=== block 1 ===
block_1/m2.png
(8 px per um)
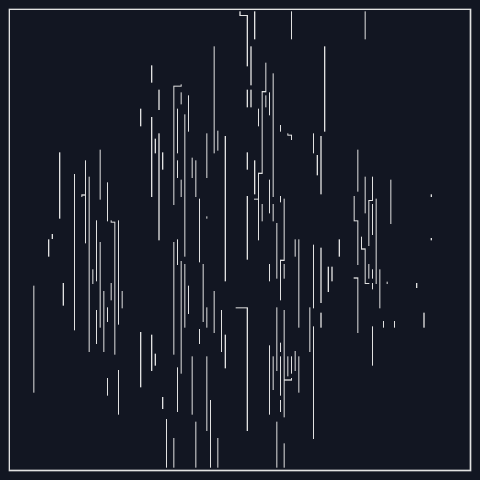
## src/rtl/fmc_div_counter_pkg.sv

```systemverilog
// Shared constants and FSM state type for the N/M frame divider.
package fmc_pkg;

   localparam int unsigned N_W_DEF = 3;
   localparam int unsigned M_W_DEF = 2;

   typedef enum logic [1:0] {
      IDLE = 2'd0,
      LOAD = 2'd1,
      RUN  = 2'd2
   } fmc_state_e;

endpackage

```

## src/rtl/fmc_div_counter_mod_counter.sv

```systemverilog
// Modulo (term+1) counter stage with wrap strobe and toggle output.
module fmc_mod_counter
   import fmc_pkg::*;
#(
   parameter int unsigned W = N_W_DEF
) (
   input  logic         clk,
   input  logic         rst,
   input  logic         clr,
   input  logic         step,
   input  logic [W-1:0] term,
   output logic [W-1:0] count,
   output logic         tog,
   output logic         wrap
);

   logic [W-1:0] count_q, count_d;
   logic         tog_q, tog_d;

   assign wrap  = step && (count_q == term);
   assign count = count_q;
   assign tog   = tog_q;

   always_comb begin
      count_d = count_q;
      tog_d   = tog_q;
      if (clr) begin
         count_d = '0;
         tog_d   = 1'b0;
      end else if (wrap) begin
         count_d = '0;
         tog_d   = ~tog_q;
      end else if (step) begin
         count_d = count_q + W'(1);
      end
   end

   always_ff @(posedge clk) begin
      if (rst) begin
         count_q <= '0;
         tog_q   <= 1'b0;
      end else begin
         count_q <= count_d;
         tog_q   <= tog_d;
      end
   end

endmodule

```

## src/rtl/fmc_div_counter.sv

```systemverilog
// Two-stage N/M frame divider with IDLE/LOAD/RUN control.
// Optional frame pulse counter enabled by macro FMC_FRAME_CNT_EN.
module fmc_div_counter
   import fmc_pkg::*;
#(
   parameter int unsigned N_W = N_W_DEF,
   parameter int unsigned M_W = M_W_DEF
) (
   input  logic           clk_out,
   input  logic           rst,
   input  logic           en,
   input  logic [N_W-1:0] N,
   input  logic [M_W-1:0] M,
   output logic [N_W-1:0] N_counter,
   output logic [M_W-1:0] M_counter,
   output logic           DIV_N,
   output logic           DIV_M,
   output logic           busy,
`ifdef FMC_FRAME_CNT_EN
   output logic           frame_done,
   output logic [7:0]     frame_cnt
`else
   output logic           frame_done
`endif
);

   fmc_state_e     state_q, state_d;
   logic [N_W-1:0] n_s_q, n_s_d;
   logic [M_W-1:0] m_s_q, m_s_d;
   logic           frame_done_q, frame_done_d;

   logic run;
   logic n_wrap;
   logic m_wrap;
   logic stage_clr;

   assign run = (state_q == RUN);
   // Stages are held clear outside RUN; the stop boundary clears the toggles on IDLE entry.
   assign stage_clr = !run || (m_wrap && !en);

   fmc_mod_counter #(.W(N_W)) u_n_stage (
      .clk   (clk_out),
      .rst   (rst),
      .clr   (stage_clr),
      .step  (run),
      .term  (n_s_q),
      .count (N_counter),
      .tog   (DIV_N),
      .wrap  (n_wrap)
   );

   fmc_mod_counter #(.W(M_W)) u_m_stage (
      .clk   (clk_out),
      .rst   (rst),
      .clr   (stage_clr),
      .step  (n_wrap),
      .term  (m_s_q),
      .count (M_counter),
      .tog   (DIV_M),
      .wrap  (m_wrap)
   );

   always_comb begin
      state_d      = state_q;
      n_s_d        = n_s_q;
      m_s_d        = m_s_q;
      frame_done_d = 1'b0;
      case (state_q)
         IDLE: begin
            if (en) state_d = LOAD;
         end
         LOAD: begin
            n_s_d   = N;
            m_s_d   = M;
            state_d = RUN;
         end
         RUN: begin
            if (m_wrap) begin
               frame_done_d = 1'b1;
               if (en) begin
                  n_s_d = N;
                  m_s_d = M;
               end else begin
                  state_d = IDLE;
               end
            end
         end
         default: state_d = IDLE;
      endcase
   end

   always_ff @(posedge clk_out) begin
      if (rst) begin
         state_q      <= IDLE;
         n_s_q        <= '0;
         m_s_q        <= '0;
         frame_done_q <= 1'b0;
      end else begin
         state_q      <= state_d;
         n_s_q        <= n_s_d;
         m_s_q        <= m_s_d;
         frame_done_q <= frame_done_d;
      end
   end

   assign busy       = (state_q == LOAD) || (state_q == RUN);
   assign frame_done = frame_done_q;

`ifdef FMC_FRAME_CNT_EN
   logic [7:0] frame_cnt_q, frame_cnt_d;

   always_comb begin
      frame_cnt_d = frame_cnt_q;
      if (frame_done_q && (frame_cnt_q != 8'hFF)) frame_cnt_d = frame_cnt_q + 8'd1;
   end

   always_ff @(posedge clk_out) begin
      if (rst) frame_cnt_q <= '0;
      else     frame_cnt_q <= frame_cnt_d;
   end

   assign frame_cnt = frame_cnt_q;
`else
`endif

endmodule

```

## config.mk

```make
export PLATFORM = sky130hd
export DESIGN_NAME = fmc_div_counter
export DESIGN_NICKNAME = d
export VERILOG_FILES = /design/src/rtl/fmc_div_counter_pkg.sv /design/src/rtl/fmc_div_counter_mod_counter.sv /design/src/rtl/fmc_div_counter.sv
export SDC_FILE = /design/constraint.sdc
export NUM_CORES = 1
export LEC_CHECK = 0
export ABC_AREA = 1
export CAP_MARGIN = 25
export CELL_PAD_IN_SITES_DETAIL_PLACEMENT = 0
export CELL_PAD_IN_SITES_GLOBAL_PLACEMENT = 2
export CORE_UTILIZATION = 27
export DETAILED_ROUTE_END_ITERATION = 7
export PLACE_DENSITY = 0.85
export SLEW_MARGIN = 25
export SYNTH_ARGS = -nofsm -noshare
export SYNTH_HDL_FRONTEND = slang
export SYNTH_SLANG_ARGS = --single-unit
```

## constraint.sdc

```tcl
create_clock -name clk_out -period 1.8 [get_ports clk_out]
set_input_delay 0.36 -clock clk_out [delete_from_list [all_inputs] [get_ports clk_out]]
set_output_delay 0.36 -clock clk_out [all_outputs]
set_load 0.02 [all_outputs]
```

==> run_results.csv <==
group,metric,value,unit
floorplanning,placementRows,19,
global_route,grt.overflow.total,0,
setup_path,critical_path_buf_inv_count,1,
global_route,grt_pass1_wl,3020,um
yosys,ys_chip_area,831,um2
setup_path,r2r_end,"n_s_q[0]",
setup_path,regToRegStartpoint,"state_q[0]",
hold_path,min-delay-start,"u_n_stage.count[2]",
timing,fin_tns_setup,0,ps
final_layout,finish.utilization,37.8,%
setup_path,crit_fanout,5,
yosys,ys_top_cells_by_area,"dfxtp_1 (36%), nand2_1 (13%), ha_1 (9.0%)",
routing,post-route-drc-count,1,
hold_path,timing.hold.worst.class,"reg2reg",
run_status,violations,"design-rule violations",
clock_tree,clock-sinks,15,
final_layout,antenna-diode-count,0,
yosys,syn_nets,131,
final_layout,buffers,19,
final_layout,seq_share,28.1,%
setup_path,critical-path-max-stage-delay,640,ps
timing,final_period_minus_worst_setup_slack,1700,ps
yosys,synth_xor_xnor_area_share,2.11,%
clock_tree,root_buffer,"clkbuf_4",
run_status,outcome,"finished with violations",
routing,vias_per_cell,4.38,
final_layout,layout_top_cells_excl_fill_tap,"nand2_1 (28), inv_1 (17), nor2_1 (16)",
final_layout,clock_cell_area_share,2.46,%
global_route,gr-usage-met2,17.6,%
clock_tree,clock_tree.htree_level_count,1,
About block_1/m2.png:
The layer holds 45% of the routed length. The layer carries 784 um of wire. 111 nets have wire on it. The wires run mostly vertical. The longest straight run is 21.8 um.

synthesized netlist by cell type, drive strengths merged:
cell and n:
nand4 2, a21oi 9, nor3 3, ha 6, inv 18, nand2 30, dfxtp 15, nor2 18
buf 1, clkinv 1, xor2 1, nand3 12, xnor2 1
registers in the layout, summed over array words and instances (netlist names):
signal,count
frame_done,1
m_s_q,2
n_s_q,3
state_q,2
u_m_stage.count,2
u_m_stage.tog,1
u_n_stage.count,3
u_n_stage.tog,1
report_power, final:
group          switching (W)  internal, W  leakage (nW)
sequential         0.0000481     0.000415         0.122
combinational       0.000454     0.000276         0.344
clock               0.000113    0.0000859        0.0150

=== block 2 ===
block_2/m2.png
(4 px per um)
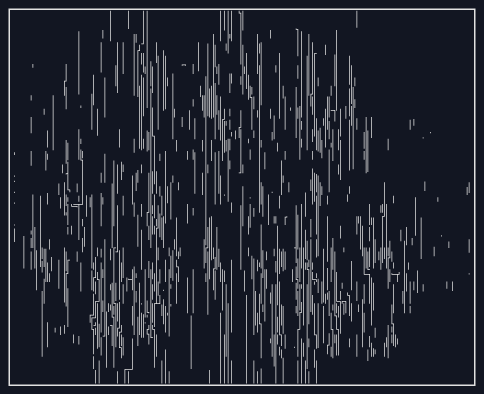
block_2/placed.png
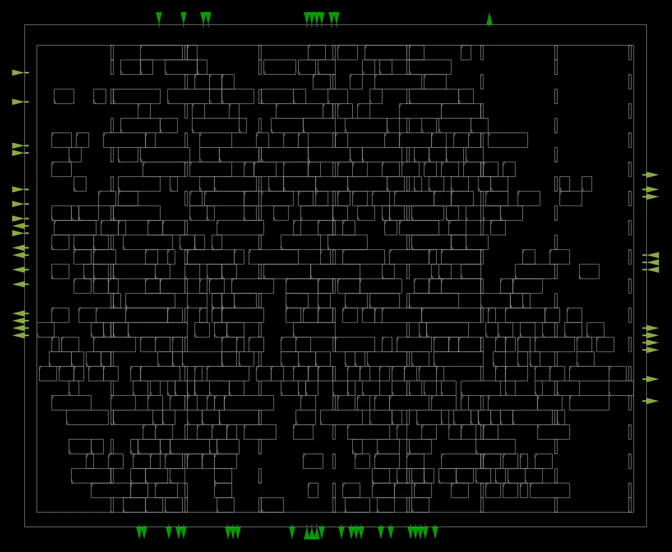
**src/rtl/mips_pipe_pkg.sv**
```systemverilog
// Shared types and constants for the MIPS pipeline hazard/forwarding control.
// Forward-select encodings, per-stage shadow records and a register-hit helper.
// Register addresses are stored zero-extended to RA_MAX bits inside records.
package mips_pipe_pkg;

   localparam logic [1:0] FWD_RF    = 2'b00;
   localparam logic [1:0] FWD_EXMEM = 2'b01;
   localparam logic [1:0] FWD_MEMWB = 2'b10;

   // Widest register address a record can hold; RA_W must not exceed this.
   localparam int RA_MAX = 8;
   typedef logic [RA_MAX-1:0] ra_t;

   typedef struct packed {
      logic valid;
      logic regwrite;
      logic memread;
      ra_t  wreg;
   } stage_rec_t;

   typedef struct packed {
      stage_rec_t base;
      logic       use_rs;
      logic       use_rt;
      ra_t        rs;
      ra_t        rt;
   } ex_rec_t;

   // True when a used source register is written by a stage; $0 never hits.
   function automatic logic reg_hit(input logic wr, input ra_t wreg,
                                    input logic used, input ra_t src);
      return wr && used && (src != '0) && (wreg == src);
   endfunction

endpackage

```
**src/rtl/mips_fwd_sel.sv**
```systemverilog
// Operand source select for one EX operand: MEM result beats WB result beats RF.
// Latency: combinational, zero cycles.
// Backpressure: none; purely a function of the current stage records.
module mips_fwd_sel
   import mips_pipe_pkg::*;
#(
   parameter int FWD_EN = 1
) (
   input  logic       ex_valid,
   input  logic       use_src,
   input  ra_t        src,
   input  logic       mem_wr,
   input  ra_t        mem_wreg,
   input  logic       wb_wr,
   input  ra_t        wb_wreg,
   output logic [1:0] sel
);

   // Pick the youngest producer of src; nothing is forwarded when disabled.
   always_comb begin
      sel = FWD_RF;
      if ((FWD_EN != 0) && ex_valid) begin
         if (reg_hit(mem_wr, mem_wreg, use_src, src))
            sel = FWD_EXMEM;
         else if (reg_hit(wb_wr, wb_wreg, use_src, src))
            sel = FWD_MEMWB;
      end
   end

endmodule

```
**src/rtl/mips_pipe_ctrl.sv**
```systemverilog
// Hazard detection, stall/flush control and forwarding selects for a 5-stage MIPS.
// Latency: all control outputs combinational from state and ID inputs (zero cycles).
// Backpressure: stalls hold PC and IF/ID and bubble ID/EX; taken branch overrides stall.
module mips_pipe_ctrl
   import mips_pipe_pkg::*;
#(
   parameter int RA_W   = 5,
   parameter int FWD_EN = 1,
   parameter int CNT_W  = 16
) (
   input  logic             clk,
   input  logic             rst,
   input  logic             id_valid,
   input  logic [RA_W-1:0]  id_rs,
   input  logic [RA_W-1:0]  id_rt,
   input  logic             id_use_rs,
   input  logic             id_use_rt,
   input  logic [RA_W-1:0]  id_wreg,
   input  logic             id_regwrite,
   input  logic             id_memread,
   input  logic             id_jump,
   input  logic             ex_br_taken,
   output logic             pc_we,
   output logic             ifid_we,
   output logic             ifid_flush,
   output logic             idex_bubble,
   output logic [1:0]       fwd_a,
   output logic [1:0]       fwd_b,
   output logic [CNT_W-1:0] stall_cnt,
   output logic [CNT_W-1:0] flush_cnt
);

   ex_rec_t    ex_q;
   stage_rec_t mem_q;
   stage_rec_t wb_q;

   ra_t  id_rs_x, id_rt_x;
   logic ex_wr, mem_wr, wb_wr;
   logic load_use, raw_any, hazard, stall;
   logic [1:0] sel_a, sel_b;
   logic unused_bits;

   assign id_rs_x = RA_MAX'(id_rs);
   assign id_rt_x = RA_MAX'(id_rt);
   assign ex_wr   = ex_q.base.valid && ex_q.base.regwrite;
   assign mem_wr  = mem_q.valid && mem_q.regwrite;
   assign wb_wr   = wb_q.valid && wb_q.regwrite;
   assign unused_bits = wb_q.memread;

   // Hazard detect: load-use always; without forwarding any in-flight writer stalls.
   always_comb begin
      load_use = reg_hit(ex_wr && ex_q.base.memread, ex_q.base.wreg, id_use_rs, id_rs_x) ||
                 reg_hit(ex_wr && ex_q.base.memread, ex_q.base.wreg, id_use_rt, id_rt_x);
      raw_any  = reg_hit(ex_wr,  ex_q.base.wreg, id_use_rs, id_rs_x) ||
                 reg_hit(ex_wr,  ex_q.base.wreg, id_use_rt, id_rt_x) ||
                 reg_hit(mem_wr, mem_q.wreg,     id_use_rs, id_rs_x) ||
                 reg_hit(mem_wr, mem_q.wreg,     id_use_rt, id_rt_x) ||
                 reg_hit(wb_wr,  wb_q.wreg,      id_use_rs, id_rs_x) ||
                 reg_hit(wb_wr,  wb_q.wreg,      id_use_rt, id_rt_x);
      hazard   = id_valid && (load_use || ((FWD_EN == 0) && raw_any));
   end

   // Control priority: reset, then taken branch, then stall, then jump.
   always_comb begin
      pc_we       = 1'b1;
      ifid_we     = 1'b1;
      ifid_flush  = 1'b0;
      idex_bubble = 1'b0;
      stall       = 1'b0;
      if (!rst) begin
         if (ex_br_taken) begin
            ifid_flush  = 1'b1;
            idex_bubble = 1'b1;
         end else if (hazard) begin
            pc_we       = 1'b0;
            ifid_we     = 1'b0;
            idex_bubble = 1'b1;
            stall       = 1'b1;
         end else if (id_valid && id_jump) begin
            ifid_flush  = 1'b1;
         end
      end
   end

   mips_fwd_sel #(.FWD_EN(FWD_EN)) u_fwd_a (
      .ex_valid (ex_q.base.valid),
      .use_src  (ex_q.use_rs),
      .src      (ex_q.rs),
      .mem_wr   (mem_wr),
      .mem_wreg (mem_q.wreg),
      .wb_wr    (wb_wr),
      .wb_wreg  (wb_q.wreg),
      .sel      (sel_a)
   );

   mips_fwd_sel #(.FWD_EN(FWD_EN)) u_fwd_b (
      .ex_valid (ex_q.base.valid),
      .use_src  (ex_q.use_rt),
      .src      (ex_q.rt),
      .mem_wr   (mem_wr),
      .mem_wreg (mem_q.wreg),
      .wb_wr    (wb_wr),
      .wb_wreg  (wb_q.wreg),
      .sel      (sel_b)
   );

   assign fwd_a = rst ? FWD_RF : sel_a;
   assign fwd_b = rst ? FWD_RF : sel_b;

   // Advance shadow records one stage per clock; a bubble enters EX as invalid.
   always_ff @(posedge clk) begin
      if (rst) begin
         ex_q  <= '0;
         mem_q <= '0;
         wb_q  <= '0;
      end else begin
         ex_q.base.valid    <= id_valid && !idex_bubble;
         ex_q.base.regwrite <= id_regwrite;
         ex_q.base.memread  <= id_memread;
         ex_q.base.wreg     <= RA_MAX'(id_wreg);
         ex_q.use_rs        <= id_use_rs;
         ex_q.use_rt        <= id_use_rt;
         ex_q.rs            <= id_rs_x;
         ex_q.rt            <= id_rt_x;
         mem_q              <= ex_q.base;
         wb_q               <= mem_q;
      end
   end

   // Saturating event counters for stall cycles and IF/ID flush cycles.
   always_ff @(posedge clk) begin
      if (rst) begin
         stall_cnt <= '0;
         flush_cnt <= '0;
      end else begin
         if (stall && (stall_cnt != '1))
            stall_cnt <= stall_cnt + CNT_W'(1);
         if (ifid_flush && (flush_cnt != '1))
            flush_cnt <= flush_cnt + CNT_W'(1);
      end
   end

endmodule

```
**config.mk**
```make
export PLATFORM = sky130hd
export DESIGN_NAME = mips_pipe_ctrl
export DESIGN_NICKNAME = d
export VERILOG_FILES = /design/src/rtl/mips_pipe_pkg.sv /design/src/rtl/mips_fwd_sel.sv /design/src/rtl/mips_pipe_ctrl.sv
export SDC_FILE = /design/constraint.sdc
export NUM_CORES = 1
export LEC_CHECK = 0
export CORE_ASPECT_RATIO = 0.8
export CORE_MARGIN = 2
export CORE_UTILIZATION = 30
export CTS_BUF_LIST = sky130_fd_sc_hd__clkbuf_16
export DETAILED_ROUTE_END_ITERATION = 8
export PLACE_DENSITY_LB_ADDON = 0.2
export SETUP_SLACK_MARGIN = 0.2
export SYNTH_ARGS = -nofsm -noshare
export SYNTH_HDL_FRONTEND = slang
export SYNTH_SLANG_ARGS = --single-unit
```
**constraint.sdc**
```tcl
create_clock -name clk -period 2 [get_ports clk]
set_clock_uncertainty 0.15 [all_clocks]
set_input_delay 0.4 -clock clk [delete_from_list [all_inputs] [get_ports clk]]
set_output_delay 0.4 -clock clk [all_outputs]
set_load 0.01 [all_outputs]
```
==> run_results.csv <==
group,metric,value,unit
routing,post-route-drc-count,0,
timing,final-max-slew-violation-count,0,
run_status,outcome,"finished with violations",
timing,highest_achievable_clock_rate,0.404,GHz
clock_tree,root_buffer,"clkbuf_16",
pwr,total_power,0.00337,W
pwr,power.clock.fraction,50.0,%
setup_path,worstSetupStartpoint,"id_rs[4]",
setup_path,critPathCaptureType,"primary output",
final_layout,post_route_cells_drive_above_1_share,43.9,%
yosys,ys_sh_aoi,12.3,%
timing,postLayoutSetupSlackWorst,-474,ps
yosys,adder_share,0.831,%
clock_tree,clock-sinks,66,
timing,worst-slew-pin-transition,648,ps
pwr,top_power_group,"clock",
global_route,grt-busiest-layer,"met2",
run_status,violations,"negative setup slack",
timing,setup_violations,40,
setup_path,critical-path-max-stage-delay,430,ps
hold_path,min_path_cells,4,
yosys,synthDominantCellAreaShare,43.9,%
clock_tree,worst_skew_pair.late_latency,330,ps
hold_path,min-delay-start,"rst",
floorplanning,floorplan.die.height,93.6,um
About block_2/m2.png:
The layer carries 4010 um of wire. The wires run mostly vertical.

About block_2/placed.png:
standard-cell row count: 32
post-route insts no fill: 624
TAP cells: 136

[cell usage in the layout, fill, tap and decap left out, drive strengths merged, types with 13 or more instances in the layout]
master / count
xnor2: 22
dlygate4sd2: 34
dfxtp: 66
clkdlybuf4s50: 14
nand3: 18
nor2: 18
a21oi: 18
nand2: 16
nor2b: 36
buf: 97
inv: 13
o21ai: 18
[area by class of cell]
class,instances,area [um2]
repair buffers,151,1280
clock buffers,9,225
clock inverters,7,93.8
inverters,13,51.3
well taps,136,170
flip-flops and latches,66,1380
fillers,934,4540
multi-input cells,242,1960

=== block 3 ===
## src/rtl/hazard_md_if.sv

```systemverilog
// hazard_md_if: bundle between the pipeline and the hazard/forwarding unit.
//   master modport: the pipeline. It drives the pre-decoded ID/EX/MEM/WB fields
//                   and reads back stall, the bypass selects and md_busy.
//   slave modport:  hazard_md_ctrl. It consumes the fields and drives the results.
interface hazard_md_if #(
    parameter int REG_AW = 5,
    parameter int T_W    = 2
);
    logic [REG_AW-1:0] id_rs, id_rt;
    logic [T_W-1:0]    id_tuse_rs, id_tuse_rt;
    logic              id_is_md;
    logic [REG_AW-1:0] ex_rs, ex_rt, ex_rd;
    logic [T_W-1:0]    ex_tnew;
    logic              ex_md_start, ex_md_is_div;
    logic [REG_AW-1:0] mem_rt, mem_rd;
    logic [T_W-1:0]    mem_tnew;
    logic [REG_AW-1:0] wb_rd;
    logic              stall;
    logic              fwd_rs_id, fwd_rt_id;
    logic [1:0]        fwd_rs_ex, fwd_rt_ex;
    logic              fwd_rt_mem;
    logic              md_busy;

    modport master (
        output id_rs, id_rt, id_tuse_rs, id_tuse_rt, id_is_md,
        output ex_rs, ex_rt, ex_rd, ex_tnew, ex_md_start, ex_md_is_div,
        output mem_rt, mem_rd, mem_tnew, wb_rd,
        input  stall, fwd_rs_id, fwd_rt_id, fwd_rs_ex, fwd_rt_ex, fwd_rt_mem, md_busy
    );

    modport slave (
        input  id_rs, id_rt, id_tuse_rs, id_tuse_rt, id_is_md,
        input  ex_rs, ex_rt, ex_rd, ex_tnew, ex_md_start, ex_md_is_div,
        input  mem_rt, mem_rd, mem_tnew, wb_rd,
        output stall, fwd_rs_id, fwd_rt_id, fwd_rs_ex, fwd_rt_ex, fwd_rt_mem, md_busy
    );
endinterface

```

## src/rtl/hazard_md_ctrl.sv

```systemverilog
// hazard_md_ctrl: ID-stage stall and ID/EX/MEM bypass selects for the 5-stage
// pipeline, plus a mult/div busy tracker.
//   clk, reset : clock and synchronous active-high reset
//   hz (slave) : per-stage register/timing fields in; stall, fwd_* and md_busy out
//   Optional macro HAZ_STATS_EN adds stall_cnt / md_stall_cnt output ports.
// hazard_md_src: per-source-operand hazard check, with one instance for rs and one for rt.

module hazard_md_src #(
    parameter int REG_AW = 5,
    parameter int T_W    = 2
) (
    input  logic [REG_AW-1:0] id_src,
    input  logic [T_W-1:0]    tuse,
    input  logic [REG_AW-1:0] ex_src,
    input  logic [REG_AW-1:0] ex_rd,
    input  logic [T_W-1:0]    ex_res,
    input  logic [REG_AW-1:0] mem_rd,
    input  logic [T_W-1:0]    mem_res,
    input  logic [REG_AW-1:0] wb_rd,
    output logic              fwd_id,
    output logic [1:0]        fwd_ex,
    output logic              data_stall
);
    logic id_hit_ex, id_hit_mem, ex_hit_mem, ex_hit_wb;

    always_comb begin
        // Register 0 never carries a dependency.
        id_hit_ex  = (id_src != '0) && (id_src == ex_rd);
        id_hit_mem = (id_src != '0) && (id_src == mem_rd);
        ex_hit_mem = (ex_src != '0) && (ex_src == mem_rd);
        ex_hit_wb  = (ex_src != '0) && (ex_src == wb_rd);

        fwd_id     = id_hit_mem && (mem_res == '0);
        data_stall = (id_hit_ex && (ex_res > tuse)) || (id_hit_mem && (mem_res > tuse));

        // The younger MEM result wins over WB when it is ready.
        if (ex_hit_mem && (mem_res == '0)) fwd_ex = 2'd1;
        else if (ex_hit_wb)                fwd_ex = 2'd2;
        else                               fwd_ex = 2'd0;
    end
endmodule

module hazard_md_ctrl #(
    parameter int REG_AW      = 5,
    parameter int T_W         = 2,
    parameter int MULT_CYCLES = 5,
    parameter int DIV_CYCLES  = 10
) (
    input  logic        clk,
    input  logic        reset,
`ifdef HAZ_STATS_EN
    output logic [31:0] stall_cnt,
    output logic [31:0] md_stall_cnt,
`endif
    hazard_md_if.slave  hz
);
    localparam int CNT_W = $clog2(DIV_CYCLES + 1);

    logic [T_W-1:0] ex_res, mem_res;
    logic [1:0][REG_AW-1:0] id_src, ex_src;
    logic [1:0][T_W-1:0]    tuse;
    logic [1:0]             fwd_id, data_stall;
    logic [1:0][1:0]        fwd_ex;
    logic [CNT_W-1:0]       md_cnt_q, md_cnt_d;
    logic                   md_busy, md_stall;

    // Residual T_new: the EX value is one cycle on from ID and the MEM value is two. Both saturate at 0.
    assign ex_res  = (hz.ex_tnew == '0) ? '0 : hz.ex_tnew - T_W'(1);
    assign mem_res = (hz.mem_tnew > T_W'(2)) ? hz.mem_tnew - T_W'(2) : '0;

    // Lane 0 is rs and lane 1 is rt.
    assign id_src = {hz.id_rt, hz.id_rs};
    assign ex_src = {hz.ex_rt, hz.ex_rs};
    assign tuse   = {hz.id_tuse_rt, hz.id_tuse_rs};

    for (genvar g = 0; g < 2; g++) begin : g_src
        hazard_md_src #(.REG_AW(REG_AW), .T_W(T_W)) u_src (
            .id_src     (id_src[g]),
            .tuse       (tuse[g]),
            .ex_src     (ex_src[g]),
            .ex_rd      (hz.ex_rd),
            .ex_res     (ex_res),
            .mem_rd     (hz.mem_rd),
            .mem_res    (mem_res),
            .wb_rd      (hz.wb_rd),
            .fwd_id     (fwd_id[g]),
            .fwd_ex     (fwd_ex[g]),
            .data_stall (data_stall[g])
        );
    end

    // A new start reloads the counter even while busy, so the last start wins.
    always_comb begin
        md_cnt_d = md_cnt_q;
        if (hz.ex_md_start)
            md_cnt_d = hz.ex_md_is_div ? CNT_W'(DIV_CYCLES) : CNT_W'(MULT_CYCLES);
        else if (md_cnt_q != '0)
            md_cnt_d = md_cnt_q - CNT_W'(1);
    end

    always_ff @(posedge clk) begin
        if (reset) md_cnt_q <= '0;
        else       md_cnt_q <= md_cnt_d;
    end

    assign md_busy  = (md_cnt_q != '0);
    // A start in EX blocks an HI/LO user in ID during that same cycle, before the counter loads.
    assign md_stall = hz.id_is_md && (md_busy || hz.ex_md_start);

    assign hz.stall      = |data_stall || md_stall;
    assign hz.fwd_rs_id  = fwd_id[0];
    assign hz.fwd_rt_id  = fwd_id[1];
    assign hz.fwd_rs_ex  = fwd_ex[0];
    assign hz.fwd_rt_ex  = fwd_ex[1];
    assign hz.fwd_rt_mem = (hz.mem_rt != '0) && (hz.mem_rt == hz.wb_rd);
    assign hz.md_busy    = md_busy;

`ifdef HAZ_STATS_EN
    logic [31:0] stall_cnt_q, stall_cnt_d, md_stall_cnt_q, md_stall_cnt_d;

    always_comb begin
        stall_cnt_d    = stall_cnt_q + {31'd0, hz.stall};
        md_stall_cnt_d = md_stall_cnt_q + {31'd0, md_stall};
    end

    always_ff @(posedge clk) begin
        if (reset) begin
            stall_cnt_q    <= '0;
            md_stall_cnt_q <= '0;
        end else begin
            stall_cnt_q    <= stall_cnt_d;
            md_stall_cnt_q <= md_stall_cnt_d;
        end
    end

    assign stall_cnt    = stall_cnt_q;
    assign md_stall_cnt = md_stall_cnt_q;
`endif
endmodule

```

## src/flat_wrapper.sv

```systemverilog
// flat-port wrapper written by rule: the top's interface ports become plain ports
module hazard_md_ctrl_flat 
#(
    parameter int REG_AW      = 5,
    parameter int T_W         = 2,
    parameter int MULT_CYCLES = 5,
    parameter int DIV_CYCLES  = 10
)
  (clk, reset, hz_id_rs, hz_id_rt, hz_id_tuse_rs, hz_id_tuse_rt, hz_id_is_md, hz_ex_rs, hz_ex_rt, hz_ex_rd, hz_ex_tnew, hz_ex_md_start, hz_ex_md_is_div, hz_mem_rt, hz_mem_rd, hz_mem_tnew, hz_wb_rd, hz_stall, hz_fwd_rs_id, hz_fwd_rt_id, hz_fwd_rs_ex, hz_fwd_rt_ex, hz_fwd_rt_mem, hz_md_busy);
  hazard_md_if #(.REG_AW(REG_AW), .T_W(T_W)) hz_i ();
  input  logic clk;
  input  logic reset;
  input wire logic [$bits(hz_i.id_rs)-1:0] hz_id_rs;
  input wire logic [$bits(hz_i.id_rt)-1:0] hz_id_rt;
  input wire logic [$bits(hz_i.id_tuse_rs)-1:0] hz_id_tuse_rs;
  input wire logic [$bits(hz_i.id_tuse_rt)-1:0] hz_id_tuse_rt;
  input wire logic [$bits(hz_i.id_is_md)-1:0] hz_id_is_md;
  input wire logic [$bits(hz_i.ex_rs)-1:0] hz_ex_rs;
  input wire logic [$bits(hz_i.ex_rt)-1:0] hz_ex_rt;
  input wire logic [$bits(hz_i.ex_rd)-1:0] hz_ex_rd;
  input wire logic [$bits(hz_i.ex_tnew)-1:0] hz_ex_tnew;
  input wire logic [$bits(hz_i.ex_md_start)-1:0] hz_ex_md_start;
  input wire logic [$bits(hz_i.ex_md_is_div)-1:0] hz_ex_md_is_div;
  input wire logic [$bits(hz_i.mem_rt)-1:0] hz_mem_rt;
  input wire logic [$bits(hz_i.mem_rd)-1:0] hz_mem_rd;
  input wire logic [$bits(hz_i.mem_tnew)-1:0] hz_mem_tnew;
  input wire logic [$bits(hz_i.wb_rd)-1:0] hz_wb_rd;
  output wire logic [$bits(hz_i.stall)-1:0] hz_stall;
  output wire logic [$bits(hz_i.fwd_rs_id)-1:0] hz_fwd_rs_id;
  output wire logic [$bits(hz_i.fwd_rt_id)-1:0] hz_fwd_rt_id;
  output wire logic [$bits(hz_i.fwd_rs_ex)-1:0] hz_fwd_rs_ex;
  output wire logic [$bits(hz_i.fwd_rt_ex)-1:0] hz_fwd_rt_ex;
  output wire logic [$bits(hz_i.fwd_rt_mem)-1:0] hz_fwd_rt_mem;
  output wire logic [$bits(hz_i.md_busy)-1:0] hz_md_busy;
  assign hz_i.id_rs = hz_id_rs;
  assign hz_i.id_rt = hz_id_rt;
  assign hz_i.id_tuse_rs = hz_id_tuse_rs;
  assign hz_i.id_tuse_rt = hz_id_tuse_rt;
  assign hz_i.id_is_md = hz_id_is_md;
  assign hz_i.ex_rs = hz_ex_rs;
  assign hz_i.ex_rt = hz_ex_rt;
  assign hz_i.ex_rd = hz_ex_rd;
  assign hz_i.ex_tnew = hz_ex_tnew;
  assign hz_i.ex_md_start = hz_ex_md_start;
  assign hz_i.ex_md_is_div = hz_ex_md_is_div;
  assign hz_i.mem_rt = hz_mem_rt;
  assign hz_i.mem_rd = hz_mem_rd;
  assign hz_i.mem_tnew = hz_mem_tnew;
  assign hz_i.wb_rd = hz_wb_rd;
  assign hz_stall = hz_i.stall;
  assign hz_fwd_rs_id = hz_i.fwd_rs_id;
  assign hz_fwd_rt_id = hz_i.fwd_rt_id;
  assign hz_fwd_rs_ex = hz_i.fwd_rs_ex;
  assign hz_fwd_rt_ex = hz_i.fwd_rt_ex;
  assign hz_fwd_rt_mem = hz_i.fwd_rt_mem;
  assign hz_md_busy = hz_i.md_busy;
  hazard_md_ctrl #(.REG_AW(REG_AW), .T_W(T_W), .MULT_CYCLES(MULT_CYCLES), .DIV_CYCLES(DIV_CYCLES)) u_core (.clk(clk), .reset(reset), .hz(hz_i));
endmodule
```

## config.mk

```make
export PLATFORM = sky130hd
export DESIGN_NAME = hazard_md_ctrl_flat
export DESIGN_NICKNAME = d
export VERILOG_FILES = /design/src/rtl/hazard_md_if.sv /design/src/rtl/hazard_md_ctrl.sv /design/src/flat_wrapper.sv
export SDC_FILE = /design/constraint.sdc
export NUM_CORES = 1
export LEC_CHECK = 0
export CORE_MARGIN = 8
export CORE_UTILIZATION = 38
export CTS_CLUSTER_SIZE = 8
export DETAILED_ROUTE_END_ITERATION = 8
export PLACE_DENSITY = 0.81
export SLEW_MARGIN = 30
export SYNTH_ARGS = -nofsm -noshare
export SYNTH_HDL_FRONTEND = slang
export SYNTH_SLANG_ARGS = --single-unit
```

## constraint.sdc

```tcl
create_clock -name clk -period 2.25 [get_ports clk]
set_input_delay 0.3375 -clock clk [delete_from_list [all_inputs] [get_ports clk]]
set_output_delay 0.3375 -clock clk [all_outputs]
set_load 0.05 [all_outputs]
```

block_3/m2.png
(6 px per um)
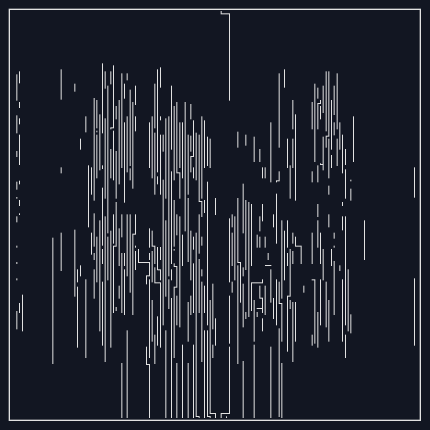
The longest straight run is 30.6 um. The layer carries 2030 um of wire. 251 nets have wire on it. The layer holds 52% of the routed length. The wires run mostly vertical.

block_3/pinout.png
(6 px per um) Pins as bars across the die edge, other pins in grey.
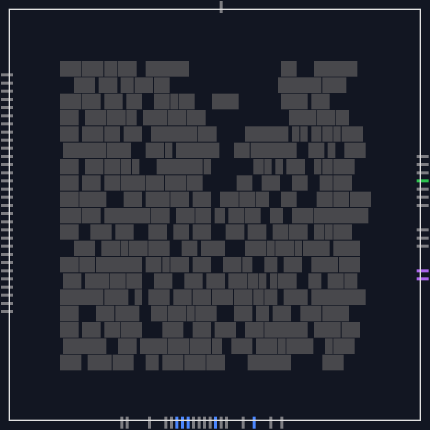
Key: green = `hz_md_busy` [pins 1, direction output, edge east]; purple = `hz_ex_tnew` [pins 2, direction input, edge east]; blue = `hz_ex_rd` [pins 5, direction input, edge south]
All pins by edge: 30 west, 19 south, 12 east, 1 north.

==> run_results.csv <==
group,metric,value,unit
run_status,outcome,"finished clean",
setup_path,worstSetupPathDepth,6,
run,max_cap_viol_count,0,
final_layout,num-fill-cells,196,
clock_tree,root_buffer,"clkbuf_4",
placement,preCtsSetupSlack,-193,ps
final_layout,buffers,87,
yosys,adder_share,9.64,%
placement,dp_wirelength,3440,um
setup_path,worstSetupPathType,"in2out",
final_layout,area.share.combinational,49.0,%
hold_path,min_path_cells,3,
setup_path,critPathCaptureType,"primary output",
yosys,synthesis.instances,131,
yosys,postSynthSeqShare,7.71,%
timing,setup_violations,0,
floorplanning,num_io_pins,62,
setup_path,r2r_end,"u_core.md_cnt_q[0]",
yosys,ys_sh_aoi,11.3,%
routing,routed-wl-met3,332,um
final_layout,seq_share,3.98,%
-- worst max-delay path by stage --
stage | endpoint | startpoint | slack (ps)
detailed placement | hz_fwd_rt_ex[1] | hz_ex_rt[1] | -190
global placement | hz_stall | hz_id_rt[0] | -160
floorplan | hz_fwd_rt_ex[1] | hz_ex_rt[1] | -190
global route | hz_stall | u_core.md_cnt_q[1] | -20
CTS | hz_fwd_rt_ex[0] | hz_mem_rd[1] | 5
finish | hz_fwd_rs_ex[1] | hz_ex_rs[4] | 40
-- worst min-delay path: stages (launching register included) --
cell     delay (ps)
dfxtp_1         330
xor2_1           80
nand2_1          60
a21oi_1          70

=== block 4 ===
block_4/port_trees.png
(1.5 px per um)
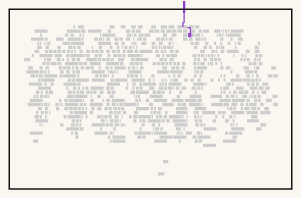
block_4/m2.png
(2 px per um)
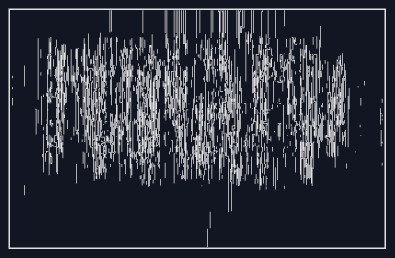
`src/rtl/issue_sched.sv`:
```
// issue_sched: dual-issue scheduler for the ISSUE buffer.
//   Looks at the two head entries each cycle (A = older, B = younger) and
//   reports how many are consumed (o_using_num). Keeps a per-register
//   load-latency scoreboard and a serialize FSM for CSR/ERTN/IDLE-class ops.
// Ports:
//   clk, rst                      clock, asynchronous active-high reset
//   i_is_valid[1:0]               {A valid, B valid}
//   a_* / b_*                     slot sources, destination, write enable, class flags
//   flush_BR                      branch mispredict flush
//   stall_DCache, stall_div       pipeline stalls
//   i_pipe_empty                  EX/MEM/WB hold no valid instruction
//   o_using_num                   instructions consumed this cycle (combinational)
//   o_issue_a, o_issue_b          per-slot issue (combinational)
//   o_ser_busy                    serialize FSM waiting (registered)
module issue_sched #(
  parameter int LOAD_LAT = 2,
  parameter int CNT_W    = 2
) (
  input  logic       clk,
  input  logic       rst,
  input  logic [1:0] i_is_valid,
  input  logic [4:0] a_rf_raddr1,
  input  logic [4:0] a_rf_raddr2,
  input  logic [4:0] a_rd,
  input  logic       a_we,
  input  logic       a_is_load,
  input  logic       a_is_store,
  input  logic       a_is_br,
  input  logic       a_is_div,
  input  logic       a_is_ser,
  input  logic [4:0] b_rf_raddr1,
  input  logic [4:0] b_rf_raddr2,
  input  logic [4:0] b_rd,
  input  logic       b_we,
  input  logic       b_is_load,
  input  logic       b_is_store,
  input  logic       b_is_br,
  input  logic       b_is_div,
  input  logic       b_is_ser,
  input  logic       flush_BR,
  input  logic       stall_DCache,
  input  logic       stall_div,
  input  logic       i_pipe_empty,
  output logic [1:0] o_using_num,
  output logic       o_issue_a,
  output logic       o_issue_b,
  output logic       o_ser_busy
);

  typedef enum logic {RUN = 1'b0, SER_WAIT = 1'b1} state_t;

  state_t           state;
  logic [CNT_W-1:0] cnt [32];
  logic [31:0]      pend_vec;
  logic             any_pend;
  logic             stall;
  logic             a_valid;
  logic             b_valid;
  logic             raw;
  logic             waw;
  logic             mem_pair;
  logic             pair_ok;

  // A branch in slot B places no constraint on pairing.
  logic unused_bits;
  assign unused_bits = b_is_br;

  // Pending vector: r0 is never pending.
  always_comb begin
    pend_vec = 32'd0;
    for (int i = 1; i < 32; i++) begin
      pend_vec[i] = (cnt[i] != '0);
    end
    any_pend = |pend_vec;
  end

  // Issue decision for both slots.
  always_comb begin
    stall    = stall_DCache | stall_div;
    a_valid  = i_is_valid[1];
    b_valid  = i_is_valid[0];
    raw      = a_we && (a_rd != 5'd0) && ((a_rd == b_rf_raddr1) || (a_rd == b_rf_raddr2));
    waw      = a_we && b_we && (a_rd == b_rd) && (a_rd != 5'd0);
    mem_pair = (a_is_load | a_is_store) && (b_is_load | b_is_store);
    pair_ok  = b_valid && !pend_vec[b_rf_raddr1] && !pend_vec[b_rf_raddr2] &&
               !raw && !waw && !mem_pair && !a_is_br && !b_is_div && !a_is_div && !b_is_ser;
    o_issue_a = 1'b0;
    if (!rst && !flush_BR && !stall && a_valid) begin
      if (state == RUN) begin
        o_issue_a = !pend_vec[a_rf_raddr1] && !pend_vec[a_rf_raddr2] && !a_is_ser;
      end else begin
        // Serialized op goes alone once the machine has fully drained.
        o_issue_a = i_pipe_empty && !any_pend;
      end
    end else begin
      o_issue_a = 1'b0;
    end
    o_issue_b   = o_issue_a && (state == RUN) && pair_ok;
    o_using_num = {1'b0, o_issue_a} + {1'b0, o_issue_b};
  end

  // Load-latency scoreboard: clear on flush, hold on stall, else count down and set.
  always_ff @(posedge clk or posedge rst) begin
    if (rst) begin
      for (int i = 0; i < 32; i++) cnt[i] <= '0;
    end else if (flush_BR) begin
      for (int i = 0; i < 32; i++) cnt[i] <= '0;
    end else if (!stall) begin
      for (int i = 0; i < 32; i++) begin
        if (cnt[i] != '0) cnt[i] <= cnt[i] - CNT_W'(1);
      end
      // Later assignment wins: a fresh load overrides the decrement.
      if (o_issue_a && a_is_load && a_we && (a_rd != 5'd0)) cnt[a_rd] <= CNT_W'(LOAD_LAT);
      if (o_issue_b && b_is_load && b_we && (b_rd != 5'd0)) cnt[b_rd] <= CNT_W'(LOAD_LAT);
    end
  end

  // Serialize FSM with registered busy flag.
  always_ff @(posedge clk or posedge rst) begin
    if (rst) begin
      state      <= RUN;
      o_ser_busy <= 1'b0;
    end else if (flush_BR) begin
      state      <= RUN;
      o_ser_busy <= 1'b0;
    end else begin
      case (state)
        RUN: begin
          if (a_valid && a_is_ser) begin
            state      <= SER_WAIT;
            o_ser_busy <= 1'b1;
          end
        end
        SER_WAIT: begin
          if (o_issue_a) begin
            state      <= RUN;
            o_ser_busy <= 1'b0;
          end
        end
        default: begin
          state      <= RUN;
          o_ser_busy <= 1'b0;
        end
      endcase
    end
  end

endmodule

```
`config.mk`:
```
export PLATFORM = sky130hd
export DESIGN_NAME = issue_sched
export DESIGN_NICKNAME = d
export VERILOG_FILES = /design/src/rtl/issue_sched.sv
export SDC_FILE = /design/constraint.sdc
export NUM_CORES = 1
export LEC_CHECK = 0
export CAP_MARGIN = 20
export CORE_ASPECT_RATIO = 0.6
export CORE_MARGIN = 8
export CORE_UTILIZATION = 30
export CTS_BUF_LIST = sky130_fd_sc_hd__clkbuf_8 sky130_fd_sc_hd__clkbuf_16
export DETAILED_ROUTE_END_ITERATION = 8
export SKIP_CTS_REPAIR_TIMING = 1
export SLEW_MARGIN = 20
export SYNTH_ARGS = -nofsm -noshare
export SYNTH_HDL_FRONTEND = slang
export SYNTH_SLANG_ARGS = --single-unit
export TNS_END_PERCENT = 5
```
`constraint.sdc`:
```
create_clock -name clk -period 4.3 [get_ports clk]
set_input_delay 0.86 -clock clk [delete_from_list [all_inputs] [get_ports clk]]
set_output_delay 0.86 -clock clk [all_outputs]
set_load 0.005 [all_outputs]
```
==> run_results.csv <==
group,metric,value,unit
clock_tree,tritoncts_clock_tree,"built",
yosys,synthDominantCellAreaShare,30.3,%
run_status,violations,"negative setup slack",
timing,worst-slew-pin-transition,807,ps
timing,setup_violations,1,
yosys,postSynthSeqShare,30.3,%
yosys,synth_async_sr_flop_share,100,%
final_layout,area.growth.synth_to_final,34.8,%
routing,post-route-drc-count,0,
timing,final_period_minus_worst_setup_slack,4370,ps
floorplanning,floorplan.initialDensity,30.7,%
floorplanning,num_io_pins,55,
final_layout,finish.utilization,41.4,%
run_status,outcome,"finished with violations",
routing,routed-wl-met3,3360,um
timing,layout_worst_path_cycle_share,102,%
setup_path,r2r_end,"cnt[46]",
yosys,adder_share,0.237,%
timing,postLayoutSetupSlackWorst,-69.2,ps
timing,post_route_worst_hold_slack,532,ps
pwr,total_switching_power,0.000477,W
About block_4/port_trees.png:
Key: purple = `b_is_div` [bits 1, direction input, end cells 1, buffers 1, wire 18.1 um]

About block_4/m2.png:
667 nets have wire on it. The layer holds 39% of the routed length. The wires run mostly vertical. The layer carries 9010 um of wire.
met2 Track Usage GR: 27.5%
Via Count: 5943
Final Routed Wirelength: 23000 um

-- area by class of cell --
cell class | instances | area [um2] | area share [%]
sequential | 64 | 1600 | 22.5
clock inverter | 6 | 42.5 | 0.598
multi-input combinational | 474 | 3500 | 49.2
inverter | 17 | 67.6 | 0.950
timing repair buffer | 155 | 1370 | 19.2
tap | 234 | 293 | 4.11
clock buffer | 10 | 239 | 3.36
-- flip-flops by register name, indices dropped and copies added (netlist names) --
signal,flops
cnt,62
o_ser_busy,1
state,1

=== block 5 ===
### src/rtl/enigma_pkg.sv
// Shared types and sizing for the enigma core driver.
package enigma_pkg;

  localparam int unsigned SYM_W         = 6;
  localparam int unsigned IDX_W         = 8;
  localparam int unsigned TBL_ENTRIES   = 192;
  localparam int unsigned ROTOR_ENTRIES = 64;
  localparam int unsigned CORE_LAT      = 1;
  localparam int unsigned RES_DEPTH     = 4;
  localparam int unsigned GAP_CYC       = 2;
  localparam int unsigned CNT_W         = $clog2(RES_DEPTH) + 1;
  localparam int unsigned SUM_W         = CNT_W + 1;
  localparam int unsigned GAP_W         = $clog2(GAP_CYC + 1);

  typedef enum logic [2:0] {
    IDLE  = 3'd0,
    LOAD  = 3'd1,
    GAP   = 3'd2,
    CRYPT = 3'd3,
    DRAIN = 3'd4
  } state_t;

  // Result word carried through the result buffer.
  typedef struct packed {
    logic             last;
    logic [SYM_W-1:0] sym;
  } res_t;

endpackage

### src/rtl/enigma_driver_if.sv
// Text-in / result-out ready/valid streams of the enigma driver.
interface enigma_driver_if;
  import enigma_pkg::*;

  logic             txt_valid;
  logic             txt_ready;
  logic [SYM_W-1:0] txt_data;
  logic             txt_last;
  logic             res_valid;
  logic             res_ready;
  logic [SYM_W-1:0] res_data;
  logic             res_last;

  modport slave (
    input  txt_valid, txt_data, txt_last, res_ready,
    output txt_ready, res_valid, res_data, res_last
  );

  modport master (
    output txt_valid, txt_data, txt_last, res_ready,
    input  txt_ready, res_valid, res_data, res_last
  );

endinterface

### src/rtl/enigma_res_fifo.sv
// Small result FIFO (symbol + last flag) with occupancy count; reads as zero when empty.
module enigma_res_fifo
  import enigma_pkg::*;
#(
  parameter  int unsigned DEPTH = RES_DEPTH,
  localparam int unsigned CW    = $clog2(DEPTH) + 1,
  localparam int unsigned PW    = $clog2(DEPTH)
) (
  input  logic          clk,
  input  logic          srst,
  input  logic          push,
  input  res_t          push_data,
  input  logic          pop,
  output res_t          pop_data,
  output logic [CW-1:0] count
);

  res_t          mem [DEPTH];
  logic [PW-1:0] wr_ptr;
  logic [PW-1:0] rd_ptr;
  logic          do_pop;

  assign do_pop   = pop && (count != '0);
  assign pop_data = (count != '0) ? mem[rd_ptr] : '0;

  always_ff @(posedge clk) begin
    if (push) mem[wr_ptr] <= push_data;
  end

  always_ff @(posedge clk) begin
    if (srst) begin
      wr_ptr <= '0;
      rd_ptr <= '0;
      count  <= '0;
    end else begin
      if (push)   wr_ptr <= wr_ptr + 1'b1;
      if (do_pop) rd_ptr <= rd_ptr + 1'b1;
      case ({push, do_pop})
        2'b10:   count <= count + 1'b1;
        2'b01:   count <= count - 1'b1;
        default: count <= count;
      endcase
    end
  end

  // Credit flow control upstream must keep a push away from a full buffer.
  always_ff @(posedge clk) begin
    if (!srst && push && !do_pop) assert (count < CW'(DEPTH));
  end

endmodule

### src/rtl/enigma_driver.sv
// Initiator for the enigma core: loads the rotor table from ROM, then streams text through the core.
// Optional ENIGMA_DRV_SKIP_LOAD_EN adds skip_load to start straight into GAP with tables kept in the core.
module enigma_driver
  import enigma_pkg::*;
(
  input  logic             clk,
  input  logic             srst,
  input  logic             start,
  input  logic             mode,
`ifdef ENIGMA_DRV_SKIP_LOAD_EN
  input  logic             skip_load,
`endif
  output logic             tbl_rd,
  output logic [IDX_W-1:0] tbl_addr,
  input  logic [SYM_W-1:0] tbl_data,
  enigma_driver_if.slave   strm,
  output logic             load,
  output logic [IDX_W-1:0] load_idx,
  output logic [SYM_W-1:0] code_in,
  output logic             encrypt,
  output logic             crypt_mode,
  input  logic [SYM_W-1:0] code_out,
  input  logic             code_valid,
  output logic             busy,
  output logic             done
);

  state_t              state;
  logic [SYM_W-1:0]    sym_q;
  logic                last_q;
  logic [GAP_W-1:0]    gap_cnt;
  logic [CNT_W-1:0]    in_flight;
  logic [CNT_W-1:0]    fifo_count;
  logic [CORE_LAT-1:0] last_pipe;
  logic [SUM_W-1:0]    credit_used;
  logic                txt_hs;
  logic                res_push;
  logic                res_pop;
  logic                skip;
  res_t                push_word;
  res_t                pop_word;

`ifdef ENIGMA_DRV_SKIP_LOAD_EN
  assign skip = skip_load;
`else
  assign skip = 1'b0;
`endif

  // Credit covers both buffered results and symbols still inside the core.
  assign credit_used    = SUM_W'(fifo_count) + SUM_W'(in_flight);
  assign strm.txt_ready = (state == CRYPT) && (credit_used < SUM_W'(RES_DEPTH));
  assign txt_hs         = strm.txt_valid && strm.txt_ready;
  assign res_push       = code_valid && ((state == CRYPT) || (state == DRAIN));
  assign res_pop        = strm.res_valid && strm.res_ready;
  assign push_word      = '{last: last_pipe[CORE_LAT-1], sym: code_out};
  assign strm.res_valid = (fifo_count != '0);
  assign strm.res_data  = pop_word.sym;
  assign strm.res_last  = pop_word.last;
  // ROM data lands one cycle after its address, in step with the registered load strobe.
  assign code_in        = load ? tbl_data : sym_q;

  always_ff @(posedge clk) begin
    if (srst) begin
      state      <= IDLE;
      tbl_rd     <= 1'b0;
      tbl_addr   <= '0;
      load       <= 1'b0;
      load_idx   <= '0;
      sym_q      <= '0;
      last_q     <= 1'b0;
      encrypt    <= 1'b0;
      crypt_mode <= 1'b0;
      busy       <= 1'b0;
      done       <= 1'b0;
      gap_cnt    <= '0;
    end else begin
      done    <= 1'b0;
      encrypt <= 1'b0;
      load    <= 1'b0;
      case (state)
        IDLE: begin
          if (start) begin
            crypt_mode <= mode;
            busy       <= 1'b1;
            tbl_addr   <= '0;
            gap_cnt    <= '0;
            if (skip) begin
              state <= GAP;
            end else begin
              state  <= LOAD;
              tbl_rd <= 1'b1;
            end
          end
        end
        LOAD: begin
          load     <= tbl_rd;
          load_idx <= tbl_addr;
          if (tbl_rd) begin
            if (tbl_addr == IDX_W'(TBL_ENTRIES - 1)) tbl_rd <= 1'b0;
            else                                     tbl_addr <= tbl_addr + 1'b1;
          end else begin
            state <= GAP;
          end
        end
        GAP: begin
          if (gap_cnt == GAP_W'(GAP_CYC - 1)) state <= CRYPT;
          else                                gap_cnt <= gap_cnt + 1'b1;
        end
        CRYPT: begin
          if (txt_hs) begin
            encrypt <= 1'b1;
            sym_q   <= strm.txt_data;
            last_q  <= strm.txt_last;
            if (strm.txt_last) state <= DRAIN;
          end
        end
        DRAIN: begin
          if ((in_flight == '0) && (fifo_count == '0)) begin
            done  <= 1'b1;
            busy  <= 1'b0;
            state <= IDLE;
          end
        end
        default: state <= IDLE;
      endcase
    end
  end

  // Outstanding-symbol credit and the last-flag delay line matching core latency.
  always_ff @(posedge clk) begin
    if (srst) begin
      in_flight <= '0;
      last_pipe <= '0;
    end else begin
      case ({txt_hs, res_push})
        2'b10:   in_flight <= in_flight + 1'b1;
        2'b01:   if (in_flight != '0) in_flight <= in_flight - 1'b1;
        default: in_flight <= in_flight;
      endcase
      last_pipe[0] <= encrypt && last_q;
      for (int i = 1; i < CORE_LAT; i++) last_pipe[i] <= last_pipe[i-1];
    end
  end

  enigma_res_fifo #(.DEPTH(RES_DEPTH)) u_res_fifo (
    .clk       (clk),
    .srst      (srst),
    .push      (res_push),
    .push_data (push_word),
    .pop       (res_pop),
    .pop_data  (pop_word),
    .count     (fifo_count)
  );

endmodule

### src/flat_wrapper.sv
// flat-port wrapper written by rule: the top's interface ports become plain ports
module enigma_driver_flat import enigma_pkg::*;
  (clk, srst, start, mode, tbl_rd, tbl_addr, tbl_data, load, load_idx, code_in, encrypt, crypt_mode, code_out, code_valid, busy, done, strm_txt_valid, strm_txt_data, strm_txt_last, strm_res_ready, strm_txt_ready, strm_res_valid, strm_res_data, strm_res_last);
  enigma_driver_if strm_i ();
  input  logic clk;
  input  logic srst;
  input  logic start;
  input  logic mode;
  output logic tbl_rd;
  output logic [IDX_W-1:0] tbl_addr;
  input  logic [SYM_W-1:0] tbl_data;
  output logic load;
  output logic [IDX_W-1:0] load_idx;
  output logic [SYM_W-1:0] code_in;
  output logic encrypt;
  output logic crypt_mode;
  input  logic [SYM_W-1:0] code_out;
  input  logic code_valid;
  output logic busy;
  output logic done;
  input wire logic [$bits(strm_i.txt_valid)-1:0] strm_txt_valid;
  input wire logic [$bits(strm_i.txt_data)-1:0] strm_txt_data;
  input wire logic [$bits(strm_i.txt_last)-1:0] strm_txt_last;
  input wire logic [$bits(strm_i.res_ready)-1:0] strm_res_ready;
  output wire logic [$bits(strm_i.txt_ready)-1:0] strm_txt_ready;
  output wire logic [$bits(strm_i.res_valid)-1:0] strm_res_valid;
  output wire logic [$bits(strm_i.res_data)-1:0] strm_res_data;
  output wire logic [$bits(strm_i.res_last)-1:0] strm_res_last;
  assign strm_i.txt_valid = strm_txt_valid;
  assign strm_i.txt_data = strm_txt_data;
  assign strm_i.txt_last = strm_txt_last;
  assign strm_i.res_ready = strm_res_ready;
  assign strm_txt_ready = strm_i.txt_ready;
  assign strm_res_valid = strm_i.res_valid;
  assign strm_res_data = strm_i.res_data;
  assign strm_res_last = strm_i.res_last;
  enigma_driver u_core (.clk(clk), .srst(srst), .start(start), .mode(mode), .tbl_rd(tbl_rd), .tbl_addr(tbl_addr), .tbl_data(tbl_data), .strm(strm_i), .load(load), .load_idx(load_idx), .code_in(code_in), .encrypt(encrypt), .crypt_mode(crypt_mode), .code_out(code_out), .code_valid(code_valid), .busy(busy), .done(done));
endmodule
### config.mk
export PLATFORM = sky130hd
export DESIGN_NAME = enigma_driver_flat
export DESIGN_NICKNAME = d
export VERILOG_FILES = /design/src/rtl/enigma_pkg.sv /design/src/rtl/enigma_driver_if.sv /design/src/rtl/enigma_res_fifo.sv /design/src/rtl/enigma_driver.sv /design/src/flat_wrapper.sv
export SDC_FILE = /design/constraint.sdc
export NUM_CORES = 1
export LEC_CHECK = 0
export CAP_MARGIN = 0
export CORE_MARGIN = 2
export CORE_UTILIZATION = 56
export DETAILED_ROUTE_END_ITERATION = 6
export PLACE_DENSITY = 0.9
export SYNTH_ARGS = -nofsm -noshare
export SYNTH_HDL_FRONTEND = slang
export SYNTH_SLANG_ARGS = --single-unit
### constraint.sdc
create_clock -name clk -period 4.95 [get_ports clk]
set_input_delay 0.7425 -clock clk [delete_from_list [all_inputs] [get_ports clk]]
set_output_delay 0.7425 -clock clk [all_outputs]
set_load 0.02 [all_outputs]
block_5/port_trees.png
(3 px per um)
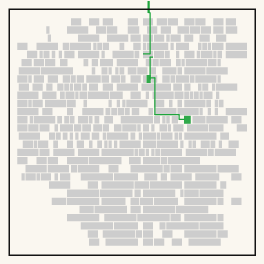
Key: green = `strm_txt_last` [bits 1, direction input, end cells 2, buffers 1, wire 50.9 um]
Ports: 63
port buffer count: 62

block_5/placed.png
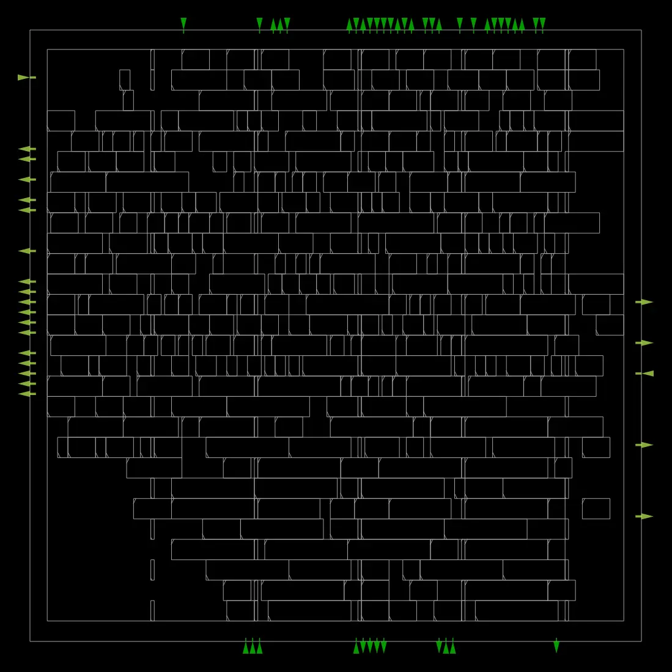
TAP cells: 75
sequential cell count: 75
sequential share of cell area: 42.0%
post-route insts no fill: 445

==> run_results.csv <==
group,metric,value,unit
setup_path,r2r_setup_slack,1960,ps
pwr,power.clock.total,0.000499,W
clock_tree,cts.path.max_buffers,2,
setup_path,worstSetupPathType,"reg2out",
yosys,post_synth_and_or_nand_nor_area_fraction,17.4,%
global_route,gr-usage-met2,40.7,%
hold_path,min_to,"u_core.sym_q[1]",
pwr,proportion_of_power_drawn_by_flip_flops_and_latches,50.0,%
run_status,outcome,"finished clean",
setup_path,critPathArrivalTime,2270,ps
routing,top_layer,"met4",
yosys,count_of_different_cell_masters_after_synthesis,53,
timing,worst-slew-pin-transition,984,ps
final_layout,flip_flop_count_of_the_largest_register_all_copies_and_words_added,28,
timing,final_period_minus_worst_setup_slack,3010,ps
yosys,synth_warnings,0,
clock_tree,clock_buffer_count_from_cts,9,
clock_tree,clock_tree.htree_level_count,3,
yosys,post_synth_most_frequent_cells,"dfxtp_1 (47), nor2_1 (29), edfxtp_1 (28), nand2_1 (26), a21oi_1 (19)",
timing,setup_violations,0,
yosys,post-synth-top-area-cell,"dfxtp_1",
pwr,powerComb,0.000175,W
setup_path,crit_fanout,10,
setup_path,critical_path.startpoint_type,"register",
block_5/pinout.png
(6 px per um) Pins as bars across the die edge, other pins in grey.
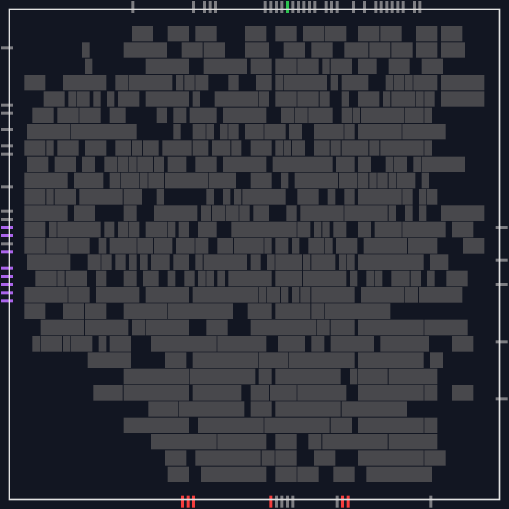
Key: purple = `load_idx` [pins 8, direction output, edge west]; red = `code_out` [pins 6, direction input, edge south]; green = `strm_txt_last` [pins 1, direction input, edge north]

==> stage by stage <==
| stage | area [um2] | total power [W] | hold slack, ps | utilization [%] | std cells |
|---|---|---|---|---|---|
| 2_1_floorplan | 3360 | 0.000789 | 432 | - | 303 |
| 6_report | 4250 | 0.00135 | 468 | 72.6 | 445 |
| 3_3_place_gp | 4040 | 0.000852 | 447 | 69.0 | 429 |
| 4_1_cts | 4250 | 0.00135 | 470 | 72.6 | 445 |
| 5_1_grt | 4250 | 0.00140 | 487 | 72.6 | 445 |
| 3_5_place_dp | 4040 | 0.000858 | 458 | 69.0 | 429 |

=== block 6 ===
block_6/pinout.png
(4 px per um) Pins as bars across the die edge, other pins in grey.
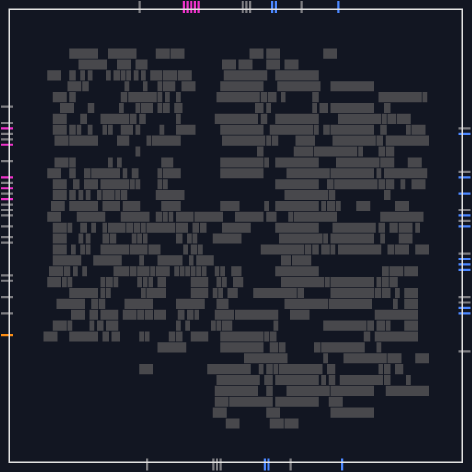
block_6/placed.png
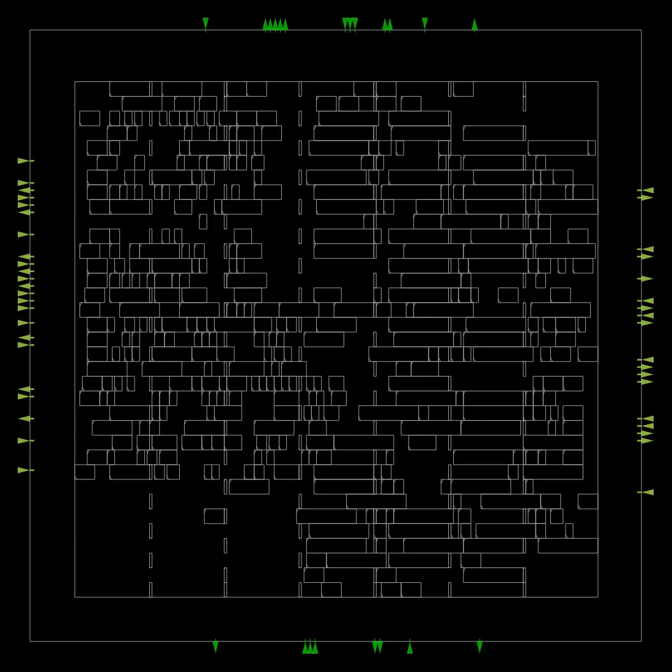
block_6/m2.png
(4 px per um)
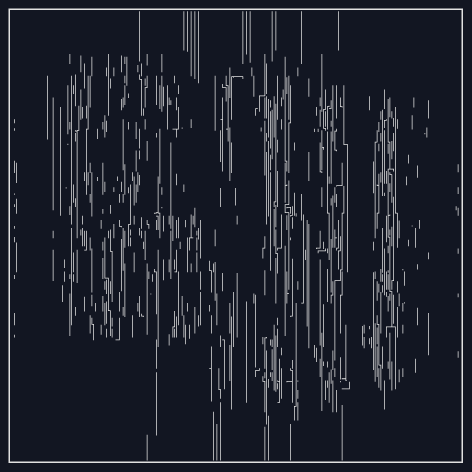
==> src/rtl/mau_pkg.sv <==
// Shared definitions for the MAU-to-MatRAM write-back path.
// Holds the default geometry (address width, element width, elements per
// lane), the write-back controller state type and the MatRAM address type.
package mau_pkg;

  localparam int MAU_ADDR_W     = 10;
  localparam int MAU_DATA_W     = 16;
  localparam int MAU_LANE_ELEMS = 4;

  typedef enum logic {
    IDLE   = 1'b0,
    ACTIVE = 1'b1
  } wb_state_t;

  typedef logic [MAU_ADDR_W-1:0] addr_t;

endpackage

==> src/rtl/matram_wb_fifo.sv <==
// Small synchronous result buffer for the write-back lane.
// First-word-visible: dout always shows the oldest stored element, so the
// consumer can use it in the same cycle it decides to pop.
// Ports:
//   clk, reset  - clock, synchronous active-high reset (flushes pointers)
//   push, din   - store din at the tail (ignored when full)
//   pop         - drop the head element (ignored when empty)
//   dout        - current head element (don't-care when empty)
//   full, empty - occupancy flags
module matram_wb_fifo #(
  parameter int DATA_W     = 16,
  parameter int FIFO_DEPTH = 4
) (
  input  logic              clk,
  input  logic              reset,
  input  logic              push,
  input  logic              pop,
  input  logic [DATA_W-1:0] din,
  output logic [DATA_W-1:0] dout,
  output logic              full,
  output logic              empty
);

  localparam int PTR_W = $clog2(FIFO_DEPTH);

  logic [DATA_W-1:0] mem [FIFO_DEPTH];
  // One extra pointer bit distinguishes full from empty when indices match.
  logic [PTR_W:0]    wr_ptr;
  logic [PTR_W:0]    rd_ptr;
  logic              do_push;
  logic              do_pop;

  assign do_push = push && !full;
  assign do_pop  = pop && !empty;

  always_ff @(posedge clk) begin
    if (reset) begin
      wr_ptr <= '0;
      rd_ptr <= '0;
    end else begin
      if (do_push) wr_ptr <= wr_ptr + 1'b1;
      if (do_pop)  rd_ptr <= rd_ptr + 1'b1;
    end
  end

  // Storage carries data only, so it is left out of reset.
  always_ff @(posedge clk) begin
    if (do_push) mem[wr_ptr[PTR_W-1:0]] <= din;
  end

  assign dout  = mem[rd_ptr[PTR_W-1:0]];
  assign empty = (wr_ptr == rd_ptr);
  assign full  = (wr_ptr[PTR_W] != rd_ptr[PTR_W]) &&
                 (wr_ptr[PTR_W-1:0] == rd_ptr[PTR_W-1:0]);

endmodule

==> src/rtl/matram_writeback_lane.sv <==
// MatRAM write-back lane: collects LANE_ELEMS result elements from one MAU
// output lane and writes them to MatRAM at base, base+1, ... (wrapping at the
// top of the address space), then pulses done for one cycle.
// Ports:
//   clk, reset              - clock, synchronous active-high reset
//   set_address, address_in - load the base address (only while idle)
//   wb_start                - arm one write-back operation (only while idle)
//   res_valid, res_data     - MAU result element offered
//   res_ready               - element is accepted this cycle
//   mem_grant               - MatRAM write port free this cycle
//   mem_we, mem_addr,
//   mem_wdata               - MatRAM write request (addr/data valid with mem_we)
//   busy                    - operation in progress
//   done                    - one-cycle pulse after the final write
module matram_writeback_lane
  import mau_pkg::*;
#(
  parameter int ADDR_W     = MAU_ADDR_W,
  parameter int DATA_W     = MAU_DATA_W,
  parameter int LANE_ELEMS = MAU_LANE_ELEMS,
  parameter int FIFO_DEPTH = 4
) (
  input  logic              clk,
  input  logic              reset,
  input  logic              set_address,
  input  logic [ADDR_W-1:0] address_in,
  input  logic              wb_start,
  input  logic              res_valid,
  input  logic [DATA_W-1:0] res_data,
  output logic              res_ready,
  input  logic              mem_grant,
  output logic              mem_we,
  output logic [ADDR_W-1:0] mem_addr,
  output logic [DATA_W-1:0] mem_wdata,
  output logic              busy,
  output logic              done
);

  localparam int              CNT_W    = $clog2(LANE_ELEMS + 1);
  localparam logic [CNT_W-1:0] ELEMS    = CNT_W'(LANE_ELEMS);
  localparam logic [CNT_W-1:0] LAST_IDX = CNT_W'(LANE_ELEMS - 1);

  // Address arithmetic is modulo 2^ADDR_W: the carry out is discarded.
  function automatic logic [ADDR_W-1:0] wrap_addr(input logic [ADDR_W-1:0] b,
                                                  input logic [CNT_W-1:0]  off);
    return b + ADDR_W'(off);
  endfunction

  wb_state_t         state;
  wb_state_t         state_next;
  logic [ADDR_W-1:0] base;
  logic [CNT_W-1:0]  accept_cnt;
  logic [CNT_W-1:0]  write_idx;

  logic              active;
  logic              push;
  logic              last_write;
  logic              fifo_full;
  logic              fifo_empty;
  logic [DATA_W-1:0] fifo_head;

  assign active = (state == ACTIVE);
  assign busy   = active;

  // Readiness ignores a same-cycle pop so the path from mem_grant to
  // res_ready stays purely registered-state based.
  assign res_ready  = active && !fifo_full && (accept_cnt < ELEMS);
  assign push       = res_valid && res_ready;

  assign mem_we     = active && !fifo_empty && mem_grant;
  assign mem_addr   = wrap_addr(base, write_idx);
  assign mem_wdata  = fifo_head;
  assign last_write = mem_we && (write_idx == LAST_IDX);

  matram_wb_fifo #(
    .DATA_W     (DATA_W),
    .FIFO_DEPTH (FIFO_DEPTH)
  ) u_fifo (
    .clk   (clk),
    .reset (reset),
    .push  (push),
    .pop   (mem_we),
    .din   (res_data),
    .dout  (fifo_head),
    .full  (fifo_full),
    .empty (fifo_empty)
  );

  always_comb begin
    state_next = state;
    case (state)
      IDLE:    if (wb_start)   state_next = ACTIVE;
      ACTIVE:  if (last_write) state_next = IDLE;
      default: state_next = IDLE;
    endcase
  end

  // The base survives completion so a repeated wb_start reuses it.
  always_ff @(posedge clk) begin
    if (reset) begin
      state      <= IDLE;
      base       <= '0;
      accept_cnt <= '0;
      write_idx  <= '0;
      done       <= 1'b0;
    end else begin
      state <= state_next;
      done  <= last_write;
      if (state == IDLE) begin
        if (set_address) base <= address_in;
        if (wb_start) begin
          accept_cnt <= '0;
          write_idx  <= '0;
        end
      end else begin
        if (push)   accept_cnt <= accept_cnt + 1'b1;
        if (mem_we) write_idx  <= write_idx + 1'b1;
      end
    end
  end

endmodule

==> config.mk <==
export PLATFORM = sky130hd
export DESIGN_NAME = matram_writeback_lane
export DESIGN_NICKNAME = d
export VERILOG_FILES = /design/src/rtl/mau_pkg.sv /design/src/rtl/matram_wb_fifo.sv /design/src/rtl/matram_writeback_lane.sv
export SDC_FILE = /design/constraint.sdc
export NUM_CORES = 1
export LEC_CHECK = 0
export ABC_AREA = 1
export CORE_MARGIN = 8
export CORE_UTILIZATION = 40
export DETAILED_ROUTE_END_ITERATION = 7
export SETUP_SLACK_MARGIN = 0.3
export SLEW_MARGIN = 20
export SYNTH_ARGS = -nofsm -noshare
export SYNTH_HDL_FRONTEND = slang
export SYNTH_SLANG_ARGS = --single-unit
==> constraint.sdc <==
create_clock -name clk -period 4.1 [get_ports clk]
set_input_delay 0.41 -clock clk [delete_from_list [all_inputs] [get_ports clk]]
set_output_delay 0.41 -clock clk [all_outputs]
set_load 0.005 [all_outputs]
==> run_results.csv <==
group,metric,value,unit
run_status,outcome,"finished clean",
floorplanning,floorplan.initialDensity,40.8,%
clock_tree,postCtsResizedCells,0,
yosys,post-synth-top-area-cell,"edfxtp_1",
placement,dp_wirelength,5070,um
yosys,synth_flops,90,
global_route,globalRouteTotalUtil,12.1,%
yosys,fraction_of_synthesized_area_in_multiplexers,0,%
floorplanning,num_io_pins,62,
yosys,post_synthesis_cell_count_from_yosys,346,
final_layout,clock_buffer_count,9,
timing,highest_achievable_clock_rate,0.345,GHz
setup_path,worstSetupPathType,"reg2out",
final_layout,seq_share,52.2,%
timing,post_route_worst_hold_slack,487,ps
routing,top_layer,"met4",
global_route,grt_pass1_vias,2543,
yosys,synth-edff-count,64,
routing,wl_met2,3510,um
yosys,ys_sh_aoi,10.7,%
setup_path,cell_with_the_biggest_individual_delay_on_the_critical_path,"clkdlybuf4s50_1",
Notes on block_6/pinout.png above:
Key: orange = `res_valid` [pins 1, direction input, edge west]; blue = `mem_wdata` [pins 16, direction output, edge 10 east, 3 south, 3 north]; magenta = `mem_addr` [pins 10, direction output, edge 5 west, 5 north]
All pins by edge: 23 west, 18 east, 13 north, 8 south.
port buffer count: 61
die width: 113 um
die span in y: 113 um

Notes on block_6/placed.png above:
TAP cells: 111
post-route insts no fill: 526
standard-cell row count: 35
sequential cell count: 90
final core utilization: 50.9%

Notes on block_6/m2.png above:
The layer carries 3510 um of wire. 333 nets have wire on it. The longest straight run is 37.1 um. The layer holds 47% of the routed length. The wires run mostly vertical.
met2 Track Usage GR: 20.1%
Final Routed Wirelength: 7460 um
Via Count: 2574

## state kept, by name, summed over array words and instances (netlist names), named ones only
signal         flops
busy               1
done               1
accept_cnt         3
u_fifo.rd_ptr      3
u_fifo.wr_ptr      3
write_idx          3
u_fifo.mem        64
base              10
## placed cells by master, fill, tap and decap left out, types with 12 or more instances in the layout
| master | n |
|---|---|
| edfxtp_1 | 64 |
| nor2_1 | 56 |
| inv_1 | 29 |
| o21ai_0 | 43 |
| nand2_1 | 37 |
| o22ai_1 | 16 |
| dfxtp_1 | 26 |
| clkdlybuf4s50_1 | 61 |
| a21oi_1 | 17 |
| nand3_1 | 12 |

=== block 7 ===
$ cat src/rtl/sdram_port_arbiter_pkg.sv
// Shared types and defaults for the SDRAM command-port arbiter.
// Imported by the arbiter top and its round-robin selector.
package sdram_port_arbiter_pkg;

  typedef enum logic [1:0] {
    ST_IDLE    = 2'd0,
    ST_ACTIVE  = 2'd1,
    ST_RELEASE = 2'd2
  } arb_state_e;

  localparam int DEF_MAX_HOLD   = 256;
  localparam int DEF_GAP_CYCLES = 2;
  localparam int ID_W           = 3;

endpackage

$ cat src/rtl/sdram_rr_select.sv
// Combinational round-robin pick: first set req bit at or
// above rr_ptr, wrapping modulo NUM_PORTS.
module sdram_rr_select
  import sdram_port_arbiter_pkg::*;
#(
  parameter int NUM_PORTS = 2
) (
  input  logic [NUM_PORTS-1:0] req,
  input  logic [ID_W-1:0]      rr_ptr,
  output logic [ID_W-1:0]      winner,
  output logic                 valid
);

  always_comb begin
    winner = '0;
    valid  = 1'b0;
    for (int i = 0; i < NUM_PORTS; i++) begin
      int idx;
      idx = int'(rr_ptr) + i;
      if (idx >= NUM_PORTS) idx = idx - NUM_PORTS;
      if (!valid && req[idx]) begin
        valid  = 1'b1;
        winner = ID_W'(idx);
      end
    end
  end

endmodule

$ cat src/rtl/sdram_port_arbiter.sv
// Round-robin sharing of the SDRAM controller command port with
// bounded hold time and an enforced idle gap between grants.
module sdram_port_arbiter
  import sdram_port_arbiter_pkg::*;
#(
  parameter int NUM_PORTS  = 2,
  parameter int ADDR_WIDTH = 22,
  parameter int MAX_HOLD   = DEF_MAX_HOLD,
  parameter int GAP_CYCLES = DEF_GAP_CYCLES
) (
  input  logic                            clk,
  input  logic                            rst,
  input  logic [NUM_PORTS-1:0]            req,
  input  logic [NUM_PORTS-1:0]            req_we,
  input  logic [NUM_PORTS*ADDR_WIDTH-1:0] req_address,
  output logic [NUM_PORTS-1:0]            grant,
  output logic [ID_W-1:0]                 grant_id,
  output logic                            write_en,
  output logic                            read_en,
  output logic [ADDR_WIDTH-1:0]           address,
  input  logic                            sdram_ready
);

  localparam int HOLD_W = (MAX_HOLD > 1) ? $clog2(MAX_HOLD) : 1;
  localparam int GAP_W  = (GAP_CYCLES > 1) ? $clog2(GAP_CYCLES + 1) : 1;
  localparam logic [HOLD_W-1:0] HOLD_LAST = HOLD_W'(MAX_HOLD - 1);
  localparam logic [GAP_W-1:0]  GAP_LAST  = GAP_W'(GAP_CYCLES - 1);

  arb_state_e              state_q, state_d;
  logic [ID_W-1:0]         rr_ptr_q, rr_ptr_d;
  logic [HOLD_W-1:0]       hold_cnt_q, hold_cnt_d;
  logic [GAP_W-1:0]        gap_cnt_q, gap_cnt_d;
  logic [NUM_PORTS-1:0]    grant_q, grant_d;
  logic [ID_W-1:0]         grant_id_q, grant_id_d;
  logic                    write_en_q, write_en_d;
  logic                    read_en_q, read_en_d;
  logic [ADDR_WIDTH-1:0]   address_q, address_d;

  logic [ID_W-1:0]         winner;
  logic                    win_valid;
  logic                    sel_we;
  logic [ADDR_WIDTH-1:0]   sel_addr;
  logic                    own_req;
  logic                    other_req;

  sdram_rr_select #(
    .NUM_PORTS (NUM_PORTS)
  ) u_rr_select (
    .req    (req),
    .rr_ptr (rr_ptr_q),
    .winner (winner),
    .valid  (win_valid)
  );

  always_comb begin
    sel_we   = 1'b0;
    sel_addr = '0;
    for (int p = 0; p < NUM_PORTS; p++) begin
      if (ID_W'(p) == winner) begin
        sel_we   = req_we[p];
        sel_addr = req_address[p*ADDR_WIDTH +: ADDR_WIDTH];
      end
    end
  end

  assign own_req   = |(grant_q & req);
  assign other_req = |(req & ~grant_q);

  always_comb begin
    state_d    = state_q;
    rr_ptr_d   = rr_ptr_q;
    hold_cnt_d = hold_cnt_q;
    gap_cnt_d  = gap_cnt_q;
    grant_d    = grant_q;
    grant_id_d = grant_id_q;
    write_en_d = write_en_q;
    read_en_d  = read_en_q;
    address_d  = address_q;
    unique case (state_q)
      ST_IDLE: begin
        if (sdram_ready && win_valid) begin
          grant_d    = NUM_PORTS'(1) << winner;
          grant_id_d = winner;
          address_d  = sel_addr;
          write_en_d = sel_we;
          read_en_d  = ~sel_we;
          rr_ptr_d   = (winner == ID_W'(NUM_PORTS - 1)) ?
                       '0 : winner + ID_W'(1);
          hold_cnt_d = '0;
          state_d    = ST_ACTIVE;
        end
      end
      ST_ACTIVE: begin
        if (hold_cnt_q != HOLD_LAST) hold_cnt_d = hold_cnt_q + 1'b1;
        // timeout only matters when someone else is waiting
        if (!own_req || (hold_cnt_q == HOLD_LAST && other_req)) begin
          grant_d    = '0;
          write_en_d = 1'b0;
          read_en_d  = 1'b0;
          gap_cnt_d  = '0;
          state_d    = ST_RELEASE;
        end
      end
      ST_RELEASE: begin
        if (gap_cnt_q < GAP_LAST) gap_cnt_d = gap_cnt_q + 1'b1;
        if (gap_cnt_q >= GAP_LAST && sdram_ready) state_d = ST_IDLE;
      end
      default: state_d = ST_IDLE;
    endcase
  end

  always_ff @(posedge clk) begin
    if (rst) begin
      state_q    <= ST_IDLE;
      rr_ptr_q   <= '0;
      hold_cnt_q <= '0;
      gap_cnt_q  <= '0;
      grant_q    <= '0;
      grant_id_q <= '0;
      write_en_q <= 1'b0;
      read_en_q  <= 1'b0;
      address_q  <= '0;
    end else begin
      state_q    <= state_d;
      rr_ptr_q   <= rr_ptr_d;
      hold_cnt_q <= hold_cnt_d;
      gap_cnt_q  <= gap_cnt_d;
      grant_q    <= grant_d;
      grant_id_q <= grant_id_d;
      write_en_q <= write_en_d;
      read_en_q  <= read_en_d;
      address_q  <= address_d;
    end
  end

  assign grant    = grant_q;
  assign grant_id = grant_id_q;
  assign write_en = write_en_q;
  assign read_en  = read_en_q;
  assign address  = address_q;

endmodule

$ cat config.mk
export PLATFORM = sky130hd
export DESIGN_NAME = sdram_port_arbiter
export DESIGN_NICKNAME = d
export VERILOG_FILES = /design/src/rtl/sdram_port_arbiter_pkg.sv /design/src/rtl/sdram_rr_select.sv /design/src/rtl/sdram_port_arbiter.sv
export SDC_FILE = /design/constraint.sdc
export NUM_CORES = 1
export LEC_CHECK = 0
export ABC_CLOCK_PERIOD_IN_PS = 3000
export CAP_MARGIN = 25
export CORE_MARGIN = 3
export CORE_UTILIZATION = 40
export CTS_CLUSTER_SIZE = 30
export DETAILED_ROUTE_END_ITERATION = 16
export HOLD_SLACK_MARGIN = 0.1
export PLACE_DENSITY = 0.84
export SLEW_MARGIN = 25
export SYNTH_ARGS = -nofsm -noshare
export SYNTH_HDL_FRONTEND = slang
export SYNTH_SLANG_ARGS = --single-unit
$ cat constraint.sdc
create_clock -name clk -period 3 [get_ports clk]
set_input_delay 0.6 -clock clk [delete_from_list [all_inputs] [get_ports clk]]
set_output_delay 0.6 -clock clk [all_outputs]
set_load 0.1 [all_outputs]
block_7/layers.png
(3 px per um) Two of the layers only.
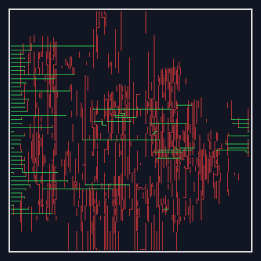
Key: red = M2 [wire length 2790 um]; green = M3 [wire length 508 um]
Tot GR Track Use: 17.5%
Via Count: 2159

block_7/port_trees.png
(3 px per um)
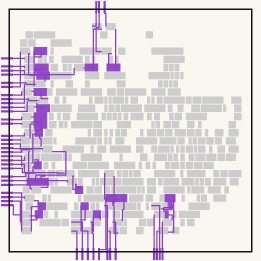
Key: purple = `req_address` [bits 44, direction input, end cells 24, buffers 44, wire 700 um]
Ports: 80
port buffer count: 79

==> run_results.csv <==
group,metric,value,unit
run_status,outcome,"finished clean",
yosys,adder_share,4.52,%
final_layout,num-fill-cells,457,
routing,drt-pass1-iter-count,4,
routing,post_drt_wl_per_cell,14.0,um
global_route,gr-usage-met2,32.0,%
final_layout,layout.area.top_class,"multi-input combinational cells",
pwr,vdd.ir_drop.worst,258,uV
yosys,syn-mean-instance-area,8.71,um2
clock_tree,clk_pin_slew,80,ps
timing,post_route_worst_hold_slack,448,ps
global_route,grt.overflow.total,0,
final_layout,flops,44,
yosys,synthDominantCellAreaShare,39.8,%
yosys,logic_family,"AND-OR/OR-AND gates",
timing,setup_violations,0,
-- registers in the layout, summed over array words and instances (netlist names) --
name / cells
address: 22
gap_cnt_q: 2
grant: 2
grant_id: 3
hold_cnt_q: 8
read_en: 1
rr_ptr_q: 3
state_q: 2
write_en: 1
-- worst paths after layout --
check | startpoint | slack [ps] | to
worst max-delay path | req[0] | 360 | grant[1]
worst min-delay path | address[4] | 450 | address[4]
worst max register to register | rr_ptr_q[0] | 420 | address[11]
worst min register to register | address[4] | 450 | address[4]

=== block 8 ===
===== src/rtl/oversampled_serializer_tx.sv =====
// 4x-oversampling serializer: bytes go out MSB-first, 2 bits per clk, as 8-sample words.
// Optional PRBS7 test source is built only when OSTX_PRBS_EN is defined.
module oversampled_serializer_tx #(
  parameter logic [7:0] IDLE_BYTE = 8'h55
) (
  input  logic       clk_i,
  input  logic       reset_i,
  input  logic [7:0] s_data_i,
  input  logic       s_valid_i,
  output logic       s_ready_o,
  input  logic [1:0] phase_i,
  input  logic       test_mode_i,
  output logic [7:0] sample_window_o,
  output logic       byte_start_o,
  output logic       underrun_o
);

  typedef enum logic {
    ST_IDLE = 1'b0,
    ST_DATA = 1'b1
  } state_e;

  state_e     state_q, state_d;
  logic [1:0] pair_cnt_q, pair_cnt_d;
  logic [5:0] shift_q, shift_d;
  logic [1:0] phase_q, phase_d;
  logic [7:0] prev_q, prev_d;
  logic [7:0] window_q, window_d;
  logic       byte_start_q, byte_start_d;
  logic       underrun_q, underrun_d;

  logic       boundary_s;
  logic       prbs_sel_s;
  logic       handshake_s;
  logic [7:0] prbs_byte_s;
  logic [7:0] byte_s;
  logic [1:0] pair_s;
  logic [7:0] raw_s;

  // Pair {a,b}, a first in time, lands in the low (earlier) samples.
  function automatic logic [7:0] build_raw(input logic [1:0] pair);
    return {{4{pair[0]}}, {4{pair[1]}}};
  endfunction

  function automatic logic [7:0] apply_phase(input logic [7:0] raw, input logic [7:0] prev,
                                             input logic [1:0] p);
    logic [15:0] cat;
    cat = {raw, prev} >> (4'd8 - {2'b00, p});
    return cat[7:0];
  endfunction

  assign boundary_s  = (pair_cnt_q == 2'd3);
  assign s_ready_o   = boundary_s && !reset_i && !prbs_sel_s;
  assign handshake_s = s_ready_o && s_valid_i;

`ifdef OSTX_PRBS_EN
  logic [6:0]  lfsr_q;
  logic [14:0] prbs_step_s;

  // Eight PRBS7 (x^7+x^6+1) steps per byte; the first generated bit becomes b7.
  function automatic logic [14:0] prbs7_byte(input logic [6:0] seed);
    logic [6:0] l;
    logic [7:0] b;
    logic       fb;
    l = seed;
    b = 8'h00;
    for (int i = 0; i < 8; i++) begin
      fb       = l[6] ^ l[5];
      b[7 - i] = fb;
      l        = {l[5:0], fb};
    end
    return {l, b};
  endfunction

  assign prbs_step_s = prbs7_byte(lfsr_q);
  assign prbs_byte_s = prbs_step_s[7:0];
  assign prbs_sel_s  = boundary_s && test_mode_i;

  always_ff @(posedge clk_i) begin
    if (reset_i) begin
      lfsr_q <= 7'h7F;
    end else if (prbs_sel_s) begin
      lfsr_q <= prbs_step_s[14:8];
    end else begin
      lfsr_q <= lfsr_q;
    end
  end
`else
  logic unused_test_mode_s;
  assign unused_test_mode_s = test_mode_i;
  assign prbs_byte_s        = IDLE_BYTE;
  assign prbs_sel_s         = 1'b0;
`endif

  always_comb begin
    state_d      = state_q;
    pair_cnt_d   = pair_cnt_q + 2'd1;
    shift_d      = {shift_q[3:0], 2'b00};
    phase_d      = phase_q;
    byte_start_d = 1'b0;
    underrun_d   = 1'b0;
    byte_s       = IDLE_BYTE;
    pair_s       = shift_q[5:4];
    if (boundary_s) begin
      byte_start_d = 1'b1;
      phase_d      = phase_i;
      pair_cnt_d   = 2'd0;
      if (prbs_sel_s) begin
        byte_s  = prbs_byte_s;
        state_d = ST_DATA;
      end else if (handshake_s) begin
        byte_s  = s_data_i;
        state_d = ST_DATA;
      end else begin
        byte_s     = IDLE_BYTE;
        state_d    = ST_IDLE;
        underrun_d = (state_q == ST_DATA);
      end
      // The first pair leaves immediately; the other three wait in the shifter.
      pair_s  = byte_s[7:6];
      shift_d = byte_s[5:0];
    end else begin
      byte_s = IDLE_BYTE;
    end
    raw_s    = build_raw(pair_s);
    prev_d   = raw_s;
    window_d = apply_phase(raw_s, prev_q, phase_d);
  end

  always_ff @(posedge clk_i) begin
    if (reset_i) begin
      state_q      <= ST_IDLE;
      pair_cnt_q   <= 2'd3;
      shift_q      <= 6'd0;
      phase_q      <= 2'd0;
      prev_q       <= 8'h00;
      window_q     <= 8'h00;
      byte_start_q <= 1'b0;
      underrun_q   <= 1'b0;
    end else begin
      state_q      <= state_d;
      pair_cnt_q   <= pair_cnt_d;
      shift_q      <= shift_d;
      phase_q      <= phase_d;
      prev_q       <= prev_d;
      window_q     <= window_d;
      byte_start_q <= byte_start_d;
      underrun_q   <= underrun_d;
    end
  end

  assign sample_window_o = window_q;
  assign byte_start_o    = byte_start_q;
  assign underrun_o      = underrun_q;

endmodule

===== config.mk =====
export PLATFORM = sky130hd
export DESIGN_NAME = oversampled_serializer_tx
export DESIGN_NICKNAME = d
export VERILOG_FILES = /design/src/rtl/oversampled_serializer_tx.sv
export SDC_FILE = /design/constraint.sdc
export NUM_CORES = 1
export LEC_CHECK = 0
export ABC_CLOCK_PERIOD_IN_PS = 5520
export CAP_MARGIN = 10
export CORE_MARGIN = 2
export CORE_UTILIZATION = 45
export DETAILED_ROUTE_END_ITERATION = 10
export MAX_ROUTING_LAYER = met4
export PLACE_DENSITY_LB_ADDON = 0.12
export SETUP_SLACK_MARGIN = 0.05
export SYNTH_ARGS = -nofsm -noshare
export SYNTH_HDL_FRONTEND = slang
export SYNTH_SLANG_ARGS = --single-unit

===== constraint.sdc =====
create_clock -name clk_i -period 5.52 [get_ports clk_i]
set_input_delay 0.828 -clock clk_i [delete_from_list [all_inputs] [get_ports clk_i]]
set_output_delay 0.828 -clock clk_i [all_outputs]
set_load 0.05 [all_outputs]

==> run_results.csv <==
group,metric,value,unit
timing,unrepaired_setup_endpoints_after_global_routing,"no",
pwr,static-leakage-power,0.454,nW
floorplanning,die-width,48.0,um
final_layout,layout_top_cells_excl_fill_tap,"clkdlybuf4s50_1 (23), dfxtp_1 (22)",
setup_path,critical_path.startpoint_type,"primary input",
placement,dp_wirelength,1050,um
setup_path,cp.required,4690,ps
yosys,synth_async_sr_flop_share,0,%
setup_path,worstPathCellList,"clkdlybuf4s50_1 > nor2b_1 > clkdlybuf4s50_1",
setup_path,crit_path_end,"s_ready_o",
final_layout,design_area,1150,um2
yosys,adder_share,2.87,%
hold_path,min_to,"pair_cnt_q[0]",
clock_tree,cts_post_setup_buffers_inserted,0,
setup_path,critical-path-max-stage-delay,860,ps
final_layout,area.sequential,440,um2
global_route,grt_pass1_wl,2280,um
clock_tree,clock-sinks,22,
final_layout,flip_flop_count_of_the_largest_register_all_copies_and_words_added,8,
final_layout,area.growth.synth_to_final,31.6,%
routing,post-route-drc-count,0,
timing,timing.slew.headroom,57.6,%
timing,highest_achievable_clock_rate,0.277,GHz
yosys,post_synth_and_or_nand_nor_area_fraction,19.4,%
run_status,outcome,"finished clean",
setup_path,crit_fanout,21,
placement,place_congestion,0.747,
pwr,power.internal,0.000282,W
## final cells by class
cell class                 instances  share of cell area, %
sequential                        22                   38.4
inverter                           3                  0.981
clock buffer                       4                   3.16
tap                               25                   2.73
timing repair buffer              23                   20.1
multi-input combinational         57                   34.7
## metal layers
| metal | global-route usage [%] | up-vias |
|---|---|---|
| met1 | 18.8 | 305 |
| met2 | 21.9 | 11 |
| li1 | - | 349 |
| met3 | 4.53 | 2 |
| met4 | 9.73 | 0 |
| met5 | - | - |
block_8/port_trees.png
(6 px per um)
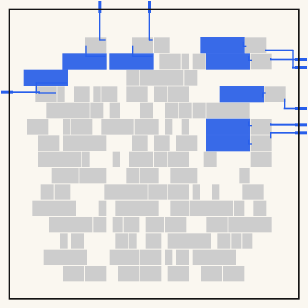
Key: blue = `sample_window_o` [bits 8, direction output, end cells 8, buffers 8, wire 64.3 um]

block_8/layers.png
(6 px per um) Two of the layers only.
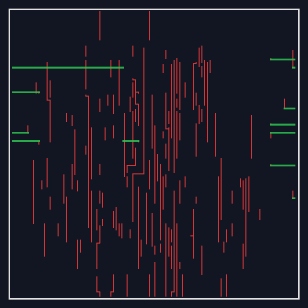
Key: green = M3 [wire length 49.9 um]; red = M2 [wire length 666 um]


=== block 9 ===
**src/rtl/flit_injector.sv**
```systemverilog
// Packet-to-flit transmitter: serialises a descriptor plus payload words into
// HEAD/BODY/TAIL flits on one round-robin VC, honouring per-VC on/off.
package flit_pkg;
  localparam int VC_NUM            = 2;
  localparam int VC_SIZE           = (VC_NUM > 1) ? $clog2(VC_NUM) : 1;
  localparam int DEST_ADDR_SIZE_X  = 2;
  localparam int DEST_ADDR_SIZE_Y  = 2;
  localparam int HEAD_PAYLOAD_SIZE = 12;
  localparam int FLIT_DATA_SIZE    = DEST_ADDR_SIZE_X + DEST_ADDR_SIZE_Y + HEAD_PAYLOAD_SIZE;

  typedef enum logic [1:0] {HEAD, BODY, TAIL, HEADTAIL} flit_label_t;

  typedef struct packed {
    logic [DEST_ADDR_SIZE_X-1:0]  x_dest;
    logic [DEST_ADDR_SIZE_Y-1:0]  y_dest;
    logic [HEAD_PAYLOAD_SIZE-1:0] head_pl;
  } head_data_t;

  typedef union packed {
    head_data_t                head_data;
    logic [FLIT_DATA_SIZE-1:0] bt_pl;
  } flit_data_t;

  typedef struct packed {
    flit_label_t        flit_label;
    logic [VC_SIZE-1:0] vc_id;
    flit_data_t         data;
  } flit_t;
endpackage

module flit_injector
  import flit_pkg::*;
#(
  parameter int BODY_CNT_SIZE = 4
) (
  input  logic                         clk,
  input  logic                         rst,
  input  logic                         pkt_valid_i,
  output logic                         pkt_ready_o,
  input  logic [DEST_ADDR_SIZE_X-1:0]  pkt_x_dest_i,
  input  logic [DEST_ADDR_SIZE_Y-1:0]  pkt_y_dest_i,
  input  logic [HEAD_PAYLOAD_SIZE-1:0] pkt_head_pl_i,
  input  logic [BODY_CNT_SIZE-1:0]     pkt_body_cnt_i,
  input  logic                         pl_valid_i,
  output logic                         pl_ready_o,
  input  logic [FLIT_DATA_SIZE-1:0]    pl_data_i,
  input  logic [VC_NUM-1:0]            on_off_i,
  output flit_t                        data_o,
  output logic                         valid_flit_o,
  output logic                         pkt_sent_o
);

  typedef enum logic [1:0] {ST_IDLE, ST_HEAD, ST_BODY, ST_TAIL} state_t;

  state_t                   state_q, state_d;
  logic [VC_SIZE-1:0]       rr_ptr_q, rr_ptr_d;
  logic [VC_SIZE-1:0]       cur_vc_q, cur_vc_d;
  logic [BODY_CNT_SIZE-1:0] cnt_q, cnt_d;
  head_data_t               hdr_q, hdr_d;
  flit_t                    data_q, data_d;
  logic                     valid_q, valid_d;
  logic                     sent_q, sent_d;

  logic [2*VC_NUM-1:0]      on_dbl;
  logic [VC_NUM-1:0]        on_rot;
  logic                     head_found;
  logic [VC_SIZE-1:0]       head_off;
  logic [VC_SIZE-1:0]       head_vc;
  logic                     pl_fire;

  function automatic logic [VC_SIZE-1:0] vc_add(logic [VC_SIZE-1:0] a, logic [VC_SIZE-1:0] b);
    logic [VC_SIZE:0] s;
    s = {1'b0, a} + {1'b0, b};
    if (s >= (VC_SIZE+1)'(VC_NUM)) s = s - (VC_SIZE+1)'(VC_NUM);
    return s[VC_SIZE-1:0];
  endfunction

  // Rotate on/off so bit 0 is the round-robin pointer; lowest set bit wins.
  assign on_dbl = {on_off_i, on_off_i} >> rr_ptr_q;
  assign on_rot = on_dbl[VC_NUM-1:0];

  always_comb begin
    head_found = 1'b0;
    head_off   = '0;
    for (int i = VC_NUM - 1; i >= 0; i--) begin
      if (on_rot[i]) begin
        head_found = 1'b1;
        head_off   = VC_SIZE'(i);
      end
    end
    head_vc = vc_add(rr_ptr_q, head_off);
  end

  always_comb begin
    state_d     = state_q;
    rr_ptr_d    = rr_ptr_q;
    cur_vc_d    = cur_vc_q;
    cnt_d       = cnt_q;
    hdr_d       = hdr_q;
    data_d      = data_q;
    valid_d     = 1'b0;
    sent_d      = 1'b0;
    pkt_ready_o = 1'b0;
    pl_ready_o  = 1'b0;
    pl_fire     = 1'b0;

    case (state_q)
      ST_IDLE: begin
        pkt_ready_o = 1'b1;
        if (pkt_valid_i) begin
          hdr_d.x_dest  = pkt_x_dest_i;
          hdr_d.y_dest  = pkt_y_dest_i;
          hdr_d.head_pl = pkt_head_pl_i;
          cnt_d         = pkt_body_cnt_i;
          state_d       = ST_HEAD;
        end
      end
      ST_HEAD: begin
        if (head_found) begin
          valid_d                = 1'b1;
          data_d.flit_label      = HEAD;
          data_d.vc_id           = head_vc;
          data_d.data.head_data  = hdr_q;
          cur_vc_d               = head_vc;
          rr_ptr_d               = vc_add(head_vc, VC_SIZE'(1));
          state_d                = (cnt_q != '0) ? ST_BODY : ST_TAIL;
        end
      end
      ST_BODY, ST_TAIL: begin
        pl_ready_o = on_off_i[cur_vc_q];
        pl_fire    = pl_valid_i & on_off_i[cur_vc_q];
        if (pl_fire) begin
          valid_d           = 1'b1;
          data_d.vc_id      = cur_vc_q;
          data_d.data.bt_pl = pl_data_i;
          if (state_q == ST_BODY) begin
            data_d.flit_label = BODY;
            cnt_d             = cnt_q - 1'b1;
            if (cnt_q == BODY_CNT_SIZE'(1)) state_d = ST_TAIL;
          end else begin
            data_d.flit_label = TAIL;
            sent_d            = 1'b1;
            state_d           = ST_IDLE;
          end
        end
      end
      default: state_d = ST_IDLE;
    endcase

    // Handshakes are masked while reset is held so nothing is accepted then.
    if (rst) begin
      pkt_ready_o = 1'b0;
      pl_ready_o  = 1'b0;
    end
  end

  always_ff @(posedge clk) begin
    if (rst) begin
      state_q  <= ST_IDLE;
      rr_ptr_q <= '0;
      cur_vc_q <= '0;
      cnt_q    <= '0;
      hdr_q    <= '0;
      data_q   <= '0;
      valid_q  <= 1'b0;
      sent_q   <= 1'b0;
    end else begin
      state_q  <= state_d;
      rr_ptr_q <= rr_ptr_d;
      cur_vc_q <= cur_vc_d;
      cnt_q    <= cnt_d;
      hdr_q    <= hdr_d;
      data_q   <= data_d;
      valid_q  <= valid_d;
      sent_q   <= sent_d;
    end
  end

  assign data_o       = data_q;
  assign valid_flit_o = valid_q;
  assign pkt_sent_o   = sent_q;

endmodule

```
**config.mk**
```make
export PLATFORM = sky130hd
export DESIGN_NAME = flit_injector
export DESIGN_NICKNAME = d
export VERILOG_FILES = /design/src/rtl/flit_injector.sv
export SDC_FILE = /design/constraint.sdc
export NUM_CORES = 1
export LEC_CHECK = 0
export ABC_AREA = 1
export CAP_MARGIN = 15
export CORE_AREA = 4 4 76 78
export CTS_BUF_LIST = sky130_fd_sc_hd__clkbuf_4
export DETAILED_ROUTE_END_ITERATION = 6
export DIE_AREA = 0 0 80 82
export PLACE_DENSITY = 0.75
export SLEW_MARGIN = 0
export SYNTH_ARGS = -nofsm -noshare
export SYNTH_HDL_FRONTEND = slang
export SYNTH_SLANG_ARGS = --single-unit
```
**constraint.sdc**
```tcl
create_clock -name clk -period 1.55 [get_ports clk]
set_input_delay 0.31 -clock clk [delete_from_list [all_inputs] [get_ports clk]]
set_output_delay 0.31 -clock clk [all_outputs]
set_load 0.02 [all_outputs]
```
block_9/m2.png
(6 px per um)
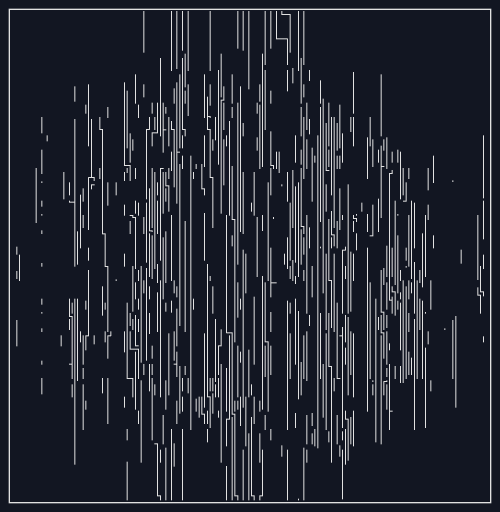
The wires run mostly vertical. The longest straight run is 52.0 um. 353 nets have wire on it. The layer holds 54% of the routed length. The layer carries 3220 um of wire.

block_9/placed.png
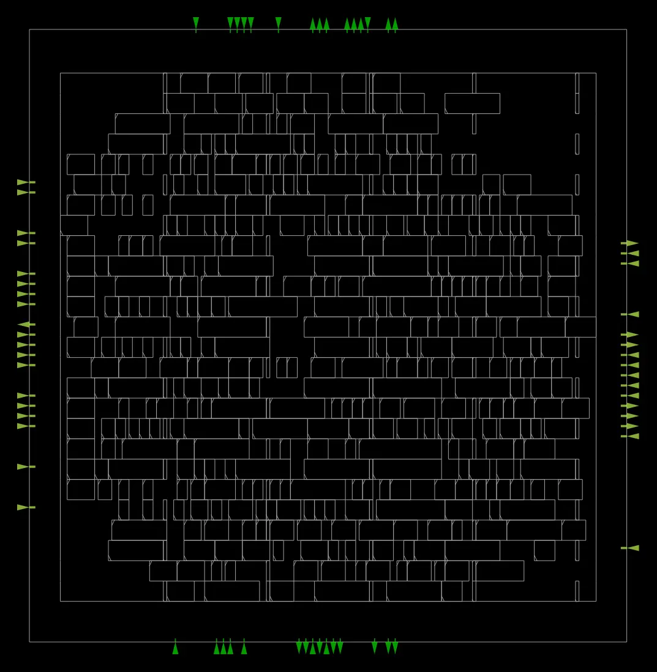
TAP cells: 70
standard-cell row count: 26

block_9/layers.png
(3 px per um) Two of the layers only.
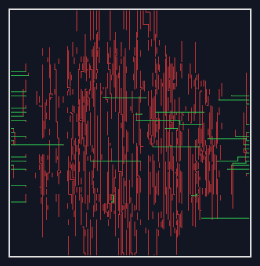
Key: green = M3 [wire length 273 um]; red = M2 [wire length 3220 um]

==> run_results.csv <==
group,metric,value,unit
clock_tree,clock_buffer_count_from_cts,5,
global_route,use_met3,3.40,%
yosys,synth_flops,45,
final_layout,num-fill-cells,455,
setup_path,r2r_setup_slack,-10,ps
final_layout,final-comb-area,1310,um2
setup_path,worstSetupPathDepth,6,
run_status,outcome,"finished with violations",
setup_path,critical_path_buf_inv_count,3,
setup_path,cp_top_family,"buffers and inverters",
setup_path,worstPathCellList,"clkdlybuf4s50_1 > inv_1 > nand2_2 > nand3_1 > nor2_2 > buf_6",
timing,final_period_minus_worst_setup_slack,1590,ps
final_layout,layout_top_cell_excl_fill_tap,"nor2_1",
routing,post_drt_wl_per_cell,12.6,um
global_route,grt_pass1_vias,2107,
final_layout,final_net_count,455,
pwr,vdd.ir_drop.worst,894,uV
final_layout,clock_cell_area_share,2.30,%
routing,num_vias,2240,
floorplanning,floorplan.initialDensity,42.5,%
timing,setup_violations,2,
final_layout,antenna-diode-count,0,
run,max_cap_viol_count,0,
timing,postLayoutSetupSlackWorst,-41.8,ps
run_status,violations,"negative setup slack",
placement,placed_area,3010,um2
hold_path,min_path_cells,2,
final_layout,count_of_multi_input_gates,240,
floorplanning,chip_area,6560,um2
==> power breakdown <==
| group | switching [W] | internal (W) |
|---|---|---|
| Clock | 0.000360 | 0.000354 |
| Combinational | 0.00266 | 0.00215 |
| Sequential | 0.000288 | 0.00161 |
==> logic make-up (layout without fill, tap and decap cells) <==
logic type,after synthesis,in the layout,share of synthesized area (%)
AND-OR/OR-AND,47,47,11.4
adder cells (fa/ha/maj),8,8,4.64
buffers and inverters,28,121,6.84
flip-flops,45,45,41.8
AND/OR/NAND/NOR,185,185,35.4

=== block 10 ===
block_10/m2.png
(3 px per um)
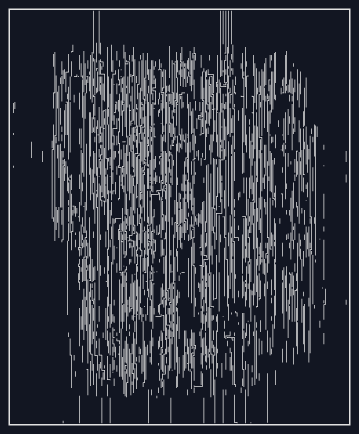
block_10/pinout.png
(3 px per um) Pins as bars across the die edge, other pins in grey.
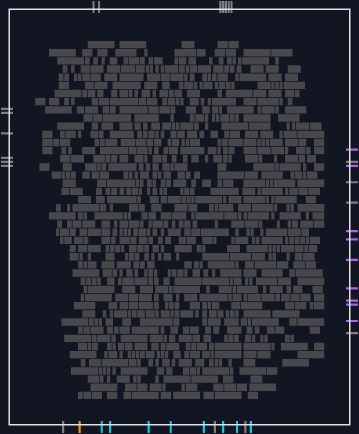
$ cat config.mk
export PLATFORM = sky130hd
export DESIGN_NAME = cordic_vectoring
export DESIGN_NICKNAME = d
export VERILOG_FILES = /design/src/rtl/cordic_vectoring.sv
export SDC_FILE = /design/constraint.sdc
export NUM_CORES = 1
export LEC_CHECK = 0
export CAP_MARGIN = 20
export CORE_AREA = 8 8 105 130
export CTS_BUF_LIST = sky130_fd_sc_hd__clkbuf_4 sky130_fd_sc_hd__clkbuf_8
export CTS_CLUSTER_SIZE = 12
export DETAILED_ROUTE_END_ITERATION = 8
export DIE_AREA = 0 0 113 138
export PLACE_DENSITY = 0.83
export SYNTH_ARGS = -nofsm -noshare
export SYNTH_HDL_FRONTEND = slang
export SYNTH_SLANG_ARGS = --single-unit
export TNS_END_PERCENT = 5
$ cat constraint.sdc
create_clock -name CLK -period 5.85 [get_ports CLK]
set_clock_uncertainty 0.05 [all_clocks]
set_input_delay 1.17 -clock CLK [delete_from_list [all_inputs] [get_ports CLK]]
set_output_delay 1.17 -clock CLK [all_outputs]
set_load 0.02 [all_outputs]
$ cat src/rtl/cordic_vectoring.sv
// Vectoring-mode CORDIC: converts a first-quadrant (X, Y) vector to angle and magnitude.
// Angle units: 256 = 90 degrees; one micro-rotation per clock.
module cordic_vectoring #(
  parameter int WIDTH    = 8,
  parameter int ITER     = 8,
  parameter int GAIN_INV = 155
) (
  input  logic             CLK,
  input  logic             RESET,
  input  logic             START,
  input  logic [WIDTH-1:0] X_IN,
  input  logic [WIDTH-1:0] Y_IN,
  output logic             BUSY,
  output logic             DONE,
  output logic [WIDTH-1:0] ANGLE,
  output logic [WIDTH:0]   MAG
);

  localparam int XW = WIDTH + 4;
  localparam int ZW = 10;
  localparam int PW = XW + 10;
  localparam logic signed [ZW-1:0] ZMAX = ZW'(2**WIDTH - 1);
  localparam logic [2:0] ILAST = 3'(ITER - 1);
  localparam logic signed [ZW-1:0] ATAN [8] = '{
    10'sd128, 10'sd76, 10'sd40, 10'sd20, 10'sd10, 10'sd5, 10'sd3, 10'sd1
  };

  typedef enum logic [1:0] {
    S_IDLE,
    S_ROTATE,
    S_SCALE,
    S_DONE
  } state_t;

  state_t state_q;
  logic signed [XW-1:0] x_q, y_q, x_d, y_d, xShift, yShift;
  logic signed [ZW-1:0] z_q, z_d, zStep;
  logic signed [PW-1:0] prod;
  logic [2:0]       i_q;
  logic             zero_q, busy_q, done_q;
  logic [WIDTH-1:0] angle_q, angle_d;
  logic [WIDTH:0]   mag_q, mag_d;

  // The sign of y picks the rotation direction that drives y toward zero.
  always_comb begin
    xShift = x_q >>> i_q;
    yShift = y_q >>> i_q;
    zStep  = ATAN[i_q];
    if (!y_q[XW-1]) begin
      x_d = x_q + yShift;
      y_d = y_q - xShift;
      z_d = z_q + zStep;
    end else begin
      x_d = x_q - yShift;
      y_d = y_q + xShift;
      z_d = z_q - zStep;
    end
  end

  // Gain compensation and clamping of the accumulated angle into the output range.
  always_comb begin
    prod    = PW'(x_q) * PW'(GAIN_INV);
    mag_d   = (WIDTH+1)'(prod >>> 8);
    angle_d = WIDTH'(z_q);
    if (z_q < 0) begin
      angle_d = '0;
    end else if (z_q > ZMAX) begin
      angle_d = '1;
    end
  end

  // A zero vector keeps x, y, z at zero so the angle does not drift to the table sum.
  always_ff @(posedge CLK or negedge RESET) begin
    if (!RESET) begin
      state_q <= S_IDLE;
      x_q     <= '0;
      y_q     <= '0;
      z_q     <= '0;
      i_q     <= '0;
      zero_q  <= 1'b0;
      busy_q  <= 1'b0;
      done_q  <= 1'b0;
      angle_q <= '0;
      mag_q   <= '0;
    end else begin
      done_q <= 1'b0;
      case (state_q)
        S_IDLE, S_DONE: begin
          if (START) begin
            x_q     <= XW'(X_IN);
            y_q     <= XW'(Y_IN);
            z_q     <= '0;
            i_q     <= '0;
            zero_q  <= (X_IN == '0) && (Y_IN == '0);
            busy_q  <= 1'b1;
            state_q <= S_ROTATE;
          end else begin
            state_q <= S_IDLE;
          end
        end
        S_ROTATE: begin
          if (!zero_q) begin
            x_q <= x_d;
            y_q <= y_d;
            z_q <= z_d;
          end
          i_q <= i_q + 3'd1;
          if (i_q == ILAST) begin
            state_q <= S_SCALE;
          end
        end
        S_SCALE: begin
          mag_q   <= mag_d;
          angle_q <= angle_d;
          busy_q  <= 1'b0;
          done_q  <= 1'b1;
          state_q <= S_DONE;
        end
        default: state_q <= S_IDLE;
      endcase
    end
  end

  assign BUSY  = busy_q;
  assign DONE  = done_q;
  assign ANGLE = angle_q;
  assign MAG   = mag_q;

endmodule
==> run_results.csv <==
group,metric,value,unit
run_status,outcome,"finished clean",
setup_path,cp.required,6060,ps
hold_path,min_to,"ANGLE[5]",
placement,dp_wirelength,13600,um
setup_path,worstSetupStartpoint,"i_q[0]",
yosys,ys.flop_type,"dfrtp_1",
final_layout,antenna-diode-count,0,
final_layout,area.growth.synth_to_final,8.67,%
final_layout,area.share.combinational,66.8,%
yosys,synth-edff-count,0,
setup_path,critical-path-max-stage-delay,930,ps
yosys,syn-cell-area,7240,um2
final_layout,seq_share,18.8,%
setup_path,worstSetupPathType,"reg2reg",
clock_tree,worst_skew_pair.late_latency,370,ps
yosys,count_of_different_cell_masters_after_synthesis,67,
global_route,grt_pass1_vias,6263,
## Picture notes: block_10/m2.png
The layer carries 9280 um of wire. 831 nets have wire on it.

## Picture notes: block_10/pinout.png
Key: purple = `MAG` [pins 9, direction output, edge east]; orange = `RESET` [pins 1, direction input, edge south]; cyan = `ANGLE` [pins 8, direction output, edge south]
All pins by edge: 13 east, 12 south, 7 north, 6 west.
die span in y: 138 um
port buffer count: 37

==> layer usage <==
layer,routed length (um),vias to the layer above,share of wire (%),track usage (%)
met4,677,0,3.8,12.6
met3,987,64,5.5,4.53
li1,-,2925,-,-
met5,0,-,0,0
met2,9280,216,52,40.2
met1,6920,2956,39,24.8
==> kinds of logic after synthesis <==
logic type | count (synthesis) | synth area share (%)
buffers and inverters | 127 | 7.08
XOR/XNOR | 53 | 6.51
flip-flops | 59 | 20.4
adder cells (fa/ha/maj) | 118 | 23.5
AND-OR/OR-AND | 202 | 17.4
multiplexers | 60 | 12.0
AND/OR/NAND/NOR | 209 | 13.2

=== block 11 ===
block_11/m2.png
(6 px per um)
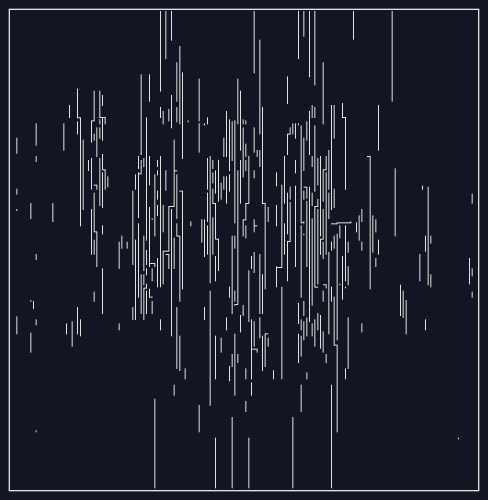
block_11/port_trees.png
(3 px per um)
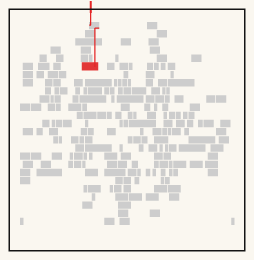
===== src/rtl/pc_sequencer.sv =====
// pc_sequencer: registered program-counter sequencer for the MIPS-style core.
//
// The PC is held in a register. Its next value is chosen from the decoded opcode:
//   - halt (0000)
//   - absolute jump (0101)
//   - ALU-conditional relative branch (0110)
//   - call (0111) / return (1000) through a return-address stack
//   - otherwise, sequential increment.
// All PC arithmetic wraps modulo 2^PC_W.
//
// Build option:
//   PC_RAS_EN - when defined, the return-address stack, the call/return opcodes
//               and the overflow/underflow flags are built. When undefined,
//               call/return act as plain increments and both flags are tied to 0.
//
// Parameters:
//   PC_W      PC, jump-target and branch-offset width
//   OP_W      opcode width (encodings occupy the low 4 bits, upper bits must be 0)
//   RAS_DEPTH return-address stack entries (>= 1)
//   RESET_PC  PC value loaded at reset
//
// Ports:
//   clk           rising-edge clock
//   reset_n       asynchronous active-low reset
//   stall         freezes all state for the cycle (beats every opcode and resume)
//   resume        leaves the HALT state
//   op_code       opcode of the instruction at the current pc
//   inst_addr     absolute jump / call target
//   next_addr     unsigned branch offset
//   ALU           ALU result; the branch is taken when it equals 1
//   pc            current PC (registered)
//   halted        high while in HALT
//   ras_overflow  sticky: call made with the stack full
//   ras_underflow sticky: return made with the stack empty
module pc_sequencer #(
    parameter int unsigned     PC_W      = 8,
    parameter int unsigned     OP_W      = 4,
    parameter int unsigned     RAS_DEPTH = 4,
    parameter logic [PC_W-1:0] RESET_PC  = '0
) (
    input  logic            clk,
    input  logic            reset_n,
    input  logic            stall,
    input  logic            resume,
    input  logic [OP_W-1:0] op_code,
    input  logic [PC_W-1:0] inst_addr,
    input  logic [PC_W-1:0] next_addr,
    input  logic [3:0]      ALU,
    output logic [PC_W-1:0] pc,
    output logic            halted,
    output logic            ras_overflow,
    output logic            ras_underflow
);

    localparam logic [OP_W-1:0] OP_HALT   = OP_W'(4'h0);
    localparam logic [OP_W-1:0] OP_JUMP   = OP_W'(4'h5);
    localparam logic [OP_W-1:0] OP_BRANCH = OP_W'(4'h6);

    typedef enum logic {
        S_RUN,
        S_HALT
    } state_t;

    state_t          state_q, state_d;
    logic [PC_W-1:0] pc_q, pc_d;

`ifdef PC_RAS_EN
    localparam logic [OP_W-1:0] OP_CALL = OP_W'(4'h7);
    localparam logic [OP_W-1:0] OP_RET  = OP_W'(4'h8);
    localparam int unsigned     CNT_W   = $clog2(RAS_DEPTH + 1);
    localparam int unsigned     IDX_W   = (RAS_DEPTH > 1) ? $clog2(RAS_DEPTH) : 1;

    logic [PC_W-1:0]  ras_mem [RAS_DEPTH];
    logic [CNT_W-1:0] ras_cnt;
    logic [IDX_W-1:0] push_idx, pop_idx;
    logic [PC_W-1:0]  ras_top;
    logic             ras_full, ras_empty;
    logic             push, pop;
    logic             ovf_q, unf_q, ovf_set, unf_set;

    assign ras_full  = (ras_cnt == CNT_W'(RAS_DEPTH));
    assign ras_empty = (ras_cnt == '0);
    assign push_idx  = IDX_W'(ras_cnt);
    assign pop_idx   = IDX_W'(ras_cnt - CNT_W'(1));
    assign ras_top   = ras_mem[pop_idx];
`endif

    always_comb begin
        state_d = state_q;
        pc_d    = pc_q;
`ifdef PC_RAS_EN
        push    = 1'b0;
        pop     = 1'b0;
        ovf_set = 1'b0;
        unf_set = 1'b0;
`endif
        if (!stall) begin
            case (state_q)
                S_RUN: begin
                    if (op_code == OP_HALT) begin
                        state_d = S_HALT;
                    end else if (op_code == OP_JUMP) begin
                        pc_d = inst_addr;
                    end else if (op_code == OP_BRANCH) begin
                        pc_d = (ALU == 4'd1) ? pc_q + next_addr + PC_W'(2)
                                             : pc_q + PC_W'(2);
`ifdef PC_RAS_EN
                    end else if (op_code == OP_CALL) begin
                        // The jump happens even when the push is dropped.
                        pc_d = inst_addr;
                        if (ras_full) ovf_set = 1'b1;
                        else          push    = 1'b1;
                    end else if (op_code == OP_RET) begin
                        if (ras_empty) begin
                            pc_d    = pc_q + PC_W'(1);
                            unf_set = 1'b1;
                        end else begin
                            pc_d = ras_top;
                            pop  = 1'b1;
                        end
`endif
                    end else begin
                        pc_d = pc_q + PC_W'(1);
                    end
                end
                S_HALT: begin
                    if (resume) begin
                        pc_d    = pc_q + PC_W'(1);
                        state_d = S_RUN;
                    end
                end
                default: state_d = S_RUN;
            endcase
        end
    end

    always_ff @(posedge clk or negedge reset_n) begin
        if (!reset_n) begin
            state_q <= S_RUN;
            pc_q    <= RESET_PC;
        end else begin
            state_q <= state_d;
            pc_q    <= pc_d;
        end
    end

`ifdef PC_RAS_EN
    always_ff @(posedge clk or negedge reset_n) begin
        if (!reset_n) begin
            ras_cnt <= '0;
            ovf_q   <= 1'b0;
            unf_q   <= 1'b0;
            for (int unsigned i = 0; i < RAS_DEPTH; i++) ras_mem[i] <= '0;
        end else begin
            if (push) begin
                ras_mem[push_idx] <= pc_q + PC_W'(1);
                ras_cnt           <= ras_cnt + CNT_W'(1);
            end else if (pop) begin
                ras_cnt <= ras_cnt - CNT_W'(1);
            end
            if (ovf_set) ovf_q <= 1'b1;
            if (unf_set) unf_q <= 1'b1;
        end
    end

    assign ras_overflow  = ovf_q;
    assign ras_underflow = unf_q;
`else
    assign ras_overflow  = 1'b0;
    assign ras_underflow = 1'b0;
`endif

    assign pc     = pc_q;
    assign halted = (state_q == S_HALT);

endmodule

===== config.mk =====
export PLATFORM = sky130hd
export DESIGN_NAME = pc_sequencer
export DESIGN_NICKNAME = d
export VERILOG_FILES = /design/src/rtl/pc_sequencer.sv
export SDC_FILE = /design/constraint.sdc
export NUM_CORES = 1
export LEC_CHECK = 0
export ABC_CLOCK_PERIOD_IN_PS = 3000
export CAP_MARGIN = 30
export CORE_AREA = 3 3 75 77
export DETAILED_ROUTE_END_ITERATION = 6
export DIE_AREA = 0 0 78 80
export REMOVE_ABC_BUFFERS = 1
export SYNTH_ARGS = -nofsm -noshare
export SYNTH_HDL_FRONTEND = slang
export SYNTH_SLANG_ARGS = --single-unit

===== constraint.sdc =====
create_clock -name clk -period 3 [get_ports clk]
set_input_delay 0.75 -clock clk [delete_from_list [all_inputs] [get_ports clk]]
set_output_delay 0.75 -clock clk [all_outputs]
set_load 0.01 [all_outputs]

==> run_results.csv <==
group,metric,value,unit
final_layout,flops,9,
yosys,postSynthSeqShare,16.8,%
run_status,outcome,"finished clean",
setup_path,crit_path_end,"pc[3]",
final_layout,flip_flop_count_of_the_largest_register_all_copies_and_words_added,8,
timing,setup_violations,0,
yosys,post_synthesis_cell_count_from_yosys,171,
final_layout,seq_share,12.2,%
yosys,ys_top_cells_by_area,"dfrtp_1 (17%), ha_1 (14%), o21ai_0 (4.9%)",
yosys,ys.flop_type,"dfrtp_1",
final_layout,inverters,12,
setup_path,reg2reg_depth,10,
placement,dp_wirelength,2980,um
global_route,largest_net_degree_at_the_start_of_global_routing,14,
placement,place_congestion,0.773,
yosys,post_synth_and_or_nand_nor_area_fraction,24.6,%
setup_path,r2r_end,"pc[3]",
pwr,share_of_power_burned_in_combinational_logic,63.8,%
hold_path,min_path_cells,2,
pwr,vdd.ir_drop.worst,221,uV
hold_path,timing.hold.worst.class,"reg2reg",
final_layout,layout.area.top_class,"multi-input combinational cells",
clock_tree,postCtsResizedCells,0,
Notes on block_11/m2.png above:
The longest straight run is 22.4 um. 199 nets have wire on it. The layer holds 47% of the routed length. The layer carries 1750 um of wire.

Notes on block_11/port_trees.png above:
Key: red = `resume` [bits 1, direction input, end cells 1, buffers 1, wire 19.5 um]
Ports: 39
port buffer count: 36

==> through the flow <==
stage	utilization [%]	setup TNS, ps
3_3_place_gp	35.5	-213
3_5_place_dp	35.5	-219
2_1_floorplan	-	0
5_1_grt	36.5	0
6_report	36.5	0
4_1_cts	36.4	0
==> metal layers <==
metal	up-vias	global-route usage (%)
li1	706	-
met1	637	16.3
met3	2	2.48
met4	0	2.62
met5	-	0
met2	52	21.9

=== block 12 ===
block_12/placed.png
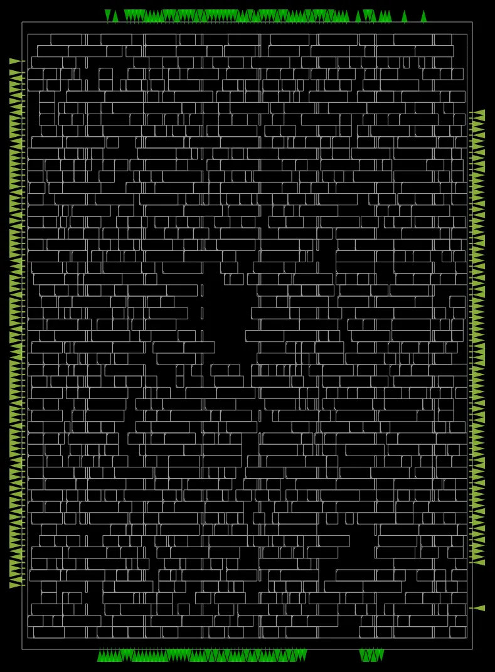
block_12/m2.png
(3 px per um)
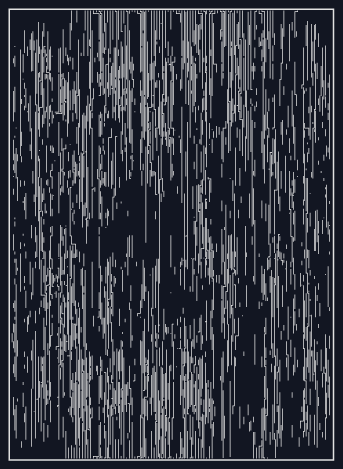
<file path="src/rtl/dmem_arb_pkg.sv">
// dmem_arb_pkg: shared state encoding, port ids and counter width for dmem_arbiter
package dmem_arb_pkg;
    typedef enum logic [1:0] {IDLE = 2'd0, ACCESS = 2'd1, RESP = 2'd2} state_t;
    localparam logic PORT_CPU = 1'b0;
    localparam logic PORT_AUX = 1'b1;
    localparam int CNT_W = 4;
endpackage

</file>
<file path="src/rtl/rr_arb2.sv">
// rr_arb2: two-input round-robin grant, ties go to the port that did not win last
module rr_arb2 (
    input  logic req0,
    input  logic req1,
    input  logic last_grant,
    output logic grant,
    output logic grant_valid
);
    assign grant_valid = req0 | req1;
    assign grant = (req0 & req1) ? ~last_grant : req1;
endmodule

</file>
<file path="src/rtl/dmem_arbiter.sv">
// dmem_arbiter: two-port req/ack data-memory arbiter with fixed access latency (optional DMEM_ARB_ALIGN_CHECK_EN misalignment errors)
module dmem_arbiter
    import dmem_arb_pkg::*;
#(
    parameter int LATENCY    = 2,
    parameter int ADDR_WIDTH = 32,
    parameter int DATA_WIDTH = 32
) (
    input  logic                  clk_i,
    input  logic                  rst_i,
    input  logic                  req0_i,
    input  logic                  we0_i,
    input  logic [ADDR_WIDTH-1:0] addr0_i,
    input  logic [DATA_WIDTH-1:0] wdata0_i,
    output logic                  ack0_o,
    output logic [DATA_WIDTH-1:0] rdata0_o,
    output logic                  err0_o,
    output logic                  stall0_o,
    input  logic                  req1_i,
    input  logic                  we1_i,
    input  logic [ADDR_WIDTH-1:0] addr1_i,
    input  logic [DATA_WIDTH-1:0] wdata1_i,
    output logic                  ack1_o,
    output logic [DATA_WIDTH-1:0] rdata1_o,
    output logic                  err1_o,
    output logic [ADDR_WIDTH-1:0] mem_addr_o,
    output logic [DATA_WIDTH-1:0] mem_data_o,
    output logic                  mem_read_o,
    output logic                  mem_write_o,
    input  logic [DATA_WIDTH-1:0] mem_data_i,
    output logic                  busy_o
);
    state_t                state, state_nx;
    logic                  last_grant, port, we, grant, grant_valid, bad, access, last_acc, take;
    logic [CNT_W-1:0]      cnt;
    logic [ADDR_WIDTH-1:0] addr;
    logic [DATA_WIDTH-1:0] wdata, rdata0, rdata1, rdata_nx;

    rr_arb2 u_arb (
        .req0        (req0_i),
        .req1        (req1_i),
        .last_grant  (last_grant),
        .grant       (grant),
        .grant_valid (grant_valid)
    );

`ifdef DMEM_ARB_ALIGN_CHECK_EN
    assign bad = addr[1:0] != 2'b00;
`else
    assign bad = 1'b0;
`endif

    assign access   = state == ACCESS;
    assign last_acc = access && cnt == '0;
    assign take     = state == IDLE && grant_valid;
    assign rdata_nx = (we | bad) ? '0 : mem_data_i;

    always_comb begin
        state_nx = state;
        if (take) state_nx = ACCESS;
        else if (last_acc) state_nx = RESP;
        else if (state == RESP) state_nx = IDLE;
    end

    always_ff @(posedge clk_i or negedge rst_i) begin
        if (!rst_i) begin
            state      <= IDLE;
            last_grant <= PORT_AUX;
            port       <= PORT_CPU;
            cnt        <= '0;
            we         <= 1'b0;
            addr       <= '0;
            wdata      <= '0;
            rdata0     <= '0;
            rdata1     <= '0;
        end else begin
            state <= state_nx;
            if (take) begin
                port       <= grant;
                last_grant <= grant;
                cnt        <= CNT_W'(LATENCY - 1);
                we         <= grant ? we1_i : we0_i;
                addr       <= grant ? addr1_i : addr0_i;
                wdata      <= grant ? wdata1_i : wdata0_i;
            end else if (access) begin
                cnt <= cnt - 1'b1;
            end
            if (last_acc && port == PORT_CPU) rdata0 <= rdata_nx;
            if (last_acc && port == PORT_AUX) rdata1 <= rdata_nx;
        end
    end

    assign mem_addr_o  = access ? addr : '0;
    assign mem_data_o  = access ? wdata : '0;
    assign mem_read_o  = access & ~we & ~bad;
    assign mem_write_o = last_acc & we & ~bad;
    assign ack0_o      = state == RESP && port == PORT_CPU;
    assign ack1_o      = state == RESP && port == PORT_AUX;
    assign err0_o      = ack0_o & bad;
    assign err1_o      = ack1_o & bad;
    assign rdata0_o    = rdata0;
    assign rdata1_o    = rdata1;
    assign stall0_o    = req0_i & ~ack0_o;
    assign busy_o      = state != IDLE;
endmodule

</file>
<file path="config.mk">
export PLATFORM = sky130hd
export DESIGN_NAME = dmem_arbiter
export DESIGN_NICKNAME = d
export VERILOG_FILES = /design/src/rtl/dmem_arb_pkg.sv /design/src/rtl/rr_arb2.sv /design/src/rtl/dmem_arbiter.sv
export SDC_FILE = /design/constraint.sdc
export NUM_CORES = 1
export LEC_CHECK = 0
export CORE_ASPECT_RATIO = 1.4
export CORE_MARGIN = 1
export CORE_UTILIZATION = 42
export DETAILED_ROUTE_END_ITERATION = 7
export PLACE_DENSITY_LB_ADDON = 0.1
export SYNTH_ARGS = -nofsm -noshare
export SYNTH_HDL_FRONTEND = slang
export SYNTH_SLANG_ARGS = --single-unit
</file>
<file path="constraint.sdc">
create_clock -name clk_i -period 2.15 [get_ports clk_i]
set_input_delay 0.43 -clock clk_i [delete_from_list [all_inputs] [get_ports clk_i]]
set_output_delay 0.43 -clock clk_i [all_outputs]
set_load 0.1 [all_outputs]
</file>
==> run_results.csv <==
group,metric,value,unit
timing,fin_tns_setup,0,ps
final_layout,clock_cell_area_share,4.97,%
yosys,ys_top_cells_by_area,"dfrtp_1 (52%), mux2_2 (11%), a2bb2oi_1 (8.7%)",
clock_tree,cts_post_setup_buffers_inserted,1,
hold_path,timing.hold.worst.class,"in2async",
routing,top_layer,"met4",
run_status,outcome,"finished clean",
final_layout,buffers,331,
final_layout,final-comb-area,3050,um2
clock_tree,postCtsResizedCells,6,
final_layout,seq_share,30.5,%
clock_tree,clk_pin_slew,60,ps
floorplanning,well_tap_count,192,
floorplanning,die-width,108,um
## Picture notes: block_12/placed.png
final core utilization: 74.5%
total of fill cells in the finished design: 1023
post-route insts no fill: 1088
standard-cell row count: 53

## Picture notes: block_12/m2.png
The layer holds 51% of the routed length. The layer carries 11000 um of wire.
met2 Track Usage GR: 44.9%
Final Routed Wirelength: 21400 um
Via Count: 5951

-- sequential cells by signal, indices dropped and copies added (netlist names) --
signal and flops:
we 1, addr 32, last_grant 1, wdata 32
state 2, rdata0_o 32, port 1, cnt 4
rdata1_o 32
-- kinds of logic after synthesis --
group | count (synthesis) | synth area share [%]
and+or+nand+nor | 184 | 15.0
other | 1 | 0.0572
xor gates and xnor gates | 1 | 0.134
DFF | 137 | 52.3
AOI/OAI and AO/OA | 142 | 17.3
muxes | 64 | 11.0
buffers and inverters | 56 | 3.93
adders and majority gates | 1 | 0.191


==> gallery <==
M2 wires.
(a)
(6 px per um)
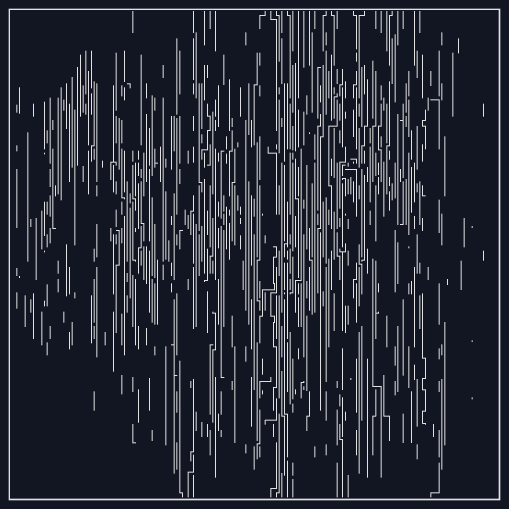
(b)
(10 px per um)
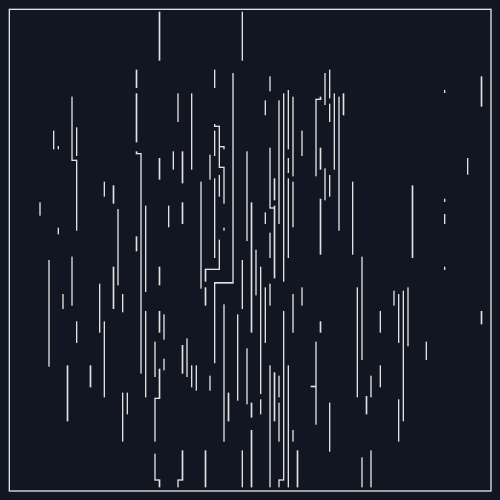
(c)
(6 px per um)
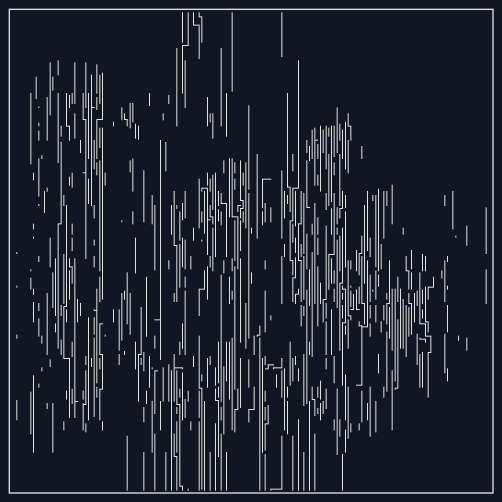
(b): block 8
(c): block 7
(a): block 5

Key to (c):
The layer holds 49% of the routed length. 331 nets have wire on it. The longest straight run is 36.5 um. The layer carries 2790 um of wire.


==> notes/layouts.md <==
Pictures saved along the way, in no particular order.

Wiring by layer.
shot_01.png
(2 px per um) Two of the layers only.
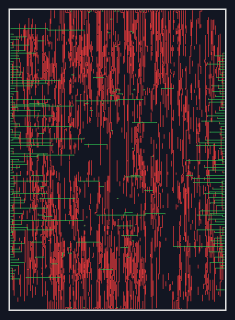
shot_02.png
(3 px per um) Two of the layers only.
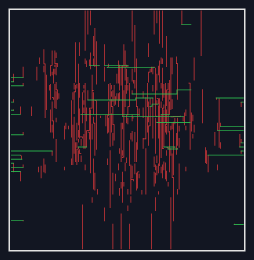
shot_03.png
(1.5 px per um) Two of the layers only.
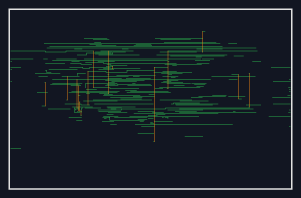
shot_04.png
(2 px per um) Two of the layers only.
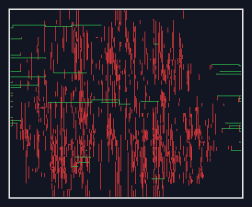
shot_05.png
(4 px per um) Two of the layers only.
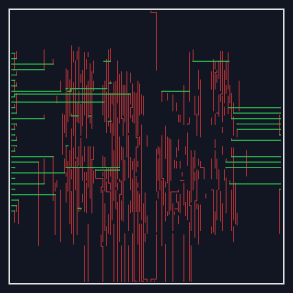
shot_06.png
(3 px per um) Two of the layers only.
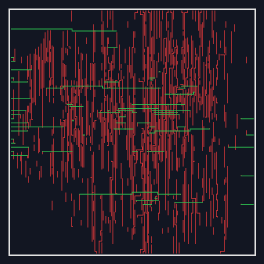
The one with the largest die is shot_03.png.
The one with the smallest die is shot_05.png.
| picture | from |
|---|---|
| shot_01.png | block 12 |
| shot_03.png | block 4 |
| shot_05.png | block 3 |
| shot_02.png | block 11 |
| shot_04.png | block 2 |
| shot_06.png | block 5 |

Key to shot_03.png:
Key: green = M3 [wire length 3360 um]; orange = M4 [wire length 281 um]

Power and IR drop assume default switching activity.
